# ---- cast_output_controller ----
==> cast_output_controller/class_map.png <==
Bar = 20 um.
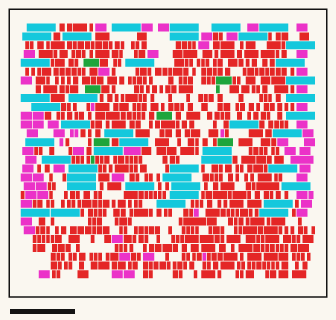

<file path="src/rtl/cast_output_controller_pkg.sv">
// Shared definitions for the cast router output-port controller.
//   CN                 number of input ports competing for one output
//   PTR_W              width of the round-robin pointer
//   CREDIT_W           width of the exported credit counter
//   CAST_CREDIT_ALLOC  default downstream buffer depth (flits)
//   flit_type_e        flit type encoding carried on out_flit_type
//   oc_state_e         output-port lock state
package cast_output_controller_pkg;

  localparam int CN                         = 5;
  localparam int PTR_W                      = (CN > 1) ? $clog2(CN) : 1;
  localparam int CREDIT_W                   = 32;
  localparam int unsigned CAST_CREDIT_ALLOC = 8;

  typedef enum logic [1:0] {
    FLIT_HEAD = 2'd0,
    FLIT_BODY = 2'd1,
    FLIT_TAIL = 2'd2
  } flit_type_e;

  typedef enum logic {
    ST_IDLE   = 1'b0,
    ST_LOCKED = 1'b1
  } oc_state_e;

endpackage

</file>
<file path="src/rtl/cast_output_controller_credit_counter.sv">
// Downstream credit counter, shared by the output controllers and the local
// ejection path. Counts free slots in the downstream buffer, clamped to
// [0, CREDIT_ALLOC]; an over- or under-run is absorbed and latched in err_o.
//   clk    clock
//   rstn   asynchronous active-low reset (counter returns to CREDIT_ALLOC)
//   inc_i  downstream freed one slot (+1)
//   dec_i  one flit sent downstream (-1)
//   cnt_o  current credit count
//   err_o  sticky over/underflow flag
module cast_credit_counter
  import cast_output_controller_pkg::*;
#(
  parameter int unsigned CREDIT_ALLOC = CAST_CREDIT_ALLOC
) (
  input  logic                clk,
  input  logic                rstn,
  input  logic                inc_i,
  input  logic                dec_i,
  output logic [CREDIT_W-1:0] cnt_o,
  output logic                err_o
);

  localparam logic [CREDIT_W-1:0] MAX_CNT = CREDIT_W'(CREDIT_ALLOC);

  logic [CREDIT_W-1:0] cnt_q, cnt_d;
  logic                err_q, err_d;

  always_comb begin
    // NOTE: every signal written here gets a default first so no path leaves it
    // unassigned, which would otherwise infer a latch.
    cnt_d = cnt_q;
    err_d = err_q;
    case ({inc_i, dec_i})
      2'b10: begin
        if (cnt_q == MAX_CNT) err_d = 1'b1;
        else                  cnt_d = cnt_q + 1'b1;
      end
      2'b01: begin
        if (cnt_q == '0) err_d = 1'b1;
        else             cnt_d = cnt_q - 1'b1;
      end
      // Simultaneous +1/-1 nets to zero, including at either bound.
      default: ;
    endcase
  end

  always_ff @(posedge clk or negedge rstn) begin
    if (!rstn) begin
      cnt_q <= MAX_CNT;
      err_q <= 1'b0;
    end else begin
      // NOTE: non-blocking assignments so every register samples the
      // pre-edge values regardless of statement order.
      cnt_q <= cnt_d;
      err_q <= err_d;
    end
  end

  assign cnt_o = cnt_q;
  assign err_o = err_q;

endmodule

</file>
<file path="src/rtl/cast_output_controller.sv">
// Output-port controller of the cast router. Arbitrates the per-input head
// requests round-robin, issues a one-hot grant pulse, locks the crossbar
// select to the winner until its TAIL flit departs, and tracks downstream
// credits for the input controllers' flow-control check.
//   clk            clock
//   rstn           asynchronous active-low reset
//   req_in         per-input head requests (multi-hot)
//   grant          one-hot grant pulse, combinational, IDLE only
//   granted        |grant
//   owner          one-hot crossbar select while locked, 0 when idle
//   out_fire       a flit leaves this output this cycle
//   out_flit_type  type of the departing flit
//   credit_upd     downstream freed one slot
//   credit_cnt     current credits, 0..CREDIT_ALLOC
//   can_send       owner!=0 && credit_cnt!=0
//   err            sticky protocol / credit error flag
module cast_output_controller
  import cast_output_controller_pkg::*;
#(
  parameter int          x_pos        = 0,
  parameter int          y_pos        = 0,
  parameter int unsigned CREDIT_ALLOC = CAST_CREDIT_ALLOC
) (
  input  logic                clk,
  input  logic                rstn,
  input  logic [CN-1:0]       req_in,
  output logic [CN-1:0]       grant,
  output logic                granted,
  output logic [CN-1:0]       owner,
  input  logic                out_fire,
  input  logic [1:0]          out_flit_type,
  input  logic                credit_upd,
  output logic [CREDIT_W-1:0] credit_cnt,
  output logic                can_send,
  output logic                err
);

  // Coordinates only name the instance; reject nonsense at elaboration.
  if (CREDIT_ALLOC == 0 || x_pos < 0 || y_pos < 0) begin : g_bad_param
    $error("cast_output_controller: CREDIT_ALLOC must be >0 and coordinates non-negative");
  end

  oc_state_e        state_q, state_d;
  logic [CN-1:0]    owner_q, owner_d;
  logic [PTR_W-1:0] ptr_q, ptr_d;
  logic             first_q, first_d;   // next fire is the packet's first flit
  logic             perr_q, perr_d;
  logic             fire_ok;            // accepted fire, consumes one credit
  logic             credit_err;

  // Round-robin pick: first requester at or after the pointer, cyclically.
  logic [CN-1:0]    pick;
  logic [PTR_W-1:0] pick_idx;
  logic [PTR_W-1:0] scan_idx;
  logic             pick_found;

  always_comb begin
    pick       = '0;
    pick_idx   = '0;
    scan_idx   = '0;
    pick_found = 1'b0;
    for (int i = 0; i < CN; i++) begin
      scan_idx = PTR_W'((int'(ptr_q) + i) % CN);
      if (!pick_found && req_in[scan_idx]) begin
        pick_found = 1'b1;
        pick_idx   = scan_idx;
      end
    end
    if (pick_found) pick[pick_idx] = 1'b1;
  end

  always_comb begin
    state_d = state_q;
    owner_d = owner_q;
    ptr_d   = ptr_q;
    first_d = first_q;
    perr_d  = perr_q;
    grant   = '0;
    fire_ok = 1'b0;
    case (state_q)
      ST_IDLE: begin
        // Nothing owns the port, so a departing flit is a protocol error
        // and is not charged against credits.
        if (out_fire) perr_d = 1'b1;
        if (pick_found && credit_cnt != '0) begin
          grant   = pick;
          owner_d = pick;
          state_d = ST_LOCKED;
          first_d = 1'b1;
          ptr_d   = (pick_idx == PTR_W'(CN - 1)) ? '0 : pick_idx + 1'b1;
        end
      end
      ST_LOCKED: begin
        if (out_fire) begin
          if (!first_q && out_flit_type == FLIT_HEAD) begin
            // A second HEAD inside a packet is dropped from all state.
            perr_d = 1'b1;
          end else begin
            fire_ok = 1'b1;
            first_d = 1'b0;
            // No grant this cycle: the next winner appears one cycle later.
            if (out_flit_type == FLIT_TAIL) begin
              state_d = ST_IDLE;
              owner_d = '0;
            end
          end
        end
      end
      default: state_d = ST_IDLE;
    endcase
  end

  always_ff @(posedge clk or negedge rstn) begin
    if (!rstn) begin
      state_q <= ST_IDLE;
      owner_q <= '0;
      ptr_q   <= '0;
      first_q <= 1'b0;
      perr_q  <= 1'b0;
    end else begin
      state_q <= state_d;
      owner_q <= owner_d;
      ptr_q   <= ptr_d;
      first_q <= first_d;
      perr_q  <= perr_d;
    end
  end

  cast_credit_counter #(
    .CREDIT_ALLOC (CREDIT_ALLOC)
  ) u_credit (
    .clk   (clk),
    .rstn  (rstn),
    .inc_i (credit_upd),
    .dec_i (fire_ok),
    .cnt_o (credit_cnt),
    .err_o (credit_err)
  );

  assign granted  = |grant;
  assign owner    = owner_q;
  assign can_send = (owner_q != '0) && (credit_cnt != '0);
  assign err      = perr_q | credit_err;

endmodule

</file>
<file path="config.mk">
export PLATFORM = sky130hd
export DESIGN_NAME = cast_output_controller
export DESIGN_NICKNAME = d
export VERILOG_FILES = /design/src/rtl/cast_output_controller_pkg.sv /design/src/rtl/cast_output_controller_credit_counter.sv /design/src/rtl/cast_output_controller.sv
export SDC_FILE = /design/constraint.sdc
export NUM_CORES = 1
export LEC_CHECK = 0
export ABC_AREA = 1
export CAP_MARGIN = 15
export CORE_ASPECT_RATIO = 0.9
export CORE_MARGIN = 3
export CORE_UTILIZATION = 62
export CTS_CLUSTER_DIAMETER = 30
export DETAILED_ROUTE_END_ITERATION = 8
export GPL_TIMING_DRIVEN = 0
export HOLD_SLACK_MARGIN = 0.05
export PLACE_DENSITY = 0.87
export SYNTH_ARGS = -nofsm -noshare
export SYNTH_HDL_FRONTEND = slang
export SYNTH_SLANG_ARGS = --single-unit
</file>
<file path="constraint.sdc">
create_clock -name clk -period 11.7 [get_ports clk]
set_input_delay 1.17 -clock clk [delete_from_list [all_inputs] [get_ports clk]]
set_output_delay 1.17 -clock clk [all_outputs]
set_load 0.05 [all_outputs]
</file>
# ---- flag_cond_unit_flat ----
## config.mk

```make
export PLATFORM = sky130hd
export DESIGN_NAME = flag_cond_unit_flat
export DESIGN_NICKNAME = d
export VERILOG_FILES = /design/src/rtl/flag_cond_pkg.sv /design/src/rtl/flag_cond_unit_if.sv /design/src/rtl/flag_cond_unit_cond_eval.sv /design/src/rtl/flag_cond_unit.sv /design/src/flat_wrapper.sv
export SDC_FILE = /design/constraint.sdc
export NUM_CORES = 1
export LEC_CHECK = 0
export CORE_ASPECT_RATIO = 1.5
export CORE_MARGIN = 10
export CORE_UTILIZATION = 28
export CTS_CLUSTER_DIAMETER = 100
export DETAILED_ROUTE_END_ITERATION = 7
export PLACE_DENSITY = 0.55
export SYNTH_ARGS = -nofsm -noshare
export SYNTH_HDL_FRONTEND = slang
export SYNTH_SLANG_ARGS = --single-unit
```

## constraint.sdc

```tcl
create_clock -name clk -period 1.4 [get_ports clk]
set_input_delay 0.28 -clock clk [delete_from_list [all_inputs] [get_ports clk]]
set_output_delay 0.28 -clock clk [all_outputs]
set_load 0.02 [all_outputs]
```

## src/rtl/flag_cond_pkg.sv

```systemverilog
`default_nettype none
// ============================================================================
// Module   : flag_cond_pkg
// Purpose  : Shared definitions for the comparator flag consumer: flag bit
//            positions inside the XXXXXGEL word, condition-code encoding and
//            the query FSM state encoding.
// Ports    : none (package)
// Revision : 1.0 - initial release
// ============================================================================
package flag_cond_pkg;

  // Bit positions of the comparator outcome inside the flag word
  localparam int FLAG_G = 2;
  localparam int FLAG_E = 1;
  localparam int FLAG_L = 0;

  typedef enum logic [2:0] {
    COND_EQ     = 3'd0,
    COND_NE     = 3'd1,
    COND_GT     = 3'd2,
    COND_LT     = 3'd3,
    COND_GE     = 3'd4,
    COND_LE     = 3'd5,
    COND_ALWAYS = 3'd6,
    COND_NEVER  = 3'd7
  } cond_code_e;

  typedef enum logic [1:0] {
    S_IDLE      = 2'd0,
    S_WAIT_FLAG = 2'd1,
    S_RESOLVE   = 2'd2,
    S_HOLD      = 2'd3
  } state_e;

  // ALWAYS/NEVER resolve without consulting the flag register
  function automatic logic needs_flags(input logic [2:0] code);
    return !((code == COND_ALWAYS) || (code == COND_NEVER));
  endfunction

endpackage
`default_nettype wire

```

## src/rtl/flag_cond_unit_if.sv

```systemverilog
`default_nettype none
// ============================================================================
// Module   : flag_cond_unit_if
// Purpose  : Handshake bundle between the comparator/sequencer side (master)
//            and the flag condition unit (slave).
// Signals  : flag_valid/flag_in/flag_ready  - flag word channel
//            cond_valid/cond_code/cond_ready - condition query channel
//            res_valid/res_taken/res_ready   - result channel
// Revision : 1.0 - initial release
// ============================================================================
interface flag_cond_unit_if #(
  parameter int FLAG_W = 8
) ();

  logic              flag_valid;
  logic [FLAG_W-1:0] flag_in;
  logic              flag_ready;
  logic              cond_valid;
  logic [2:0]        cond_code;
  logic              cond_ready;
  logic              res_valid;
  logic              res_taken;
  logic              res_ready;

  modport master (
    output flag_valid, flag_in, cond_valid, cond_code, res_ready,
    input  flag_ready, cond_ready, res_valid, res_taken
  );

  modport slave (
    input  flag_valid, flag_in, cond_valid, cond_code, res_ready,
    output flag_ready, cond_ready, res_valid, res_taken
  );

endinterface
`default_nettype wire

```

## src/rtl/flag_cond_unit_cond_eval.sv

```systemverilog
`default_nettype none
// ============================================================================
// Module   : cond_eval
// Purpose  : Purely combinational resolution of a 3-bit condition code
//            against a G/E/L triple. Shared with the branch predictor check.
// Ports    : gel       - {G,E,L} flag bits
//            cond_code - condition selector
//            taken     - condition outcome
// Revision : 1.0 - initial release
// ============================================================================
module cond_eval
  import flag_cond_pkg::*;
(
  input  logic [2:0] gel,
  input  logic [2:0] cond_code,
  output logic       taken
);

  always_comb begin
    taken = 1'b0;
    case (cond_code_e'(cond_code))
      COND_EQ:     taken = gel[FLAG_E];
      COND_NE:     taken = ~gel[FLAG_E];
      COND_GT:     taken = gel[FLAG_G];
      COND_LT:     taken = gel[FLAG_L];
      COND_GE:     taken = gel[FLAG_G] | gel[FLAG_E];
      COND_LE:     taken = gel[FLAG_L] | gel[FLAG_E];
      COND_ALWAYS: taken = 1'b1;
      COND_NEVER:  taken = 1'b0;
      default:     taken = 1'b0;
    endcase
  end

endmodule
`default_nettype wire

```

## src/rtl/flag_cond_unit.sv

```systemverilog
`default_nettype none
// ============================================================================
// Module   : flag_cond_unit
// Purpose  : Holds the latest well-formed comparator flag word and resolves
//            condition queries against it, returning a registered
//            taken/not-taken result.
// Ports    : clk, rst_n  - clock, asynchronous active-low reset
//            bus         - flag / query / result handshakes (slave side)
//            flags_q     - current flag register
//            flags_vld   - flag register loaded since reset
//            err, err_clr- sticky malformed-word flag and its clear
//            taken_cnt   - wrapping count of delivered taken results
// Revision : 1.0 - initial release
// ============================================================================
module flag_cond_unit
  import flag_cond_pkg::*;
#(
  parameter int FLAG_W = 8,
  parameter int CNT_W  = 8
) (
  input  logic              clk,
  input  logic              rst_n,
  flag_cond_unit_if.slave   bus,
  output logic [FLAG_W-1:0] flags_q,
  output logic              flags_vld,
  output logic              err,
  input  logic              err_clr,
  output logic [CNT_W-1:0]  taken_cnt
);

  state_e            r_state;
  state_e            w_state_nxt;
  logic [FLAG_W-1:0] r_flags;
  logic              r_flags_vld;
  logic              r_err;
  logic [2:0]        r_code;
  logic              r_res_taken;
  logic [CNT_W-1:0]  r_taken_cnt;

  logic w_flag_acc;
  logic w_flag_ok;
  logic w_flag_good;
  logic w_idle_ready;
  logic w_load_code;
  logic w_resolve;
  logic w_release;
  logic w_taken;

  // Flags are always accepted; only the reset window blocks them
  assign bus.flag_ready = rst_n;
  assign w_flag_acc     = bus.flag_valid & bus.flag_ready;
  // Well-formed: reserved bits clear and exactly one of G/E/L set
  assign w_flag_ok      = (bus.flag_in[FLAG_W-1:3] == '0) && $onehot(bus.flag_in[2:0]);
  assign w_flag_good    = w_flag_acc & w_flag_ok;

  assign bus.cond_ready = w_idle_ready & rst_n;
  assign bus.res_valid  = (r_state == S_HOLD);
  assign bus.res_taken  = r_res_taken;
  assign flags_q        = r_flags;
  assign flags_vld      = r_flags_vld;
  assign err            = r_err;
  assign taken_cnt      = r_taken_cnt;

  cond_eval u_cond_eval (
    .gel       (r_flags[2:0]),
    .cond_code (r_code),
    .taken     (w_taken)
  );

  always_ff @(posedge clk or negedge rst_n) begin
    if (!rst_n) begin
      r_state <= S_IDLE;
    end else begin
      r_state <= w_state_nxt;
    end
  end

  always_comb begin
    w_state_nxt  = r_state;
    w_idle_ready = 1'b0;
    w_load_code  = 1'b0;
    w_resolve    = 1'b0;
    w_release    = 1'b0;
    case (r_state)
      S_IDLE: begin
        w_idle_ready = 1'b1;
        if (bus.cond_valid) begin
          w_load_code = 1'b1;
          // A good flag word landing on the same edge counts as valid flags
          if (!needs_flags(bus.cond_code) || r_flags_vld || w_flag_good) begin
            w_state_nxt = S_RESOLVE;
          end else begin
            w_state_nxt = S_WAIT_FLAG;
          end
        end
      end
      S_WAIT_FLAG: begin
        if (w_flag_good) begin
          w_state_nxt = S_RESOLVE;
        end
      end
      S_RESOLVE: begin
        w_resolve   = 1'b1;
        w_state_nxt = S_HOLD;
      end
      S_HOLD: begin
        if (bus.res_ready) begin
          w_release   = 1'b1;
          w_state_nxt = S_IDLE;
        end
      end
      default: w_state_nxt = S_IDLE;
    endcase
  end

  always_ff @(posedge clk or negedge rst_n) begin
    if (!rst_n) begin
      r_flags     <= '0;
      r_flags_vld <= 1'b0;
      r_err       <= 1'b0;
      r_code      <= 3'd0;
      r_res_taken <= 1'b0;
      r_taken_cnt <= '0;
    end else begin
      if (w_flag_good) begin
        r_flags     <= bus.flag_in;
        r_flags_vld <= 1'b1;
      end
      // A malformed word outranks a simultaneous clear
      if (w_flag_acc && !w_flag_ok) begin
        r_err <= 1'b1;
      end else if (err_clr) begin
        r_err <= 1'b0;
      end
      if (w_load_code) begin
        r_code <= bus.cond_code;
      end
      // Snapshot taken in RESOLVE; stays frozen through HOLD
      if (w_resolve) begin
        r_res_taken <= w_taken;
      end
      if (w_release && r_res_taken) begin
        r_taken_cnt <= r_taken_cnt + 1'b1;
      end
    end
  end

endmodule
`default_nettype wire

```

## src/flat_wrapper.sv

```systemverilog
// flat-port wrapper written by rule: the top's interface ports become plain ports
module flag_cond_unit_flat import flag_cond_pkg::*;
#(
  parameter int FLAG_W = 8,
  parameter int CNT_W  = 8
)
  (clk, rst_n, flags_q, flags_vld, err, err_clr, taken_cnt, bus_flag_valid, bus_flag_in, bus_cond_valid, bus_cond_code, bus_res_ready, bus_flag_ready, bus_cond_ready, bus_res_valid, bus_res_taken);
  flag_cond_unit_if #(.FLAG_W(FLAG_W)) bus_i ();
  input  logic clk;
  input  logic rst_n;
  output logic [FLAG_W-1:0] flags_q;
  output logic flags_vld;
  output logic err;
  input  logic err_clr;
  output logic [CNT_W-1:0] taken_cnt;
  input wire logic [$bits(bus_i.flag_valid)-1:0] bus_flag_valid;
  input wire logic [$bits(bus_i.flag_in)-1:0] bus_flag_in;
  input wire logic [$bits(bus_i.cond_valid)-1:0] bus_cond_valid;
  input wire logic [$bits(bus_i.cond_code)-1:0] bus_cond_code;
  input wire logic [$bits(bus_i.res_ready)-1:0] bus_res_ready;
  output wire logic [$bits(bus_i.flag_ready)-1:0] bus_flag_ready;
  output wire logic [$bits(bus_i.cond_ready)-1:0] bus_cond_ready;
  output wire logic [$bits(bus_i.res_valid)-1:0] bus_res_valid;
  output wire logic [$bits(bus_i.res_taken)-1:0] bus_res_taken;
  assign bus_i.flag_valid = bus_flag_valid;
  assign bus_i.flag_in = bus_flag_in;
  assign bus_i.cond_valid = bus_cond_valid;
  assign bus_i.cond_code = bus_cond_code;
  assign bus_i.res_ready = bus_res_ready;
  assign bus_flag_ready = bus_i.flag_ready;
  assign bus_cond_ready = bus_i.cond_ready;
  assign bus_res_valid = bus_i.res_valid;
  assign bus_res_taken = bus_i.res_taken;
  flag_cond_unit #(.FLAG_W(FLAG_W), .CNT_W(CNT_W)) u_core (.clk(clk), .rst_n(rst_n), .bus(bus_i), .flags_q(flags_q), .flags_vld(flags_vld), .err(err), .err_clr(err_clr), .taken_cnt(taken_cnt));
endmodule
```


==> layout pictures side by side <==
I/O nets highlighted.
image #1
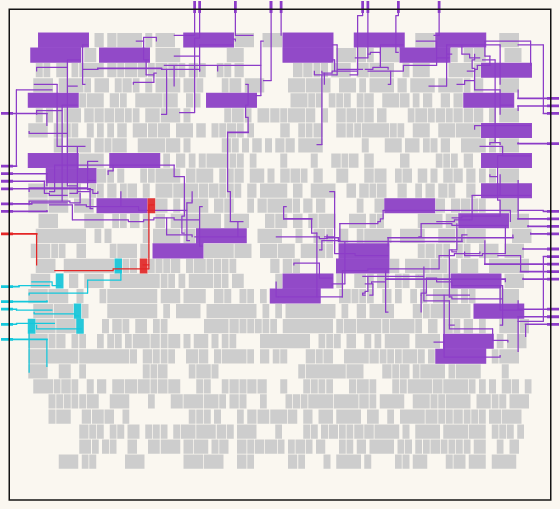
image #2
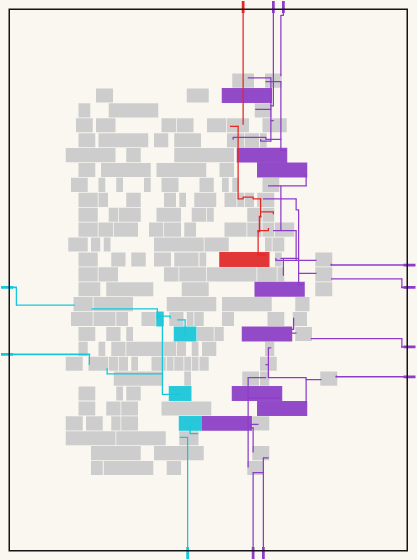
flag_cond_unit_flat is image #2.
cast_output_controller is image #1.
- most cells: image #1

==> flag_cond_unit_flat/congestion_map.png <==
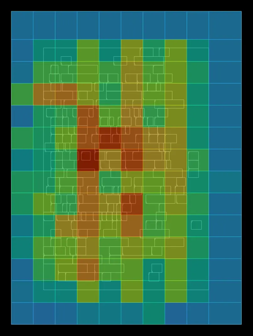
Top Usage Layer GRT: met2
fin util: 47.6%
Avg WL per Cell: 14.2 um
gr usage total: 9.10%
GR Util met3: 4.22%

==> results_dict.tcl, flag_cond_unit_flat <==
# yosys + openroad results
set metrics [dict create \
    status "finished with violations" \
    violations "negative setup slack" \
    cp.depth 7 \
    holdPathStages 3 \
    initCoreUtil_pct 29.1 \
    yosys.area_share.xor_xnor_pct 5.32 \
    slowest_stage "fa_1" \
    edf_count 0 \
    n_antenna_cell 0 \
    dp.cells 209 \
    comb_area_sq_um 544 \
    end_kind "flip-flop" \
    synth.distinct_cells 27 \
    min-delay-start "bus_flag_in[0]" \
    post-route-period-util_pct 109 \
    r2r_end "u_core.r_state[0]$_DFFE_PN0P_" \
    vias 1001 \
    maxCapViolations 0 \
    setup.worst_path.end "u_core.r_state[0]$_DFFE_PN0P_" \
    clk_latency_ns 0.27 \
    globalRouteMet1Util_pct 8.91 \
    layout_min_cycle_time_ns 1.52 \
    slew_headroom_pct 80.7 \
    grt_pass1_wl_um 5370 \
    area_growth_pct 63.5 \
    cts_tree "done" \
    cts_sinks 24 \
    yosysTopAreaCell "dfrtp_1" \
    critPathKind "in2reg" \
    synth.avg_cell_area_sq_um 10.8 \
    worstMarginPinSlew_ns 0.287 \
    area_leaders "dfrtp_1 (52%), ha_1 (6.5%), mux2_2 (3.9%), nand2_1 (3.9%), inv_1 (3.6%)" \
    syn_inst 107 \
    top_cells_by_count "dfrtp_1 (24), nand2_1 (12), inv_1 (11)" \
    worst_slack_ns -0.124 \
    cp_cell_sequence "buf_6 -> inv_4 -> fa_1 -> nor4b_4 -> nand4_2 -> a21o_1 -> o22a_1" \
    setup_violations 11 \
    syn_area_sq_um 1150 \
    yosysWarningCount 0 \
]
## flag_cond_unit_flat: cell usage in the layout, fill, tap and decap left out, drive strengths merged, types with 2 or more instances in the layout
| cell type | n |
|---|---|
| dfrtp | 24 |
| dlygate4sd2 | 19 |
| xnor2 | 4 |
| nand3 | 5 |
| a21oi | 2 |
| and2 | 6 |
| nand2 | 12 |
| clkdlybuf4s50 | 13 |
| o21ai | 6 |
| clkbuf | 3 |
| nor2 | 5 |
| nor3 | 3 |
| o22ai | 2 |
| buf | 32 |
| ha | 6 |
| inv | 11 |
| xor2 | 3 |
| nand4 | 3 |
| mux2 | 4 |
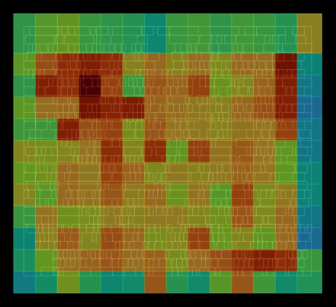
(cast_output_controller/congestion_map.png)
gr usage total: 30.7%
fin util: 76.1%

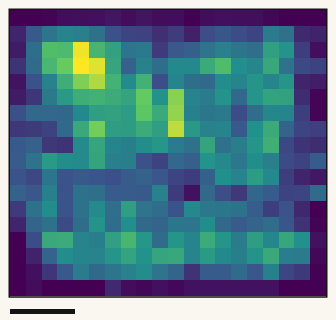
(cast_output_controller/route_heat.png)
Bar = 20 um. 20 x 18 tiles, from dark purple (low) to yellow (high), scaled to the fullest tile. Values are wire area over tile area, all layers added.
fullest tile: 0.74
tiles over half the peak: 22%
mean over tiles: 0.25
nearly empty tiles: 6.9%
Avg WL per Cell: 15.3 um
vias: 5123

Notes on cast_output_controller/class_map.png above:
legend:
  green:
    class: clock drivers and dummy loads
    cells: 8
  magenta:
    class: remaining buffers and delay cells
    cells: 65
  red:
    class: remaining logic cells
    cells: 650
  cyan:
    class: registers
    cells: 44
Seq area share: 20.2%
final instance area: 5460 sq um
Rows: 29

==> results_dict.tcl, cast_output_controller <==
# yosys + openroad results
set metrics [dict create \
    slew_violations 0 \
    wl_met2_um 5650 \
    syn_area_sq_um 4680 \
    area_leaders "dfrtp_1 (23%), nand2_1 (17%), ha_1 (14%), inv_1 (6.2%), a21oi_1 (5.0%)" \
    reg2reg_slack_ns 6.75 \
    required_ns 10.53 \
    min-delay-start "u_credit.err_o$_DFFE_PN0P_" \
    drt_wl_total_um 13200 \
    firstDrtPassIters 6 \
    ctsHoldBuffers 0 \
    cts-root-buf "clkbuf_8" \
    globalRouteMet1Util_pct 44.5 \
    critPathKind "reg2out" \
    synth.distinct_cells 41 \
    status "completed" \
    lay_top_cells "nand2_1 (207), inv_1 (77), ha_1 (54), clkdlybuf4s50_1 (54), a21oi_1 (47)" \
    fillCellCount 583 \
    cts_sinks 44 \
    n_all_buffers 65 \
    seqCellArea_sq_um 1100 \
    worst_slack_ns 4.91 \
    clockBufferDepth 2 \
    path_common_cell "nand2_1" \
    start_kind "flip-flop" \
    routed.top_layer "met4" \
    fin_nets 833 \
    hold_slack_ns 0.464 \
]
cast_output_controller: worst reg2reg max path: cells and delay by family (launching register included):
| kind | cells | cell delay, ns |
|---|---|---|
| XOR/XNOR | 1 | 0.30 |
| flip-flops | 1 | 0.49 |
| adder cells (fa/ha/maj) | 4 | 0.87 |
| buffers and inverters | 5 | 0.65 |
| AND/OR/NAND/NOR | 22 | 2.56 |
cast_output_controller: kinds of logic after synthesis:
group	Yosys count	share of synthesized area, %
buffers and inverters	91	7.49
adders and majority gates	56	15.3
xor gates and xnor gates	25	4.68
DFF	44	23.6
and+or+nand+nor	360	33.9
AOI/OAI and AO/OA	126	15.0

# ---- pipe_stage_reg ----
===== src/rtl/y86_pkg.sv =====
`default_nettype none
// ============================================================================
// Module      : y86_pkg
// Description : Shared Y86-64 encodings and default pipeline-register widths.
// Revision    : 1.0 - initial release
// ============================================================================
package y86_pkg;

  // Status codes carried down the pipeline
  localparam logic [1:0] STAT_AOK = 2'd0;
  localparam logic [1:0] STAT_HLT = 2'd1;
  localparam logic [1:0] STAT_ADR = 2'd2;
  localparam logic [1:0] STAT_INS = 2'd3;

  // Instruction codes used for bubble injection and halt detection
  localparam logic [3:0] ICODE_HALT = 4'h0;
  localparam logic [3:0] ICODE_NOP  = 4'h1;

  // "No register" ID at the default register-ID width
  localparam logic [3:0] RNONE = 4'hF;

  // Default widths
  localparam int DEF_WORD_W  = 64;
  localparam int DEF_REG_W   = 4;
  localparam int DEF_NUM_VAL = 2;
  localparam int DEF_NUM_DST = 2;
  localparam int DEF_CNT_W   = 16;

  // True when a status code indicates an exception
  function automatic logic is_exc(input logic [1:0] stat);
    return stat != STAT_AOK;
  endfunction

endpackage
`default_nettype wire


===== src/rtl/sat_counter.sv =====
`default_nettype none
// ============================================================================
// Module      : sat_counter
// Description : Event counter that sticks at its maximum value instead of
//               wrapping. Synchronous active-high reset.
// Revision    : 1.0 - initial release
// ============================================================================
module sat_counter #(
  parameter int CNT_W = 16
) (
  input  logic             clk,
  input  logic             rst,
  input  logic             inc,
  output logic [CNT_W-1:0] count
);

  localparam logic [CNT_W-1:0] c_max = '1;
  localparam logic [CNT_W-1:0] c_one = CNT_W'(1);

  logic [CNT_W-1:0] r_count;

  // Count qualifying events, holding once the all-ones value is reached
  always_ff @(posedge clk) begin
    if (rst) begin
      r_count <= '0;
    end else if (inc && (r_count != c_max)) begin
      r_count <= r_count + c_one;
    end
  end

  assign count = r_count;

endmodule
`default_nettype wire


===== src/rtl/pipe_stage_reg.sv =====
`default_nettype none
// ============================================================================
// Module      : pipe_stage_reg
// Description : Parametrised Y86-64 pipeline register with stall (hold),
//               bubble (NOP injection), optional freeze-on-exception and
//               saturating stall/bubble event counters.
// Revision    : 1.0 - initial release
// ============================================================================
module pipe_stage_reg
  import y86_pkg::*;
#(
  parameter int NUM_VAL       = DEF_NUM_VAL,
  parameter int WORD_W        = DEF_WORD_W,
  parameter int NUM_DST       = DEF_NUM_DST,
  parameter int REG_W         = DEF_REG_W,
  parameter int FREEZE_ON_EXC = 0,
  parameter int CNT_W         = DEF_CNT_W
) (
  input  logic                       clk,
  input  logic                       rst,
  input  logic                       stall,
  input  logic                       bubble,
  input  logic [1:0]                 in_stat,
  input  logic [3:0]                 in_icode,
  input  logic [NUM_VAL*WORD_W-1:0]  in_val,
  input  logic [NUM_DST*REG_W-1:0]   in_dst,
  output logic [1:0]                 out_stat,
  output logic [3:0]                 out_icode,
  output logic [NUM_VAL*WORD_W-1:0]  out_val,
  output logic [NUM_DST*REG_W-1:0]   out_dst,
  output logic                       out_valid,
  output logic                       frozen,
  output logic                       ctrl_err,
  output logic [CNT_W-1:0]           stall_cnt,
  output logic [CNT_W-1:0]           bubble_cnt
);

  // Every dst field of a bubble is RNONE, i.e. the whole vector is all ones
  localparam logic [NUM_DST*REG_W-1:0] c_dst_none = '1;
  localparam bit                       c_freeze   = (FREEZE_ON_EXC != 0);

  logic [1:0]                r_stat;
  logic [3:0]                r_icode;
  logic [NUM_VAL*WORD_W-1:0] r_val;
  logic [NUM_DST*REG_W-1:0]  r_dst;
  logic                      r_valid;
  logic                      r_frozen;
  logic                      r_ctrl_err;

  logic w_stall_inc;
  logic w_bubble_inc;

  // Stall wins over bubble, so a simultaneous request only counts as a stall
  assign w_stall_inc  = stall && !r_frozen;
  assign w_bubble_inc = bubble && !stall && !r_frozen;

  // Pipeline contents: reset > frozen > stall > bubble > load
  always_ff @(posedge clk) begin
    if (rst) begin
      r_stat     <= STAT_AOK;
      r_icode    <= ICODE_NOP;
      r_val      <= '0;
      r_dst      <= c_dst_none;
      r_valid    <= 1'b0;
      r_frozen   <= 1'b0;
      r_ctrl_err <= 1'b0;
    end else if (r_frozen) begin
      // Contents are parked on the faulting instruction until reset; no
      // control request is acted on, so none can be flagged as conflicting
      r_ctrl_err <= 1'b0;
    end else begin
      r_ctrl_err <= stall && bubble;
      if (stall) begin
        // hold current contents
      end else if (bubble) begin
        r_stat  <= STAT_AOK;
        r_icode <= ICODE_NOP;
        r_val   <= '0;
        r_dst   <= c_dst_none;
        r_valid <= 1'b0;
      end else begin
        r_stat  <= in_stat;
        r_icode <= in_icode;
        r_val   <= in_val;
        r_dst   <= in_dst;
        r_valid <= 1'b1;
        if (c_freeze && is_exc(in_stat)) begin
          r_frozen <= 1'b1;
        end
      end
    end
  end

  sat_counter #(
    .CNT_W (CNT_W)
  ) u_stall_cnt (
    .clk   (clk),
    .rst   (rst),
    .inc   (w_stall_inc),
    .count (stall_cnt)
  );

  sat_counter #(
    .CNT_W (CNT_W)
  ) u_bubble_cnt (
    .clk   (clk),
    .rst   (rst),
    .inc   (w_bubble_inc),
    .count (bubble_cnt)
  );

  assign out_stat  = r_stat;
  assign out_icode = r_icode;
  assign out_val   = r_val;
  assign out_dst   = r_dst;
  assign out_valid = r_valid;
  assign frozen    = r_frozen;
  assign ctrl_err  = r_ctrl_err;

endmodule
`default_nettype wire


===== config.mk =====
export PLATFORM = sky130hd
export DESIGN_NAME = pipe_stage_reg
export DESIGN_NICKNAME = d
export VERILOG_FILES = /design/src/rtl/y86_pkg.sv /design/src/rtl/sat_counter.sv /design/src/rtl/pipe_stage_reg.sv
export SDC_FILE = /design/constraint.sdc
export NUM_CORES = 1
export LEC_CHECK = 0
export CAP_MARGIN = 5
export CORE_ASPECT_RATIO = 1.1
export CORE_MARGIN = 2
export CORE_UTILIZATION = 47
export DETAILED_ROUTE_END_ITERATION = 10
export PLACE_DENSITY = 0.84
export SKIP_LAST_GASP = 1
export SLEW_MARGIN = 20
export SYNTH_ARGS = -nofsm -noshare
export SYNTH_HDL_FRONTEND = slang
export SYNTH_HIERARCHICAL = 1
export SYNTH_SLANG_ARGS = --single-unit

===== constraint.sdc =====
create_clock -name clk -period 5.4 [get_ports clk]
set_clock_uncertainty 0.05 [all_clocks]
set_input_delay 1.08 -clock clk [delete_from_list [all_inputs] [get_ports clk]]
set_output_delay 1.08 -clock clk [all_outputs]
set_load 0.01 [all_outputs]

# ---- cic_frame_sequencer ----
File: src/rtl/cic_frame_sequencer.sv
// Gathers one decimated sample per CIC channel and streams them out as an ordered
// frame (ch 0..n_ch-1) on a valid/ready port, with a sticky flag for overwritten samples.
module cic_frame_sequencer #(
    parameter int n_ch = 8,
    parameter int odw  = 15,
    parameter int fcw  = 16,
    localparam int cw  = $clog2(n_ch)
) (
    input  logic                    clk,
    input  logic                    reset_n,
    input  logic                    enable,
    input  logic [n_ch-1:0]         ch_dv,
    input  logic [n_ch*odw-1:0]     ch_data,
    output logic signed [odw-1:0]   m_data,
    output logic [cw-1:0]           m_ch,
    output logic                    m_valid,
    input  logic                    m_ready,
    output logic                    m_last,
    output logic                    ovf,
    input  logic                    ovf_clr,
    output logic [fcw-1:0]          frame_cnt,
    output logic [1:0]              dbg_state
);

    // Output handshake: a word transfers on a rising clk edge where m_valid && m_ready;
    // while m_valid is high and m_ready low, m_data/m_ch/m_last hold their values.

    typedef enum logic [1:0] {
        IDLE = 2'd0,
        SEND = 2'd1
    } state_t;

    localparam logic [cw-1:0] last_ch = cw'(n_ch - 1);

    state_t                 state_q, state_d;
    logic [cw-1:0]          ptr_q, ptr_d;
    logic [n_ch-1:0]        pend_q, pend_d;
    logic signed [odw-1:0]  hold_q [n_ch];
    logic signed [odw-1:0]  hold_d [n_ch];
    logic signed [odw-1:0]  buf_q  [n_ch];
    logic signed [odw-1:0]  buf_d  [n_ch];
    logic                   ovf_q, ovf_d;
    logic [fcw-1:0]         frame_cnt_q, frame_cnt_d;
    logic                   m_valid_q, m_valid_d;
    logic                   m_last_q, m_last_d;
    logic [cw-1:0]          m_ch_q, m_ch_d;
    logic signed [odw-1:0]  m_data_q, m_data_d;

    logic                   snap;
    logic                   ovf_set;
    logic [cw-1:0]          ptr_inc;

    always_comb begin
        snap        = (state_q == IDLE) && enable && (&pend_q);
        ovf_set     = enable && !snap && (|(ch_dv & pend_q));
        ptr_inc     = ptr_q + cw'(1);

        state_d     = state_q;
        ptr_d       = ptr_q;
        frame_cnt_d = frame_cnt_q;
        m_valid_d   = m_valid_q;
        m_last_d    = m_last_q;
        m_ch_d      = m_ch_q;
        m_data_d    = m_data_q;
        for (int i = 0; i < n_ch; i++) begin
            hold_d[i] = hold_q[i];
            buf_d[i]  = buf_q[i];
            if (enable && ch_dv[i]) begin
                hold_d[i] = ch_data[i*odw +: odw];
            end
        end

        // At a snapshot the pend bits restart from this cycle's strobes so a
        // coincident sample seeds the next frame instead of counting as overrun.
        if (!enable) begin
            pend_d = '0;
        end else if (snap) begin
            pend_d = ch_dv;
        end else begin
            pend_d = pend_q | ch_dv;
        end

        if (ovf_set) begin
            ovf_d = 1'b1;
        end else if (ovf_clr) begin
            ovf_d = 1'b0;
        end else begin
            ovf_d = ovf_q;
        end

        case (state_q)
            IDLE: begin
                if (snap) begin
                    for (int i = 0; i < n_ch; i++) begin
                        buf_d[i] = hold_q[i];
                    end
                    state_d   = SEND;
                    ptr_d     = '0;
                    m_valid_d = 1'b1;
                    m_data_d  = hold_q[0];
                    m_ch_d    = '0;
                    m_last_d  = 1'b0;
                end
            end
            SEND: begin
                if (m_valid_q && m_ready) begin
                    if (ptr_q == last_ch) begin
                        state_d     = IDLE;
                        ptr_d       = '0;
                        m_valid_d   = 1'b0;
                        m_last_d    = 1'b0;
                        m_ch_d      = '0;
                        frame_cnt_d = frame_cnt_q + fcw'(1);
                    end else begin
                        ptr_d    = ptr_inc;
                        m_data_d = buf_q[ptr_inc];
                        m_ch_d   = ptr_inc;
                        m_last_d = (ptr_inc == last_ch);
                    end
                end
            end
            default: begin
                state_d = IDLE;
            end
        endcase
    end

    always_ff @(posedge clk or negedge reset_n) begin
        if (!reset_n) begin
            state_q     <= IDLE;
            ptr_q       <= '0;
            pend_q      <= '0;
            ovf_q       <= 1'b0;
            frame_cnt_q <= '0;
            m_valid_q   <= 1'b0;
            m_last_q    <= 1'b0;
            m_ch_q      <= '0;
            m_data_q    <= '0;
            for (int i = 0; i < n_ch; i++) begin
                hold_q[i] <= '0;
                buf_q[i]  <= '0;
            end
        end else begin
            state_q     <= state_d;
            ptr_q       <= ptr_d;
            pend_q      <= pend_d;
            ovf_q       <= ovf_d;
            frame_cnt_q <= frame_cnt_d;
            m_valid_q   <= m_valid_d;
            m_last_q    <= m_last_d;
            m_ch_q      <= m_ch_d;
            m_data_q    <= m_data_d;
            for (int i = 0; i < n_ch; i++) begin
                hold_q[i] <= hold_d[i];
                buf_q[i]  <= buf_d[i];
            end
        end
    end

    assign m_data    = m_data_q;
    assign m_ch      = m_ch_q;
    assign m_valid   = m_valid_q;
    assign m_last    = m_last_q;
    assign ovf       = ovf_q;
    assign frame_cnt = frame_cnt_q;
    assign dbg_state = state_q;

endmodule

File: config.mk
export PLATFORM = sky130hd
export DESIGN_NAME = cic_frame_sequencer
export DESIGN_NICKNAME = d
export VERILOG_FILES = /design/src/rtl/cic_frame_sequencer.sv
export SDC_FILE = /design/constraint.sdc
export NUM_CORES = 1
export LEC_CHECK = 0
export ABC_AREA = 1
export CAP_MARGIN = 5
export CORE_ASPECT_RATIO = 0.75
export CORE_MARGIN = 3
export CORE_UTILIZATION = 30
export CTS_CLUSTER_DIAMETER = 40
export DETAILED_ROUTE_END_ITERATION = 8
export PLACE_DENSITY_LB_ADDON = 0.05
export SKIP_CTS_REPAIR_TIMING = 1
export SLEW_MARGIN = 20
export SYNTH_ARGS = -nofsm -noshare
export SYNTH_HDL_FRONTEND = slang
export SYNTH_SLANG_ARGS = --single-unit
File: constraint.sdc
create_clock -name clk -period 3.6 [get_ports clk]
set_clock_uncertainty 0.05 [all_clocks]
set_input_delay 1.08 -clock clk [delete_from_list [all_inputs] [get_ports clk]]
set_output_delay 1.08 -clock clk [all_outputs]
set_load 0.005 [all_outputs]
# ---- nn_result_reader_flat ----
**config.mk**
```make
export PLATFORM = sky130hd
export DESIGN_NAME = nn_result_reader_flat
export DESIGN_NICKNAME = d
export VERILOG_FILES = /design/src/rtl/nn_pkg.sv /design/src/rtl/nn_result_reader_if.sv /design/src/rtl/nn_skid_fifo.sv /design/src/rtl/nn_result_reader.sv /design/src/flat_wrapper.sv
export SDC_FILE = /design/constraint.sdc
export NUM_CORES = 1
export LEC_CHECK = 0
export CAP_MARGIN = 5
export CORE_MARGIN = 1
export CORE_UTILIZATION = 40
export CTS_BUF_LIST = sky130_fd_sc_hd__clkbuf_4
export CTS_CLUSTER_SIZE = 12
export DETAILED_ROUTE_END_ITERATION = 8
export SLEW_MARGIN = 0
export SYNTH_ARGS = -nofsm -noshare
export SYNTH_HDL_FRONTEND = slang
export SYNTH_SLANG_ARGS = --single-unit
```
**constraint.sdc**
```tcl
create_clock -name clk_i -period 3.4 [get_ports clk_i]
set_input_delay 0.34 -clock clk_i [delete_from_list [all_inputs] [get_ports clk_i]]
set_output_delay 0.34 -clock clk_i [all_outputs]
set_load 0.01 [all_outputs]
```
**src/rtl/nn_pkg.sv**
```systemverilog
// Shared types and constants for the nn result-reader slice.
//   reader_state_t : transfer FSM states
//   BUF_DEPTH      : words held between the RAM read port and the output stream
//   OCC_W          : width of the buffer occupancy count
package nn_pkg;

   typedef enum logic [1:0] {
      IDLE,
      READ,
      DRAIN,
      DONE
   } reader_state_t;

   localparam int unsigned BUF_DEPTH = 2;
   localparam int unsigned OCC_W     = $clog2(BUF_DEPTH + 1);

endpackage

```
**src/rtl/nn_result_reader_if.sv**
```systemverilog
// Valid/ready result stream from the reader toward the host/debug link.
//   m_data_o  : stream word
//   m_valid_o : word valid
//   m_last_o  : final word of the transfer, qualified by m_valid_o
//   m_ready_i : sink ready
// master = reader side, slave = sink side.
interface nn_result_reader_if #(
   parameter int unsigned DATA_LEN = 32
);

   logic [DATA_LEN-1:0] m_data_o;
   logic                m_valid_o;
   logic                m_last_o;
   logic                m_ready_i;

   modport master (
      output m_data_o,
      output m_valid_o,
      output m_last_o,
      input  m_ready_i
   );

   modport slave (
      input  m_data_o,
      input  m_valid_o,
      input  m_last_o,
      output m_ready_i
   );

endinterface

```
**src/rtl/nn_skid_fifo.sv**
```systemverilog
// Two-entry FIFO between the RAM return path and the output stream.
// Head entry is a register that drives the stream directly, so head data
// stays stable until it is popped.
//   clk_i, reset_i        : clock, synchronous active-high reset
//   push_i / push_data_i  : write a returned RAM word
//   push_last_i           : last-word flag carried with the data
//   pop_i                 : consume the head (ignored when head is empty)
//   occupancy_o           : number of valid entries
//   head_data_o / head_last_o / head_valid_o : registered head
module nn_skid_fifo
   import nn_pkg::*;
#(
   parameter int unsigned DATA_LEN = 32
) (
   input  logic                clk_i,
   input  logic                reset_i,
   input  logic                push_i,
   input  logic [DATA_LEN-1:0] push_data_i,
   input  logic                push_last_i,
   input  logic                pop_i,
   output logic [OCC_W-1:0]    occupancy_o,
   output logic [DATA_LEN-1:0] head_data_o,
   output logic                head_last_o,
   output logic                head_valid_o
);

   logic [DATA_LEN-1:0] tail_data;
   logic                tail_last;
   logic                tail_valid;
   logic                do_pop;

   assign do_pop      = pop_i && head_valid_o;
   assign occupancy_o = OCC_W'(head_valid_o) + OCC_W'(tail_valid);

   // Head refills from the tail first, then straight from the push port.
   always_ff @(posedge clk_i) begin
      if (reset_i) begin
         head_data_o  <= '0;
         head_last_o  <= 1'b0;
         head_valid_o <= 1'b0;
         tail_data    <= '0;
         tail_last    <= 1'b0;
         tail_valid   <= 1'b0;
      end else if (do_pop) begin
         if (tail_valid) begin
            head_data_o  <= tail_data;
            head_last_o  <= tail_last;
            head_valid_o <= 1'b1;
            tail_valid   <= push_i;
            if (push_i) begin
               tail_data <= push_data_i;
               tail_last <= push_last_i;
            end
         end else begin
            head_valid_o <= push_i;
            if (push_i) begin
               head_data_o <= push_data_i;
               head_last_o <= push_last_i;
            end
         end
      end else if (push_i) begin
         if (!head_valid_o) begin
            head_data_o  <= push_data_i;
            head_last_o  <= push_last_i;
            head_valid_o <= 1'b1;
         end else begin
            tail_data  <= push_data_i;
            tail_last  <= push_last_i;
            tail_valid <= 1'b1;
         end
      end
   end

endmodule

```
**src/rtl/nn_result_reader.sv**
```systemverilog
// Reads a contiguous block of result words from the nn data RAM and streams
// them out on a valid/ready link, absorbing back-pressure in a 2-entry FIFO.
//   clk_i, reset_i : clock, synchronous active-high reset
//   start_i        : begin a transfer (IDLE only); base_addr_i/count_i captured
//   busy_o, done_o : transfer in progress / one-cycle completion pulse
//   rd_en_o, rd_addr_o, rd_data_i : RAM read port, data one cycle after rd_en_o
//   m              : result stream (master side)
module nn_result_reader
   import nn_pkg::*;
#(
   parameter int unsigned ADDR_LEN = 2**16,
   parameter int unsigned DATA_LEN = 32,
   localparam int unsigned AW      = $clog2(ADDR_LEN),
   localparam int unsigned CW      = AW + 1
) (
   input  logic                clk_i,
   input  logic                reset_i,
   input  logic                start_i,
   input  logic [AW-1:0]       base_addr_i,
   input  logic [CW-1:0]       count_i,
   output logic                busy_o,
   output logic                done_o,
   output logic                rd_en_o,
   output logic [AW-1:0]       rd_addr_o,
   input  logic [DATA_LEN-1:0] rd_data_i,
   nn_result_reader_if.master  m
);

   reader_state_t       state_q, state_d;
   logic [AW-1:0]       addr_q;
   logic [CW-1:0]       count_q;
   logic [CW-1:0]       issued_q;
   logic [CW-1:0]       popped_q;
   logic                rd_vld_q;
   logic                rd_last_q;
   logic                issue;
   logic                last_issue;
   logic                pop;
   logic [OCC_W-1:0]    occ;
   logic [DATA_LEN-1:0] head_data;
   logic                head_last;
   logic                head_valid;

   assign m.m_data_o  = head_data;
   assign m.m_last_o  = head_last;
   assign m.m_valid_o = head_valid;

   // The read strobe is decided in the cycle it is issued so that a pop in
   // the same cycle frees a credit; this keeps 1 word/cycle with only two
   // words buffered or in flight.
   assign rd_en_o   = issue;
   assign rd_addr_o = addr_q;

   // Next state and read-issue decision.
   always_comb begin
      state_d    = state_q;
      issue      = 1'b0;
      pop        = head_valid && m.m_ready_i;
      last_issue = (issued_q == count_q - CW'(1));
      unique case (state_q)
         IDLE: begin
            if (start_i) state_d = (count_i == '0) ? DONE : READ;
         end
         READ: begin
            if ((issued_q < count_q) &&
                ((3'(occ) + 3'(rd_vld_q)) < (3'(BUF_DEPTH) + 3'(pop)))) begin
               issue = 1'b1;
               if (last_issue) state_d = DRAIN;
            end
         end
         DRAIN: begin
            // The beat carrying m_last_o empties the buffer and the pipe.
            if (pop && (popped_q == count_q - CW'(1))) state_d = DONE;
         end
         DONE: begin
            state_d = IDLE;
         end
         default: begin
            state_d = IDLE;
         end
      endcase
   end

   // State, transfer registers and status outputs.
   always_ff @(posedge clk_i) begin
      if (reset_i) begin
         state_q   <= IDLE;
         addr_q    <= '0;
         count_q   <= '0;
         issued_q  <= '0;
         popped_q  <= '0;
         rd_vld_q  <= 1'b0;
         rd_last_q <= 1'b0;
         busy_o    <= 1'b0;
         done_o    <= 1'b0;
      end else begin
         state_q   <= state_d;
         busy_o    <= (state_d != IDLE);
         done_o    <= (state_d == DONE);
         rd_vld_q  <= issue;
         rd_last_q <= issue && last_issue;
         if ((state_q == IDLE) && start_i) begin
            addr_q   <= base_addr_i;
            count_q  <= count_i;
            issued_q <= '0;
            popped_q <= '0;
         end
         if (issue) begin
            addr_q   <= (addr_q == AW'(ADDR_LEN - 1)) ? '0 : addr_q + AW'(1);
            issued_q <= issued_q + CW'(1);
         end
         if (pop) popped_q <= popped_q + CW'(1);
      end
   end

   nn_skid_fifo #(
      .DATA_LEN (DATA_LEN)
   ) u_fifo (
      .clk_i        (clk_i),
      .reset_i      (reset_i),
      .push_i       (rd_vld_q),
      .push_data_i  (rd_data_i),
      .push_last_i  (rd_last_q),
      .pop_i        (pop),
      .occupancy_o  (occ),
      .head_data_o  (head_data),
      .head_last_o  (head_last),
      .head_valid_o (head_valid)
   );

endmodule
```
**src/flat_wrapper.sv**
```systemverilog
// flat-port wrapper written by rule: the top's interface ports become plain ports
module nn_result_reader_flat import nn_pkg::*;
#(
   parameter int unsigned ADDR_LEN = 2**16,
   parameter int unsigned DATA_LEN = 32,
   localparam int unsigned AW      = $clog2(ADDR_LEN),
   localparam int unsigned CW      = AW + 1
)
  (clk_i, reset_i, start_i, base_addr_i, count_i, busy_o, done_o, rd_en_o, rd_addr_o, rd_data_i, m_m_data_o, m_m_valid_o, m_m_last_o, m_m_ready_i);
  nn_result_reader_if #(.DATA_LEN(DATA_LEN)) m_i ();
  input  logic clk_i;
  input  logic reset_i;
  input  logic start_i;
  input  logic [AW-1:0] base_addr_i;
  input  logic [CW-1:0] count_i;
  output logic busy_o;
  output logic done_o;
  output logic rd_en_o;
  output logic [AW-1:0] rd_addr_o;
  input  logic [DATA_LEN-1:0] rd_data_i;
  output wire logic [$bits(m_i.m_data_o)-1:0] m_m_data_o;
  output wire logic [$bits(m_i.m_valid_o)-1:0] m_m_valid_o;
  output wire logic [$bits(m_i.m_last_o)-1:0] m_m_last_o;
  input wire logic [$bits(m_i.m_ready_i)-1:0] m_m_ready_i;
  assign m_m_data_o = m_i.m_data_o;
  assign m_m_valid_o = m_i.m_valid_o;
  assign m_m_last_o = m_i.m_last_o;
  assign m_i.m_ready_i = m_m_ready_i;
  nn_result_reader #(.ADDR_LEN(ADDR_LEN), .DATA_LEN(DATA_LEN)) u_core (.clk_i(clk_i), .reset_i(reset_i), .start_i(start_i), .base_addr_i(base_addr_i), .count_i(count_i), .busy_o(busy_o), .done_o(done_o), .rd_en_o(rd_en_o), .rd_addr_o(rd_addr_o), .rd_data_i(rd_data_i), .m(m_i));
endmodule
```

## Gallery

I/O nets highlighted.
panel A
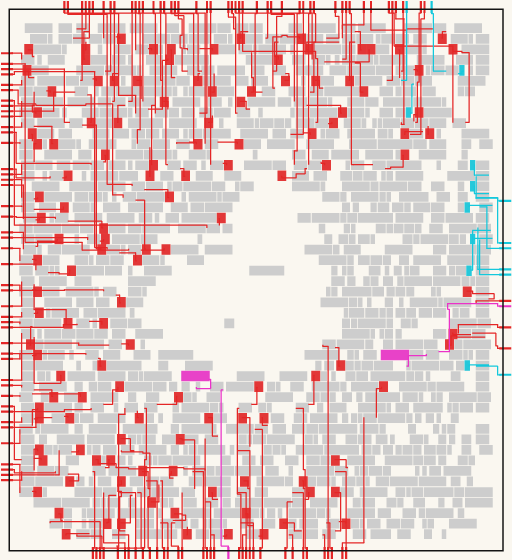
panel B
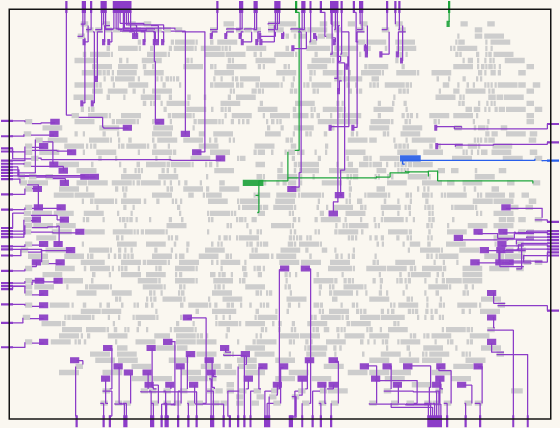
panel C
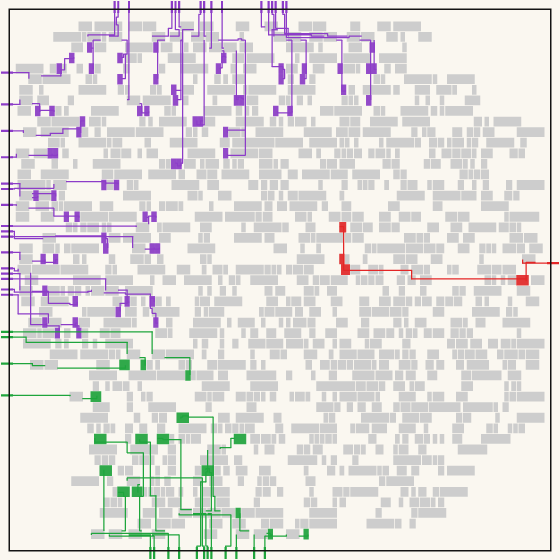
- panel C = nn_result_reader_flat
- panel A = pipe_stage_reg
- panel B = cic_frame_sequencer
Of these, most cells: panel B

==> cic_frame_sequencer/route_heat.png <==
Bar = 50 um. 24 x 18 tiles, from dark purple (low) to yellow (high), scaled to the fullest tile. Values are wire area over tile area, all layers added.
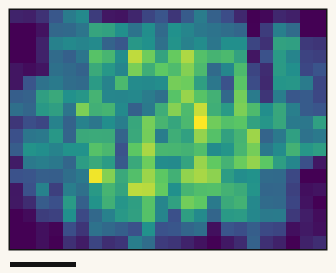
mean over tiles: 0.13
fullest tile: 0.31
densest ninth of the die: middle
tiles over half the peak: 37%
nearly empty tiles: 5.6%
total wire length: 36200 um
gr usage total: 16.7%
vias: 9326

==> results_dict.tcl, cic_frame_sequencer <==
# yosys + openroad results
set metrics [dict create \
    start_kind "flip-flop" \
    cts-root-buf "clkbuf_16" \
    ir_worst_vdd_v 0.000378 \
    cp.depth 1 \
    fin_nets 1640 \
    lay_top_count "nand2_1" \
    clk_latency_ns 0.53 \
    layout_min_cycle_time_ns 2.93 \
    maxCapViolations 0 \
    seq_area_share_pct 44.3 \
    required_ns 2.47 \
    crit_family "buffers and inverters" \
    use_met2_pct 25.0 \
    cp_max_fo 8 \
    cts_made_buffers 42 \
    utilization_pct 40.2 \
    post_drt_wl_per_cell_um 17.6 \
    fillCellCount 4022 \
    status "completed" \
    setup.worst_path.end "dbg_state[0]" \
    routed.top_layer "met4" \
    setup_violations 0 \
    post-route-period-util_pct 81.5 \
    cts_sinks 285 \
    worst_slack_ns 0.666 \
    syn-num-nets 1468 \
    fin_area_sq_um 16100 \
    synth.distinct_cells 30 \
    vias_per_cell 4.54 \
    powerDensity_nw_per_um2 696 \
    worstHoldEndpoint "m_data[10]$_DFFE_PN0P_" \
    wl_met1_um 18000 \
    ys_sh_adder_pct 0.406 \
    p_total_mw 11.2 \
]
[cic_frame_sequencer: state kept, by name, indices dropped and copies added, names as in the netlist]
name and count:
m_data 15, hold_q 120, buf_q 120, ovf 1
m_ch 3, pend_q 8, m_last 1, frame_cnt 16
m_valid 1
[cic_frame_sequencer: where the power goes]
group | internal [mW] | switching, mW
logic | 1.09 | 1.92
clock network | 2.85 | 1.51
registers | 3.54 | 0.281
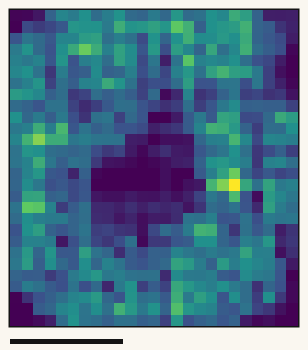
(pipe_stage_reg/route_heat.png)
Bar = 50 um. 25 x 28 tiles, from dark purple (low) to yellow (high), scaled to the fullest tile. Values are wire area over tile area, all layers added.
mean over tiles: 0.20
nearly empty tiles: 5.4%
emptiest ninth of the die: middle
fullest tile: 0.62
tiles over half the peak: 16%
vias: 7115
total wire length: 22200 um
Avg WL per Cell: 16.7 um
gr usage total: 24.5%

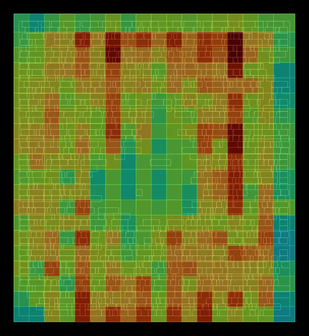
(pipe_stage_reg/congestion_map.png)
fin util: 70.6%
GR Layer Usage met2: 42.4%
GRT met1 Usage: 28.9%

==> results_dict.tcl, pipe_stage_reg <==
# yosys + openroad results
set metrics [dict create \
    yosys.area_share.xor_xnor_pct 0.448 \
    htree_levels 4 \
    worstMarginPinSlew_ns 0.881 \
    drive_gt1_share_pct 11.3 \
    p_leak_nw 3.90 \
    taps 204 \
    status "completed" \
    rows 49 \
    cp.arrival_ns 3.21 \
    comb_share_pct 33.5 \
    rsz0062_at_grt "false" \
    dpl.hpwl_um 15000 \
    final_hold_viol_count 0 \
    power.group.top "registers" \
    grt_max_degree 192 \
    worst-path-buf-inv 1 \
]
-- pipe_stage_reg: synthesized netlist by cell type, types with 8 or more instances --
library cell    n  area (sq um)
o22ai_2        80          1000
buf_6          16           180
o21ai_0         8          40.0
nand2b_1      132           826
a21oi_1        30           150
o31ai_1        12          90.1
or4_1          14           105
clkbuf_1       27           101
buf_2          19          95.1
dfxtp_1       176          3520
nor3_1          9          45.0
nor3b_1         9          67.6
nor2_1         23          86.3
nand3_1        12          60.1
o22ai_1        52           325
nand2_1       146           548
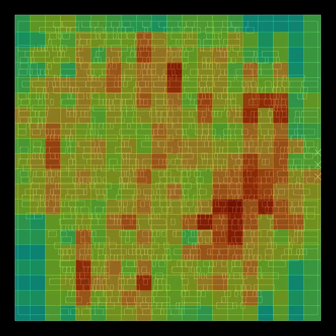
(nn_result_reader_flat/congestion_map.png)
fin util: 50.9%
GR Layer Usage met2: 35.6%
GRT met1 Usage: 31.1%
GR Util met3: 6.22%

==> results_dict.tcl, nn_result_reader_flat <==
# yosys + openroad results
set metrics [dict create \
    status "finished with violations" \
    violations "design-rule violations" \
    seq_area_share_pct 30.7 \
    ioPinCount 122 \
    edf_count 0 \
    fp.dieH_um 139 \
    drt_iter0_markers 502 \
    ctsHoldBuffers 0 \
    seq_power_mw 1.79 \
    firstDrtPassIters 7 \
    final_hold_viol_count 0 \
    drt_drc_violations_left 6 \
    combPwrFrac_pct 20.4 \
    n_clock_buffer 17 \
    cts_made_buffers 17 \
    cp_cell_sequence "fa_1 -> o21ai_1 -> nand3b_1 -> a2111oi_4 -> nand3_2 -> inv_2 -> clkdlybuf4s50_1" \
    pwr.group.clock_mw 1.14 \
    drive_gt1_share_pct 8.19 \
    vias_per_cell 5.60 \
    ff_count 141 \
    die_w_um 139 \
    syn_area_sq_um 7490 \
    p_sw_share_pct 32.8 \
    worst_slack_ns 0.166 \
    comb_cells 751 \
    worst-path-buf-inv 2 \
    top_regs "u_core.u_fifo.head_data_o: 32 flops, u_core.u_fifo.tail_data: 32 flops" \
]
[nn_result_reader_flat: repair_timing]
item | CTS | global route
gates resized | 4 | 10
pin swaps | 0 | 1
endpoints found under the setup margin | 1 | 1
hold endpoints to repair | 0 | 0
buffers inserted | 0 | 0
[nn_result_reader_flat: Yosys cell counts (all sizes together) (16+ instances only)]
cell    count
nor3       18
a21oi     107
nand2     184
ha         21
clkbuf     65
xnor2      32
o21ai      36
nor2       92
inv        27
dfxtp     141
nand3b     16
nor4       18
nand3      66
a311oi     38

# ---- ps2_host_transmitter ----
==> ps2_host_transmitter/route_heat.png <==
Bar = 20 um. 23 x 23 tiles, from dark purple (low) to yellow (high), scaled to the fullest tile. Values are wire area over tile area, all layers added.
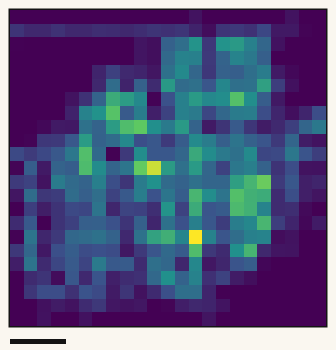

<file path="src/rtl/ps2_host_transmitter.sv">
// PS/2 host-to-device transmitter: command FIFO, inhibit/start sequencing, per-phase timeout, ack check.
// Optional macro PS2_TX_RETRY_EN re-sends a failed byte up to MAX_RETRIES times before flagging ERROR.
module ps2_host_transmitter #(
  parameter int CLK_FREQ_HZ = 50_000_000,
  parameter int INHIBIT_US  = 100,
  parameter int TIMEOUT_US  = 15000,
  parameter int FIFO_DEPTH  = 4,
  parameter int MAX_RETRIES = 2
) (
  input  logic       CLK,
  input  logic       RESET_N,
  input  logic       CLK_MOUSE_IN,
  output logic       CLK_MOUSE_OUT_EN,
  input  logic       DATA_MOUSE_IN,
  output logic       DATA_MOUSE_OUT,
  output logic       DATA_MOUSE_OUT_EN,
  input  logic       SEND_BYTE,
  input  logic [7:0] BYTE_TO_SEND,
  output logic       READY,
  output logic       BUSY,
  output logic       BYTE_SENT,
  output logic       ERROR,
  output logic [1:0] ERROR_CODE
);
  localparam int INHIBIT_CYC = CLK_FREQ_HZ / 1_000_000 * INHIBIT_US;
  localparam int TIMEOUT_CYC = CLK_FREQ_HZ / 1_000_000 * TIMEOUT_US;
  localparam int TMR_MAX     = (TIMEOUT_CYC > INHIBIT_CYC) ? TIMEOUT_CYC : INHIBIT_CYC;
  localparam int TW          = $clog2(TMR_MAX + 1);
  localparam int AW          = $clog2(FIFO_DEPTH);
  localparam int CW          = $clog2(FIFO_DEPTH + 1);
`ifdef PS2_TX_RETRY_EN
  localparam int RETRY_ON    = 1;
`else
  localparam int RETRY_ON    = 0;
`endif
  localparam int RETRY_LIMIT = MAX_RETRIES * RETRY_ON;

  typedef enum logic [3:0] {
    IDLE, INHIBIT, START, WAIT_FIRST, DATA, PARITY, STOP, ACK_DATA, ACK_WAIT
  } state_t;

  state_t          state, state_n;
  logic            clk_s1, clk_s2, clk_d, dat_s1, dat_s2, fall;
  logic [7:0]      mem [FIFO_DEPTH];
  logic [AW-1:0]   wr_ptr, rd_ptr;
  logic [CW-1:0]   count, count_n;
  logic            full, push, pop, ovf;
  logic [7:0]      shreg, shreg_n;
  logic [2:0]      idx, idx_n;
  logic [TW-1:0]   tmr, tmr_n;
  logic [7:0]      retry_cnt, retry_n;
  logic            timed, fail, fsm_err, sent_n, den_n, dout_n;
  logic [1:0]      fail_code;

  // Sync flops idle high so reset release never looks like a clock fall.
  always_ff @(posedge CLK or negedge RESET_N) begin
    if (!RESET_N) begin
      {clk_s1, clk_s2, clk_d, dat_s1, dat_s2} <= '1;
    end else begin
      clk_s1 <= CLK_MOUSE_IN;  clk_s2 <= clk_s1;  clk_d <= clk_s2;
      dat_s1 <= DATA_MOUSE_IN; dat_s2 <= dat_s1;
    end
  end
  assign fall = clk_d & ~clk_s2;

  assign full = (count == CW'(FIFO_DEPTH));
  assign push = SEND_BYTE & ~full;
  assign ovf  = SEND_BYTE & full;

  always_comb begin
    count_n = count;
    if (push && !pop)      count_n = count + 1'b1;
    else if (!push && pop) count_n = count - 1'b1;
  end

  always_ff @(posedge CLK) begin
    if (push) mem[wr_ptr] <= BYTE_TO_SEND;
  end

  always_comb begin
    state_n   = state;
    idx_n     = idx;
    shreg_n   = shreg;
    tmr_n     = '0;
    retry_n   = retry_cnt;
    pop       = 1'b0;
    sent_n    = 1'b0;
    fail      = 1'b0;
    fsm_err   = 1'b0;
    fail_code = 2'b00;
    timed     = state inside {WAIT_FIRST, DATA, PARITY, STOP, ACK_DATA, ACK_WAIT};
    if (timed) tmr_n = fall ? '0 : tmr + 1'b1;
    case (state)
      IDLE:       if (count != '0) begin
                    pop = 1'b1; shreg_n = mem[rd_ptr]; retry_n = '0; state_n = INHIBIT;
                  end
      INHIBIT:    if (tmr == TW'(INHIBIT_CYC - 1)) state_n = START;
                  else tmr_n = tmr + 1'b1;
      START:      state_n = WAIT_FIRST;
      WAIT_FIRST: if (fall) begin state_n = DATA; idx_n = 3'd0; end
      DATA:       if (fall) begin
                    idx_n = idx + 3'd1;
                    if (idx == 3'd7) state_n = PARITY;
                  end
      PARITY:     if (fall) state_n = STOP;
      STOP:       if (fall) state_n = ACK_DATA;
      ACK_DATA:   if (fall) begin
                    if (dat_s2) begin fail = 1'b1; fail_code = 2'b10; end
                    else state_n = ACK_WAIT;
                  end
      ACK_WAIT:   if (clk_s2 && dat_s2) begin sent_n = 1'b1; state_n = IDLE; end
      default:    state_n = IDLE;
    endcase
    if (timed && !fall && !sent_n && tmr == TW'(TIMEOUT_CYC - 1)) begin
      fail = 1'b1; fail_code = 2'b01;
    end
    if (fail) begin
      tmr_n = '0;
      if (retry_cnt != 8'(RETRY_LIMIT)) begin
        retry_n = retry_cnt + 8'd1; state_n = INHIBIT;
      end else begin
        fsm_err = 1'b1; state_n = IDLE;
      end
    end
  end

  // Data pad follows the next state so a failure releases it at once;
  // the clock pad follows the current state, giving the two-edge start latency.
  always_comb begin
    den_n  = 1'b0;
    dout_n = 1'b0;
    case (state_n)
      START, WAIT_FIRST: den_n = 1'b1;
      DATA:              begin den_n = 1'b1; dout_n = shreg_n[idx_n]; end
      PARITY:            begin den_n = 1'b1; dout_n = ~^shreg_n; end
      STOP:              begin den_n = 1'b1; dout_n = 1'b1; end
      default:           ;
    endcase
  end

  always_ff @(posedge CLK or negedge RESET_N) begin
    if (!RESET_N) begin
      state             <= IDLE;
      idx               <= '0;
      shreg             <= '0;
      tmr               <= '0;
      retry_cnt         <= '0;
      wr_ptr            <= '0;
      rd_ptr            <= '0;
      count             <= '0;
      CLK_MOUSE_OUT_EN  <= 1'b0;
      DATA_MOUSE_OUT    <= 1'b0;
      DATA_MOUSE_OUT_EN <= 1'b0;
      READY             <= 1'b1;
      BUSY              <= 1'b0;
      BYTE_SENT         <= 1'b0;
      ERROR             <= 1'b0;
      ERROR_CODE        <= 2'b00;
    end else begin
      state             <= state_n;
      idx               <= idx_n;
      shreg             <= shreg_n;
      tmr               <= tmr_n;
      retry_cnt         <= retry_n;
      count             <= count_n;
      if (push) wr_ptr  <= wr_ptr + 1'b1;
      if (pop)  rd_ptr  <= rd_ptr + 1'b1;
      CLK_MOUSE_OUT_EN  <= (state == INHIBIT);
      DATA_MOUSE_OUT    <= dout_n;
      DATA_MOUSE_OUT_EN <= den_n;
      READY             <= (count_n != CW'(FIFO_DEPTH));
      BUSY              <= (state_n != IDLE) || (count_n != '0);
      BYTE_SENT         <= sent_n;
      ERROR             <= fsm_err | ovf;
      if (fsm_err)  ERROR_CODE <= fail_code;
      else if (ovf) ERROR_CODE <= 2'b11;
    end
  end
endmodule

</file>
<file path="config.mk">
export PLATFORM = sky130hd
export DESIGN_NAME = ps2_host_transmitter
export DESIGN_NICKNAME = d
export VERILOG_FILES = /design/src/rtl/ps2_host_transmitter.sv
export SDC_FILE = /design/constraint.sdc
export NUM_CORES = 1
export LEC_CHECK = 0
export CAP_MARGIN = 0
export CORE_MARGIN = 3
export CORE_UTILIZATION = 40
export DETAILED_ROUTE_END_ITERATION = 10
export GPL_TIMING_DRIVEN = 0
export SYNTH_ARGS = -nofsm -noshare
export SYNTH_HDL_FRONTEND = slang
export SYNTH_SLANG_ARGS = --single-unit
</file>
<file path="constraint.sdc">
create_clock -name CLK -period 3.84 [get_ports CLK]
set_clock_uncertainty 0.15 [all_clocks]
set_input_delay 0.384 -clock CLK [delete_from_list [all_inputs] [get_ports CLK]]
set_output_delay 0.384 -clock CLK [all_outputs]
set_load 0.005 [all_outputs]
</file>
# ---- digit_serial_adder_flat ----
**config.mk**
```make
export PLATFORM = sky130hd
export DESIGN_NAME = digit_serial_adder_flat
export DESIGN_NICKNAME = d
export VERILOG_FILES = /design/src/rtl/adder_pkg.sv /design/src/rtl/digit_serial_adder_if.sv /design/src/rtl/full_adder.sv /design/src/rtl/ripple_digit_adder.sv /design/src/rtl/digit_serial_adder.sv /design/src/flat_wrapper.sv
export SDC_FILE = /design/constraint.sdc
export NUM_CORES = 1
export LEC_CHECK = 0
export CAP_MARGIN = 20
export CORE_MARGIN = 3
export CORE_UTILIZATION = 43
export CTS_BUF_LIST = sky130_fd_sc_hd__clkbuf_2 sky130_fd_sc_hd__clkbuf_4 sky130_fd_sc_hd__clkbuf_8
export DETAILED_ROUTE_END_ITERATION = 16
export PLACE_DENSITY = 0.69
export SYNTH_ARGS = -nofsm -noshare
export SYNTH_HDL_FRONTEND = slang
export SYNTH_SLANG_ARGS = --single-unit
```
**constraint.sdc**
```tcl
create_clock -name clk -period 5.55 [get_ports clk]
set_clock_uncertainty 0.05 [all_clocks]
set_input_delay 1.11 -clock clk [delete_from_list [all_inputs] [get_ports clk]]
set_output_delay 1.11 -clock clk [all_outputs]
set_load 0.1 [all_outputs]
```
**src/rtl/adder_pkg.sv**
```systemverilog
// Shared definitions for the digit-serial adder.
//   state_e   : controller states (IDLE, BUSY, DONE)
//   cnt_width : digit-counter width, clog2(n) with a floor of one bit
package adder_pkg;

    typedef enum logic [1:0] {
        IDLE = 2'd0,
        BUSY = 2'd1,
        DONE = 2'd2
    } state_e;

    // A single-digit configuration still needs a one-bit counter.
    function automatic int cnt_width(input int n);
        return (n <= 1) ? 1 : $clog2(n);
    endfunction

endpackage

```
**src/rtl/digit_serial_adder_if.sv**
```systemverilog
// Operand/result handshake bundle for the digit-serial adder.
//   in_valid / in_ready   : operand-side handshake
//   a, b, carry_in, sub   : operand set
//   out_valid / out_ready : result-side handshake
//   sum, carry_out, overflow : result
// master = operand producer / result consumer, slave = the adder.
interface digit_serial_adder_if #(
    parameter int WIDTH = 16
);
    logic             in_valid;
    logic             in_ready;
    logic [WIDTH-1:0] a;
    logic [WIDTH-1:0] b;
    logic             carry_in;
    logic             sub;
    logic             out_valid;
    logic             out_ready;
    logic [WIDTH-1:0] sum;
    logic             carry_out;
    logic             overflow;

    modport master (
        output in_valid, a, b, carry_in, sub, out_ready,
        input  in_ready, out_valid, sum, carry_out, overflow
    );

    modport slave (
        input  in_valid, a, b, carry_in, sub, out_ready,
        output in_ready, out_valid, sum, carry_out, overflow
    );
endinterface

```
**src/rtl/full_adder.sv**
```systemverilog
// One-bit full adder cell.
//   a, b, cin : addend bits and carry in
//   sum, cout : sum bit and carry out
module full_adder (
    input  logic a,
    input  logic b,
    input  logic cin,
    output logic sum,
    output logic cout
);
    assign sum  = a ^ b ^ cin;
    assign cout = (a & b) | (cin & (a ^ b));
endmodule

```
**src/rtl/ripple_digit_adder.sv**
```systemverilog
// Combinational DIGIT-bit ripple-carry adder built from full_adder cells.
//   a, b  : digit operands
//   cin   : carry into bit 0
//   sum   : digit sum
//   cout  : carry out of the top bit
//   c_msb : carry into the top bit (needed for signed overflow)
module ripple_digit_adder #(
    parameter int DIGIT = 4
) (
    input  logic [DIGIT-1:0] a,
    input  logic [DIGIT-1:0] b,
    input  logic             cin,
    output logic [DIGIT-1:0] sum,
    output logic             cout,
    output logic             c_msb
);
    // Each stage owns its carry nets so the chain is not a single
    // self-referencing vector.
    for (genvar i = 0; i < DIGIT; i++) begin : g_bit
        logic w_ci;
        logic w_co;

        if (i == 0) begin : g_first
            assign w_ci = cin;
        end else begin : g_next
            assign w_ci = g_bit[i-1].w_co;
        end

        full_adder u_fa (
            .a    (a[i]),
            .b    (b[i]),
            .cin  (w_ci),
            .sum  (sum[i]),
            .cout (w_co)
        );
    end

    assign cout  = g_bit[DIGIT-1].w_co;
    assign c_msb = g_bit[DIGIT-1].w_ci;
endmodule

```
**src/rtl/digit_serial_adder.sv**
```systemverilog
// Digit-serial adder: adds a + (sub ? ~b : b) + carry_in over WIDTH/DIGIT
// cycles using one DIGIT-wide ripple chain and a registered carry.
//   clk   : rising-edge clock
//   rst_n : asynchronous active-low reset
//   bus   : slave side of digit_serial_adder_if (operand and result
//           handshakes, sum, carry_out, signed overflow)
module digit_serial_adder
    import adder_pkg::*;
#(
    parameter int WIDTH = 16,
    parameter int DIGIT = 4
) (
    input  logic                  clk,
    input  logic                  rst_n,
    digit_serial_adder_if.slave   bus
);
    localparam int N  = WIDTH / DIGIT;
    localparam int CW = cnt_width(N);
    localparam logic [CW-1:0] LAST = CW'(N - 1);

    state_e           r_state;
    state_e           w_next_state;
    logic [WIDTH-1:0] r_a;
    logic [WIDTH-1:0] r_b;          // b already conditioned by sub
    logic [WIDTH-1:0] r_sum;
    logic [CW-1:0]    r_count;
    logic             r_carry;
    logic             r_carry_out;
    logic             r_overflow;

    logic [DIGIT-1:0] w_digit_a;
    logic [DIGIT-1:0] w_digit_b;
    logic [DIGIT-1:0] w_digit_sum;
    logic             w_digit_cout;
    logic             w_digit_cmsb;
    logic             w_last;

    assign w_digit_a = r_a[r_count*DIGIT +: DIGIT];
    assign w_digit_b = r_b[r_count*DIGIT +: DIGIT];
    assign w_last    = (r_count == LAST);

    ripple_digit_adder #(
        .DIGIT (DIGIT)
    ) u_ripple (
        .a     (w_digit_a),
        .b     (w_digit_b),
        .cin   (r_carry),
        .sum   (w_digit_sum),
        .cout  (w_digit_cout),
        .c_msb (w_digit_cmsb)
    );

    // NOTE: next state gets a default before the case so every path assigns it and no latch is inferred.
    always_comb begin
        w_next_state = r_state;
        case (r_state)
            IDLE:    if (bus.in_valid)  w_next_state = BUSY;
            BUSY:    if (w_last)        w_next_state = DONE;
            DONE:    if (bus.out_ready) w_next_state = IDLE;
            default: w_next_state = IDLE;
        endcase
    end

    // NOTE: non-blocking assignments so every register samples pre-edge values regardless of statement order.
    always_ff @(posedge clk or negedge rst_n) begin
        if (!rst_n) begin
            r_state     <= IDLE;
            // NOTE: operand registers are individual flops rather than a memory, so they are reset too and never feed X into the adder.
            r_a         <= '0;
            r_b         <= '0;
            r_sum       <= '0;
            r_count     <= '0;
            r_carry     <= 1'b0;
            r_carry_out <= 1'b0;
            r_overflow  <= 1'b0;
        end else begin
            r_state <= w_next_state;
            case (r_state)
                IDLE: begin
                    if (bus.in_valid) begin
                        r_a     <= bus.a;
                        r_b     <= bus.sub ? ~bus.b : bus.b;
                        r_carry <= bus.carry_in;
                        r_count <= '0;
                    end
                end
                BUSY: begin
                    r_sum[r_count*DIGIT +: DIGIT] <= w_digit_sum;
                    r_carry                       <= w_digit_cout;
                    if (w_last) begin
                        // Top digit: its carries are the word-level carries.
                        r_carry_out <= w_digit_cout;
                        r_overflow  <= w_digit_cout ^ w_digit_cmsb;
                    end else begin
                        r_count <= r_count + 1'b1;
                    end
                end
                default: ;
            endcase
        end
    end

    assign bus.in_ready  = (r_state == IDLE);
    assign bus.out_valid = (r_state == DONE);
    assign bus.sum       = r_sum;
    assign bus.carry_out = r_carry_out;
    assign bus.overflow  = r_overflow;
endmodule

```
**src/flat_wrapper.sv**
```systemverilog
// flat-port wrapper written by rule: the top's interface ports become plain ports
module digit_serial_adder_flat import adder_pkg::*;
#(
    parameter int WIDTH = 16,
    parameter int DIGIT = 4
)
  (clk, rst_n, bus_in_valid, bus_a, bus_b, bus_carry_in, bus_sub, bus_out_ready, bus_in_ready, bus_out_valid, bus_sum, bus_carry_out, bus_overflow);
  digit_serial_adder_if #(.WIDTH(WIDTH)) bus_i ();
  input  logic clk;
  input  logic rst_n;
  input wire logic [$bits(bus_i.in_valid)-1:0] bus_in_valid;
  input wire logic [$bits(bus_i.a)-1:0] bus_a;
  input wire logic [$bits(bus_i.b)-1:0] bus_b;
  input wire logic [$bits(bus_i.carry_in)-1:0] bus_carry_in;
  input wire logic [$bits(bus_i.sub)-1:0] bus_sub;
  input wire logic [$bits(bus_i.out_ready)-1:0] bus_out_ready;
  output wire logic [$bits(bus_i.in_ready)-1:0] bus_in_ready;
  output wire logic [$bits(bus_i.out_valid)-1:0] bus_out_valid;
  output wire logic [$bits(bus_i.sum)-1:0] bus_sum;
  output wire logic [$bits(bus_i.carry_out)-1:0] bus_carry_out;
  output wire logic [$bits(bus_i.overflow)-1:0] bus_overflow;
  assign bus_i.in_valid = bus_in_valid;
  assign bus_i.a = bus_a;
  assign bus_i.b = bus_b;
  assign bus_i.carry_in = bus_carry_in;
  assign bus_i.sub = bus_sub;
  assign bus_i.out_ready = bus_out_ready;
  assign bus_in_ready = bus_i.in_ready;
  assign bus_out_valid = bus_i.out_valid;
  assign bus_sum = bus_i.sum;
  assign bus_carry_out = bus_i.carry_out;
  assign bus_overflow = bus_i.overflow;
  digit_serial_adder #(.WIDTH(WIDTH), .DIGIT(DIGIT)) u_core (.clk(clk), .rst_n(rst_n), .bus(bus_i));
endmodule
```
# ---- chngy_writeback ----
## src/rtl/chngy_pkg.sv

```systemverilog
// chngy_pkg: shared definitions for the change-in-Y writeback stage.
// Holds the complex Y word layout, the default address width, the
// writeback FSM encoding and the FIFO entry packing helpers.
package chngy_pkg;

   // Complex Y word: upper half real, lower half imaginary.
   localparam int CY_DATA_W = 48;
   localparam int CY_REAL_W = 24;
   localparam int CY_IMAG_W = CY_DATA_W - CY_REAL_W;

   // Default Y-matrix memory address width.
   localparam int CY_ADDR_W = 10;

   // Writeback FSM: IDLE waits for data, ISSUE drives the memory write port.
   typedef enum logic {
      ST_IDLE  = 1'b0,
      ST_ISSUE = 1'b1
   } wb_state_t;

   // FIFO entry = {last, addr, data}; data sits at bit 0.
   localparam int ENT_DATA_LSB = 0;

   function automatic int entry_addr_lsb(input int data_w);
      return data_w;
   endfunction

   function automatic int entry_last_pos(input int addr_w, input int data_w);
      return addr_w + data_w;
   endfunction

   function automatic int entry_width(input int addr_w, input int data_w);
      return addr_w + data_w + 1;
   endfunction

endpackage

```

## src/rtl/chngy_wb_fifo.sv

```systemverilog
// chngy_wb_fifo: synchronous FIFO for the writeback stage. Besides the usual
// head it also presents the entry behind the head so the writer can move on
// to the next write in the same cycle it retires the current one.
// almost_full is registered and tracks count >= DEPTH-1 with no extra lag.
module chngy_wb_fifo #(
   parameter int DEPTH = 4,
   parameter int WIDTH = 59
) (
   input  logic                     clock,
   input  logic                     reset,
   input  logic                     push,
   input  logic                     pop,
   input  logic [WIDTH-1:0]         wdata,
   output logic [WIDTH-1:0]         head,
   output logic [WIDTH-1:0]         head_next,
   output logic                     full,
   output logic                     almost_full,
   output logic                     empty,
   output logic [$clog2(DEPTH):0]   count
);

   localparam int PTR_W = $clog2(DEPTH);
   localparam int CNT_W = PTR_W + 1;
   localparam logic [CNT_W-1:0] FULL_CNT = CNT_W'(DEPTH);
   localparam logic [CNT_W-1:0] AF_CNT   = CNT_W'(DEPTH - 1);

   logic [WIDTH-1:0] mem [DEPTH];
   logic [PTR_W-1:0] wr_ptr;
   logic [PTR_W-1:0] rd_ptr;
   logic [PTR_W-1:0] rd_ptr_inc;
   logic             push_ok;
   logic             pop_ok;
   logic [CNT_W-1:0] count_next;

   assign full       = (count == FULL_CNT);
   assign empty      = (count == '0);
   assign pop_ok     = pop & ~empty;
   // A full FIFO still takes a push when the head leaves in the same cycle.
   assign push_ok    = push & (~full | pop_ok);
   assign rd_ptr_inc = rd_ptr + PTR_W'(1);
   assign head       = mem[rd_ptr];
   assign head_next  = mem[rd_ptr_inc];

   // Occupancy after this edge's push/pop.
   always_comb begin
      count_next = count;
      if (push_ok && !pop_ok) begin
         count_next = count + CNT_W'(1);
      end else if (!push_ok && pop_ok) begin
         count_next = count - CNT_W'(1);
      end
   end

   // Pointers, occupancy and the registered almost-full flag.
   always_ff @(posedge clock or negedge reset) begin
      if (!reset) begin
         wr_ptr      <= '0;
         rd_ptr      <= '0;
         count       <= '0;
         almost_full <= 1'b0;
      end else begin
         if (push_ok) begin
            wr_ptr <= wr_ptr + PTR_W'(1);
         end
         if (pop_ok) begin
            rd_ptr <= rd_ptr_inc;
         end
         count       <= count_next;
         almost_full <= (count_next >= AF_CNT);
      end
   end

   // Storage; entries are only read once counted, so no reset is needed.
   always_ff @(posedge clock) begin
      if (push_ok) begin
         mem[wr_ptr] <= wdata;
      end
   end

endmodule

```

## src/rtl/chngy_writeback.sv

```systemverilog
// chngy_writeback: captures change-in-Y results, buffers them and writes them
// verbatim to the Y-matrix memory. Handshake: a write transfers on every
// rising edge where mem_wr_en and mem_ready are both high; while mem_wr_en is
// high and mem_ready low, mem_addr/mem_wdata hold. in_valid has no ready and
// is pushed unconditionally; op_Stall asks the control path to stop issuing.
// Optional build macro CHNGY_WB_STATS_EN adds op_WrCount / op_GroupCount.
module chngy_writeback
   import chngy_pkg::*;
#(
   parameter int DEPTH  = 4,
   parameter int ADDR_W = CY_ADDR_W,
   parameter int DATA_W = CY_DATA_W
) (
   input  logic              clock,
   input  logic              reset,
   input  logic              in_valid,
   input  logic              in_last,
   input  logic [DATA_W-1:0] in_data,
   input  logic [ADDR_W-1:0] in_addr,
   output logic              op_Stall,
   output logic              mem_wr_en,
   output logic [ADDR_W-1:0] mem_addr,
   output logic [DATA_W-1:0] mem_wdata,
   input  logic              mem_ready,
   output logic              op_GroupDone,
   output logic              op_Overflow,
   output logic              op_Busy,
   output wb_state_t         fsm_state
`ifdef CHNGY_WB_STATS_EN
   ,
   output logic [15:0]       op_WrCount,
   output logic [15:0]       op_GroupCount
`endif
);

   localparam int CNT_W    = $clog2(DEPTH) + 1;
   localparam int ENT_W    = entry_width(ADDR_W, DATA_W);
   localparam int LAST_POS = entry_last_pos(ADDR_W, DATA_W);
   localparam int ADDR_LSB = entry_addr_lsb(DATA_W);

   wb_state_t        state;
   logic [ENT_W-1:0] in_entry;
   logic [ENT_W-1:0] head;
   logic [ENT_W-1:0] head_next;
   logic [ENT_W-1:0] load_entry;
   logic             full;
   logic             almost_full;
   logic             empty;
   logic [CNT_W-1:0] count;
   logic             accept;
   logic             push_taken;
   logic             drop;
   logic             cur_last;

   assign in_entry   = {in_last, in_addr, in_data};
   assign accept     = mem_wr_en & mem_ready;
   assign push_taken = in_valid & (~full | accept);
   assign drop       = in_valid & full & ~accept;
   assign op_Stall   = almost_full;
   assign op_Busy    = (count != '0) | mem_wr_en;
   assign fsm_state  = state;

   chngy_wb_fifo #(
      .DEPTH (DEPTH),
      .WIDTH (ENT_W)
   ) u_fifo (
      .clock       (clock),
      .reset       (reset),
      .push        (in_valid),
      .pop         (accept),
      .wdata       (in_entry),
      .head        (head),
      .head_next   (head_next),
      .full        (full),
      .almost_full (almost_full),
      .empty       (empty),
      .count       (count)
   );

   // Next entry to present: the head when starting from IDLE; when retiring
   // the head, the one behind it, or the entry arriving this very cycle if
   // the FIFO only held the head.
   always_comb begin
      load_entry = head;
      if (state == ST_ISSUE) begin
         load_entry = (count > CNT_W'(1)) ? head_next : in_entry;
      end
   end

   // Writeback FSM with registered memory port and status flags.
   always_ff @(posedge clock or negedge reset) begin
      if (!reset) begin
         state        <= ST_IDLE;
         mem_wr_en    <= 1'b0;
         mem_addr     <= '0;
         mem_wdata    <= '0;
         cur_last     <= 1'b0;
         op_GroupDone <= 1'b0;
         op_Overflow  <= 1'b0;
      end else begin
         op_GroupDone <= accept & cur_last;
         if (drop) begin
            op_Overflow <= 1'b1;
         end
         case (state)
            ST_IDLE: begin
               if (!empty) begin
                  state     <= ST_ISSUE;
                  mem_wr_en <= 1'b1;
                  cur_last  <= load_entry[LAST_POS];
                  mem_addr  <= load_entry[ADDR_LSB +: ADDR_W];
                  mem_wdata <= load_entry[DATA_W-1:0];
               end
            end
            ST_ISSUE: begin
               if (mem_ready) begin
                  if ((count > CNT_W'(1)) || push_taken) begin
                     cur_last  <= load_entry[LAST_POS];
                     mem_addr  <= load_entry[ADDR_LSB +: ADDR_W];
                     mem_wdata <= load_entry[DATA_W-1:0];
                  end else begin
                     state     <= ST_IDLE;
                     mem_wr_en <= 1'b0;
                     cur_last  <= 1'b0;
                  end
               end
            end
            default: begin
               state     <= ST_IDLE;
               mem_wr_en <= 1'b0;
            end
         endcase
      end
   end

`ifdef CHNGY_WB_STATS_EN
   // Accepted-write and group-completion counters; both wrap at 16 bits.
   always_ff @(posedge clock or negedge reset) begin
      if (!reset) begin
         op_WrCount    <= '0;
         op_GroupCount <= '0;
      end else begin
         if (accept) begin
            op_WrCount <= op_WrCount + 16'd1;
         end
         if (accept && cur_last) begin
            op_GroupCount <= op_GroupCount + 16'd1;
         end
      end
   end
`endif

endmodule

```

## config.mk

```make
export PLATFORM = sky130hd
export DESIGN_NAME = chngy_writeback
export DESIGN_NICKNAME = d
export VERILOG_FILES = /design/src/rtl/chngy_pkg.sv /design/src/rtl/chngy_wb_fifo.sv /design/src/rtl/chngy_writeback.sv
export SDC_FILE = /design/constraint.sdc
export NUM_CORES = 1
export LEC_CHECK = 0
export CAP_MARGIN = 40
export CORE_MARGIN = 2
export CORE_UTILIZATION = 54
export DETAILED_ROUTE_END_ITERATION = 12
export MAX_ROUTING_LAYER = met4
export PLACE_DENSITY_LB_ADDON = 0.05
export SYNTH_ARGS = -nofsm -noshare
export SYNTH_HDL_FRONTEND = slang
export SYNTH_SLANG_ARGS = --single-unit
```

## constraint.sdc

```tcl
create_clock -name clock -period 9.15 [get_ports clock]
set_input_delay 0.915 -clock clock [delete_from_list [all_inputs] [get_ports clock]]
set_output_delay 0.915 -clock clock [all_outputs]
set_load 0.01 [all_outputs]
```

# ---- oflow_conflict_resolve ----
--- src/rtl/oflow_cr_pkg.sv ---
// Shared widths, types and state encoding for the score-board conflict resolver.
package oflow_cr_pkg;

    localparam int MAX_ROWS  = 32;
    localparam int ROW_LEN   = 5;
    localparam int SCORE_LEN = 16;
    localparam int ID_LEN    = 12;

    typedef logic [ROW_LEN-1:0]   row_t;
    typedef logic [ROW_LEN:0]     cnt_t;
    typedef logic [SCORE_LEN-1:0] score_t;
    typedef logic [ID_LEN-1:0]    id_t;

    typedef enum logic [2:0] {
        IDLE   = 3'd0,
        LOAD_I = 3'd1,
        SCAN   = 3'd2,
        WRITE  = 3'd3,
        DONE   = 3'd4
    } cr_state_e;

    localparam cnt_t CNT_ONE = {{ROW_LEN{1'b0}}, 1'b1};
    localparam cnt_t CNT_MAX = {(ROW_LEN+1){1'b1}};

    function automatic cnt_t sat_inc(input cnt_t v);
        return (v == CNT_MAX) ? v : v + CNT_ONE;
    endfunction

endpackage

--- src/rtl/oflow_cr_compare.sv ---
// Pairwise conflict test: equal selected IDs conflict; the larger score loses, ties go against row b.
module oflow_cr_compare
    import oflow_cr_pkg::*;
(
    input  logic [SCORE_LEN-1:0] score_a_i,
    input  logic [SCORE_LEN-1:0] score_b_i,
    input  logic [ID_LEN-1:0]    id_a_i,
    input  logic [ID_LEN-1:0]    id_b_i,
    input  logic [ROW_LEN-1:0]   row_a_i,
    input  logic [ROW_LEN-1:0]   row_b_i,
    output logic                 conflict_o,
    output logic [ROW_LEN-1:0]   loser_row_o
);

    // Row b is always the higher index, so it takes the loss on equal scores.
    always_comb begin
        conflict_o  = (id_a_i == id_b_i);
        loser_row_o = (score_a_i > score_b_i) ? row_a_i : row_b_i;
    end

endmodule

--- src/rtl/oflow_conflict_resolve.sv ---
// Scans valid score-board rows pairwise, flipping the pointer of the worse row in each ID conflict
// and restarting the pass after every write until a write-free pass completes.
module oflow_conflict_resolve
    import oflow_cr_pkg::*;
(
    input  logic                 clk,
    input  logic                 reset,
    input  logic                 start_cr,
    input  logic [ROW_LEN:0]     num_rows,
    input  logic                 ready_new_frame,
    output logic [ROW_LEN-1:0]   row_sel_from_cr,
    input  logic [SCORE_LEN-1:0] score_to_cr,
    input  logic [ID_LEN-1:0]    id_to_cr,
    output logic                 write_to_pointer,
    output logic [ROW_LEN-1:0]   row_to_change,
    output logic                 data_from_cr,
    output logic                 busy,
    output logic                 done_cr,
    output logic [ROW_LEN:0]     unresolved_cnt
);

    cr_state_e           state_q, state_d;
    cnt_t                i_q, i_d, j_q, j_d, n_q, n_d, unres_q, unres_d;
    score_t              score_i_q, score_i_d;
    id_t                 id_i_q, id_i_d;
    logic [MAX_ROWS-1:0] shadow_q, shadow_d;
    row_t                loser_q, loser_d, row_sel_q, row_sel_d;
    logic                write_q, busy_q, done_q;
    logic                conflict_s;
    row_t                loser_s;

    oflow_cr_compare u_cmp (
        .score_a_i   (score_i_q),
        .score_b_i   (score_to_cr),
        .id_a_i      (id_i_q),
        .id_b_i      (id_to_cr),
        .row_a_i     (i_q[ROW_LEN-1:0]),
        .row_b_i     (j_q[ROW_LEN-1:0]),
        .conflict_o  (conflict_s),
        .loser_row_o (loser_s)
    );

    // Next-state, scan indices, shadow pointers and read-row selection.
    always_comb begin
        state_d   = state_q;
        i_d       = i_q;
        j_d       = j_q;
        n_d       = n_q;
        score_i_d = score_i_q;
        id_i_d    = id_i_q;
        shadow_d  = shadow_q;
        unres_d   = unres_q;
        loser_d   = loser_q;
        case (state_q)
            IDLE: begin
                if (start_cr) begin
                    n_d      = num_rows;
                    shadow_d = '0;
                    unres_d  = '0;
                    i_d      = '0;
                    state_d  = (num_rows <= CNT_ONE) ? DONE : LOAD_I;
                end else begin
                    state_d = IDLE;
                end
            end
            LOAD_I: begin
                score_i_d = score_to_cr;
                id_i_d    = id_to_cr;
                j_d       = i_q + CNT_ONE;
                state_d   = SCAN;
            end
            SCAN: begin
                if (conflict_s && !shadow_q[loser_s]) begin
                    loser_d = loser_s;
                    state_d = WRITE;
                end else begin
                    if (conflict_s) begin
                        unres_d = sat_inc(unres_q);
                    end else begin
                        unres_d = unres_q;
                    end
                    // Last j for this i: advance i, or finish once no pair remains.
                    if (j_q == n_q - CNT_ONE) begin
                        i_d     = i_q + CNT_ONE;
                        state_d = ((i_q + CNT_ONE) == (n_q - CNT_ONE)) ? DONE : LOAD_I;
                    end else begin
                        j_d     = j_q + CNT_ONE;
                        state_d = SCAN;
                    end
                end
            end
            WRITE: begin
                shadow_d[loser_q] = 1'b1;
                unres_d           = '0;
                i_d               = '0;
                state_d           = LOAD_I;
            end
            DONE: begin
                state_d = IDLE;
            end
            default: begin
                state_d = IDLE;
            end
        endcase

        if (state_d == LOAD_I) begin
            row_sel_d = i_d[ROW_LEN-1:0];
        end else if (state_d == SCAN) begin
            row_sel_d = j_d[ROW_LEN-1:0];
        end else begin
            row_sel_d = row_sel_q;
        end
    end

    // State and registered outputs; a new-frame abort clears everything like reset.
    always_ff @(posedge clk) begin
        if (reset || ready_new_frame) begin
            state_q   <= IDLE;
            i_q       <= '0;
            j_q       <= '0;
            n_q       <= '0;
            score_i_q <= '0;
            id_i_q    <= '0;
            shadow_q  <= '0;
            unres_q   <= '0;
            loser_q   <= '0;
            row_sel_q <= '0;
            write_q   <= 1'b0;
            busy_q    <= 1'b0;
            done_q    <= 1'b0;
        end else begin
            state_q   <= state_d;
            i_q       <= i_d;
            j_q       <= j_d;
            n_q       <= n_d;
            score_i_q <= score_i_d;
            id_i_q    <= id_i_d;
            shadow_q  <= shadow_d;
            unres_q   <= unres_d;
            loser_q   <= loser_d;
            row_sel_q <= row_sel_d;
            write_q   <= (state_d == WRITE);
            busy_q    <= (state_d != IDLE);
            done_q    <= (state_d == DONE);
        end
    end

    assign row_sel_from_cr  = row_sel_q;
    assign write_to_pointer = write_q;
    assign row_to_change    = loser_q;
    assign data_from_cr     = write_q;
    assign busy             = busy_q;
    assign done_cr          = done_q;
    assign unresolved_cnt   = unres_q;

endmodule

--- config.mk ---
export PLATFORM = sky130hd
export DESIGN_NAME = oflow_conflict_resolve
export DESIGN_NICKNAME = d
export VERILOG_FILES = /design/src/rtl/oflow_cr_pkg.sv /design/src/rtl/oflow_cr_compare.sv /design/src/rtl/oflow_conflict_resolve.sv
export SDC_FILE = /design/constraint.sdc
export NUM_CORES = 1
export LEC_CHECK = 0
export CELL_PAD_IN_SITES_DETAIL_PLACEMENT = 1
export CELL_PAD_IN_SITES_GLOBAL_PLACEMENT = 2
export CORE_UTILIZATION = 34
export DETAILED_ROUTE_END_ITERATION = 12
export PLACE_DENSITY_LB_ADDON = 0.25
export SYNTH_ARGS = -nofsm -noshare
export SYNTH_HDL_FRONTEND = slang
export SYNTH_SLANG_ARGS = --single-unit
--- constraint.sdc ---
create_clock -name clk -period 4.41 [get_ports clk]
set_clock_uncertainty 0.1 [all_clocks]
set_input_delay 0.441 -clock clk [delete_from_list [all_inputs] [get_ports clk]]
set_output_delay 0.441 -clock clk [all_outputs]
set_load 0.1 [all_outputs]
==> digit_serial_adder_flat/sizing.png <==
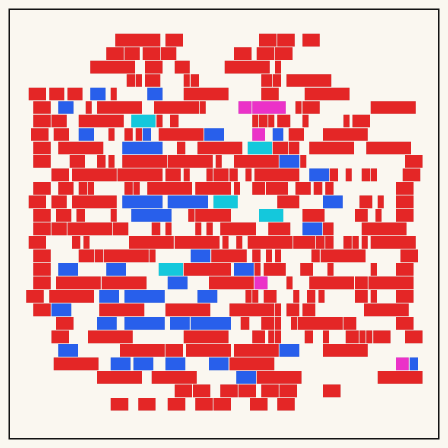
legend:
  blue:
    size: x2
    cells: 36
    share: 12%
  red:
    size: x1 and smaller
    cells: 245
    share: 84%
  magenta:
    size: x3 and x4
    cells: 5
    share: 1.7%
  cyan:
    size: x6 and larger
    cells: 5
    share: 1.7%
final worst slack: 2.04 ns
Syn-to-layout area delta: 24.6%

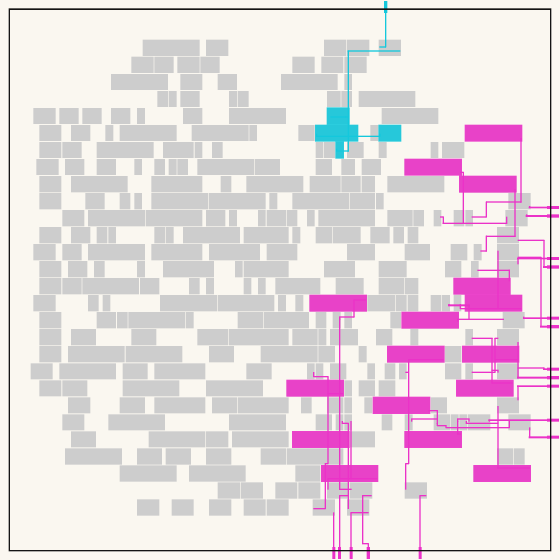
(digit_serial_adder_flat/port_trees.png)
legend:
  magenta:
    port: `bus_sum`
    bits: 16
    direction: output
    end_cells: 16
    buffers: 16
    wire: 418 um
  cyan:
    port: `bus_in_valid`
    bits: 1
    direction: input
    end_cells: 4
    buffers: 1
    wire: 46.5 um
IO Count: 58
PortBufs: 57

==> results_dict.tcl, digit_serial_adder_flat <==
# yosys + openroad results
set metrics [dict create \
    edf_count 0 \
    synth.distinct_cells 32 \
    post-route-period-util_pct 63.2 \
    synth.most_common_cell "dfrtp_1" \
    worstHoldPathType "reg2reg" \
    hold_slack_ns 0.434 \
    clk_latency_ns 0.31 \
    slowest_delay_ns 1.12 \
    drt_drc_violations_left 0 \
    startpoint "u_core.r_state[0]$_DFFE_PN0P_" \
    num-nonclk-inverters 12 \
    final-clk-cell-share_pct 2.57 \
    comb_area_sq_um 1270 \
    holdPathStages 2 \
    cts.reportedPaths.clkPinSlew_ns 0.10 \
    status "completed" \
    slowest_stage "clkdlybuf4s50_1" \
    placed_area_sq_um 3370 \
]
-- digit_serial_adder_flat: registers in the layout (all words and copies together) (netlist names) --
name                  cells
u_core.bus.carry_out      1
u_core.bus.overflow       1
u_core.bus.sum           16
u_core.r_a               16
u_core.r_b               16
u_core.r_carry            1
u_core.r_count            2
u_core.r_state            2
-- digit_serial_adder_flat: layer usage --
layer / up-vias / routed length, um / GRT usage (%)
met2: 40 / 2810 / 27.6
met3: 5 / 186 / 3.23
met1: 895 / 2330 / 19.7
li1: 909 / - / -
met4: 0 / 43 / 3.68
met5: - / 0 / 0
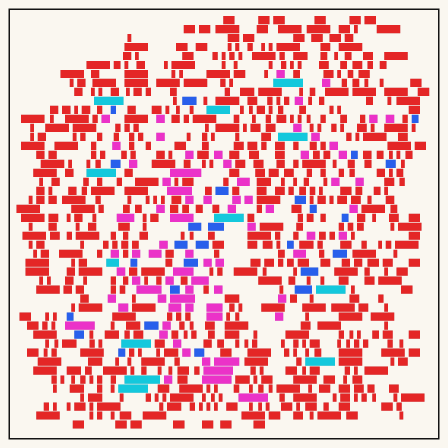
(oflow_conflict_resolve/sizing.png)
legend:
  cyan:
    size: x6 and larger
    cells: 12
    share: 1.5%
  blue:
    size: x2
    cells: 26
    share: 3.3%
  red:
    size: x1 and smaller
    cells: 675
    share: 86%
  magenta:
    size: x3 and x4
    cells: 74
    share: 9.4%

==> results_dict.tcl, oflow_conflict_resolve <==
# yosys + openroad results
set metrics [dict create \
    cp_max_fo 6 \
    startpoint "score_to_cr[6]" \
    ctsHoldBuffers 0 \
    r2r_start "score_i_q[15]$_SDFFE_PP0P_" \
    buffer_area_share_pct 14.1 \
    r2r_end "row_sel_from_cr[2]$_SDFFE_PP0P_" \
    layout_min_cycle_time_ns 4.27 \
    setup_tns_ns 0 \
    worstHoldPathType "reg2reg" \
    worst_slack_ns 0.145 \
    n_antenna_cell 0 \
    place.gp.congestion 0.837 \
    status "completed" \
    worstMarginPinSlew_ns 0.995 \
    synth.comb.largest_family "simple AND/OR/NAND/NOR gates" \
    n_all_buffers 112 \
    rows 46 \
    crit_family "AND-OR/OR-AND gates" \
    use_met2_pct 39.8 \
]
[oflow_conflict_resolve: sequential cells by signal, summed over array words and instances (netlist names)]
register / flops
row_to_change: 5
score_i_q: 16
busy: 1
state_q: 3
data_from_cr: 1
unresolved_cnt: 6
done_cr: 1
row_sel_from_cr: 5
shadow_q: 32
id_i_q: 12
j_q: 6
n_q: 6
i_q: 6
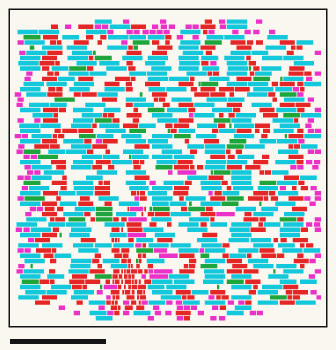
(chngy_writeback/class_map.png)
Bar = 50 um.
legend:
  magenta:
    class: remaining buffers and delay cells
    cells: 144
  cyan:
    class: registers
    cells: 307
  green:
    class: clock drivers and dummy loads
    cells: 62
  red:
    class: remaining logic cells
    cells: 368
fin util: 66.6%
final instance area: 16900 sq um
Seq area share: 52.6%
Core Area: 25300 sq um
Rows: 58

==> results_dict.tcl, chngy_writeback <==
# yosys + openroad results
set metrics [dict create \
    status "completed" \
    lay_top_cells "edfxtp_1 (236), clkdlybuf4s50_1 (125), mux4_2 (118)" \
    yosysTopAreaCell "edfxtp_1" \
    wl_met1_um 13100 \
    ff_count 307 \
    clk_latency_ns 0.51 \
    synth.avg_cell_area_sq_um 19.0 \
    fillCellCount 1702 \
    area_leaders "edfxtp_1 (51%), mux4_2 (19%), dfrtp_1 (13%), a221o_1 (4.1%), mux2_2 (3.9%)" \
    yosysWarningCount 0 \
    comb_share_pct 28.9 \
    synth-simple-area-share_pct 4.46 \
    first_global_vias 8891 \
    final-clk-cell-share_pct 6.64 \
    use_met2_pct 43.4 \
    grt_pass1_wl_um 50300 \
    synth.comb.largest_family "multiplexers" \
    syn_inst 737 \
    track_usage_pct 25.5 \
    mux_area_share_pct 23.8 \
    setup_tns_ns 0 \
    ys_async_sr_fraction_pct 23.1 \
    dpl.hpwl_um 18500 \
    cts_tree "done" \
    largest_reg_flops 236 \
]
-- chngy_writeback: worst max-delay path, cell delays in order --
cell and delay, ns:
clkdlybuf4s50_1 0.61, o311a_2 0.46, buf_4 0.21, buf_16 0.24, nor2_4 0.39, buf_4 0.66, a221o_1 0.28
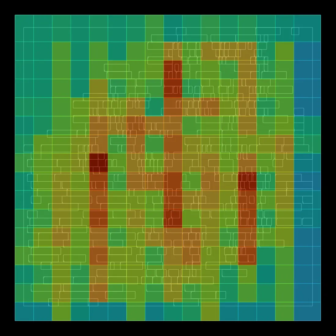
(ps2_host_transmitter/congestion_map.png)
Top Usage Layer GRT: met2
gr usage total: 14.6%
fin util: 47.6%
GRT met1 Usage: 19.4%
GR Layer Usage met2: 22.5%

## Picture notes: ps2_host_transmitter/route_heat.png
emptiest ninth of the die: top left
tiles over half the peak: 7.6%
mean over tiles: 0.10
Avg WL per Cell: 15.2 um
vias: 2938
total wire length: 8510 um

==> results_dict.tcl, ps2_host_transmitter <==
# yosys + openroad results
set metrics [dict create \
    cts.reportedPaths.clkPinSlew_ns 0.07 \
    ys_cells 384 \
    wl_met1_um 4110 \
    top_cells_by_count "dfrtp_1 (58), nor2_1 (42), edfxtp_1 (32)" \
    crit_family "AND-OR/OR-AND gates" \
    area_growth_pct 14.2 \
    setup_violations 0 \
    area_leaders "dfrtp_1 (31%), edfxtp_1 (21%), xor2_1 (4.0%), mux4_2 (3.9%), ha_1 (3.5%)" \
    yosysWarningCount 0 \
    post-place-ws_ns 0.969 \
    wl_met2_um 3920 \
    mux_area_share_pct 7.48 \
    status "finished with violations" \
    setup.worst_path.end "DATA_MOUSE_OUT$_DFF_PN0_" \
    final_hold_viol_count 21 \
    stdcell_count 561 \
    fin_nets 442 \
    ys_sh_aoi_pct 7.94 \
    synthFlopType "dfrtp_1" \
    firstDrtPassIters 4 \
    cts_resized 0 \
    r2r_start "state[1]$_DFF_PN0_" \
    hold_slack_ns -0.0285 \
    fin_area_sq_um 5270 \
    drt_iter0_markers 165 \
    max_freq_ghz 0.348 \
    violations "negative hold slack" \
]
## ps2_host_transmitter: final cells by class
cell class                      count  share of cell area [%]
Inverter                           14                   0.996
Buffer                             14                    1.42
Clock inverter                      6                   0.854
Multi-Input combinational cell    260                    36.4
Clock buffer                       10                    4.34
Sequential cell                    96                    48.7
Timing Repair Buffer               21                    3.94
Tap cell                          140                    3.32
## ps2_host_transmitter: registers in the layout, summed over array words and instances, names as in the netlist, 2 cells and up
register    flops
shreg           8
count           3
idx             3
retry_cnt       8
mem            32
ERROR_CODE      2
tmr            20
wr_ptr          2
state           4
rd_ptr          2


==> notes/layouts.md <==
Pictures saved along the way, in no particular order.

Cell classes on the final placement.
shot_01.png
Bar = 50 um.
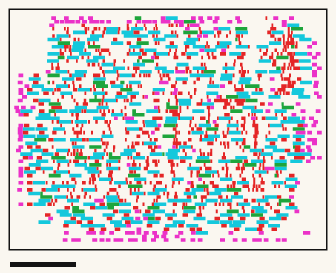
shot_02.png
Bar = 50 um.
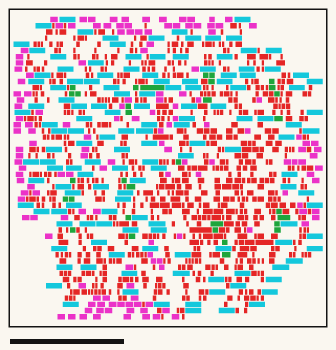
shot_03.png
Bar = 20 um.
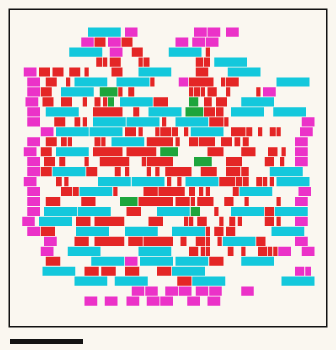
shot_04.png
Bar = 20 um.
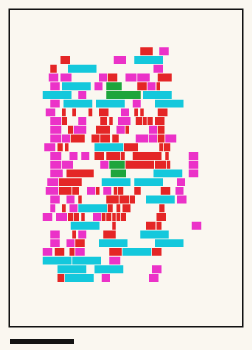
shot_05.png
Bar = 50 um.
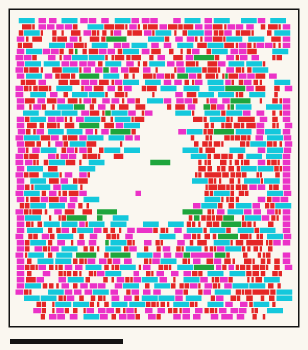
shot_06.png
Bar = 50 um.
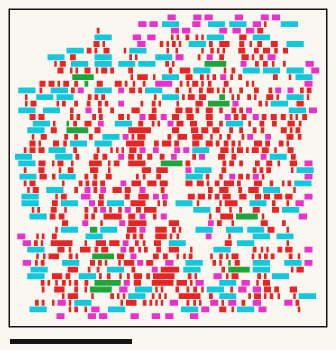
For nn_result_reader_flat, see shot_02.png.
For flag_cond_unit_flat, see shot_04.png.
For cic_frame_sequencer, see shot_01.png.
For pipe_stage_reg, see shot_05.png.
For oflow_conflict_resolve, see shot_06.png.
For digit_serial_adder_flat, see shot_03.png.


==> layout pictures side by side <==
I/O nets highlighted.
Plate I
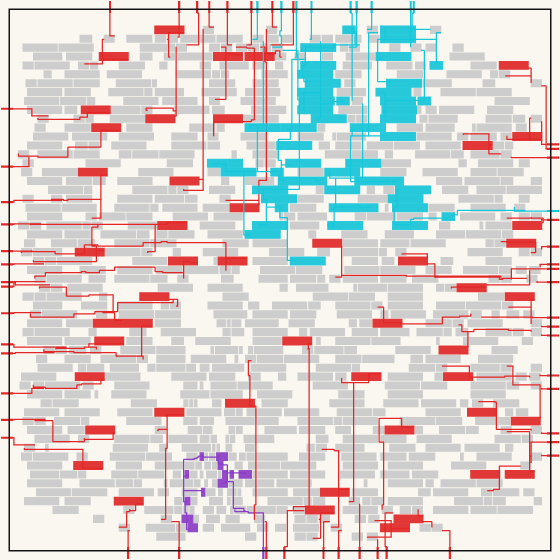
Plate II
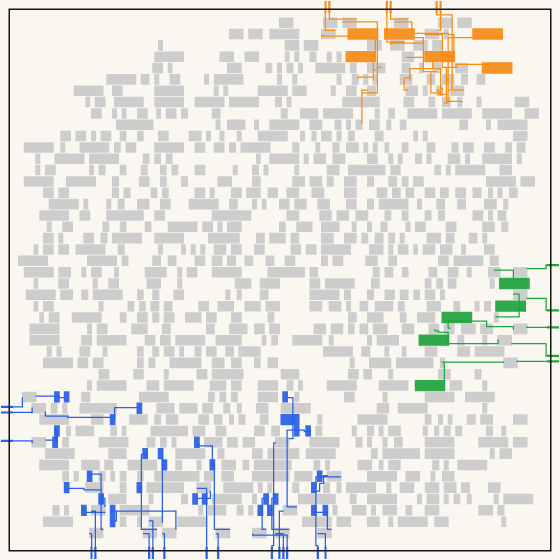
Plate III
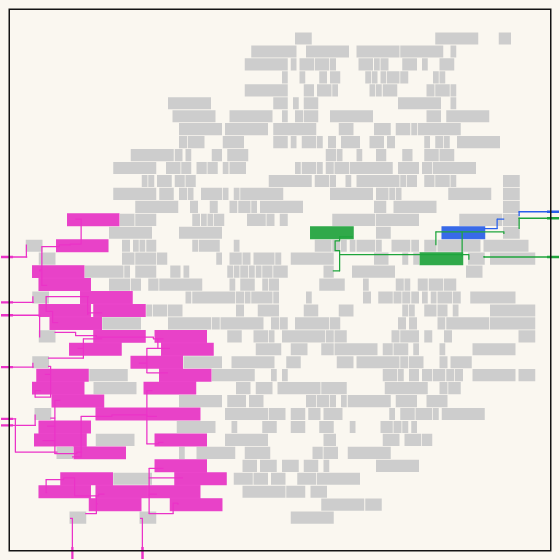
oflow_conflict_resolve: Plate II
chngy_writeback: Plate I
ps2_host_transmitter: Plate III
- fewest cells: Plate III

Key to Plate I:
legend:
  purple:
    port: `in_valid`
    bits: 1
    direction: input
    end_cells: 12
    buffers: 1
    wire: 98.7 um
  red:
    port: `mem_wdata`
    bits: 48
    direction: output
    end_cells: 48
    buffers: 48
    wire: 2090 um
  cyan:
    port: `in_addr`
    bits: 10
    direction: input
    end_cells: 50
    buffers: 10
    wire: 759 um

Power figures rest on the tool's default switching activity, not on a simulated workload.
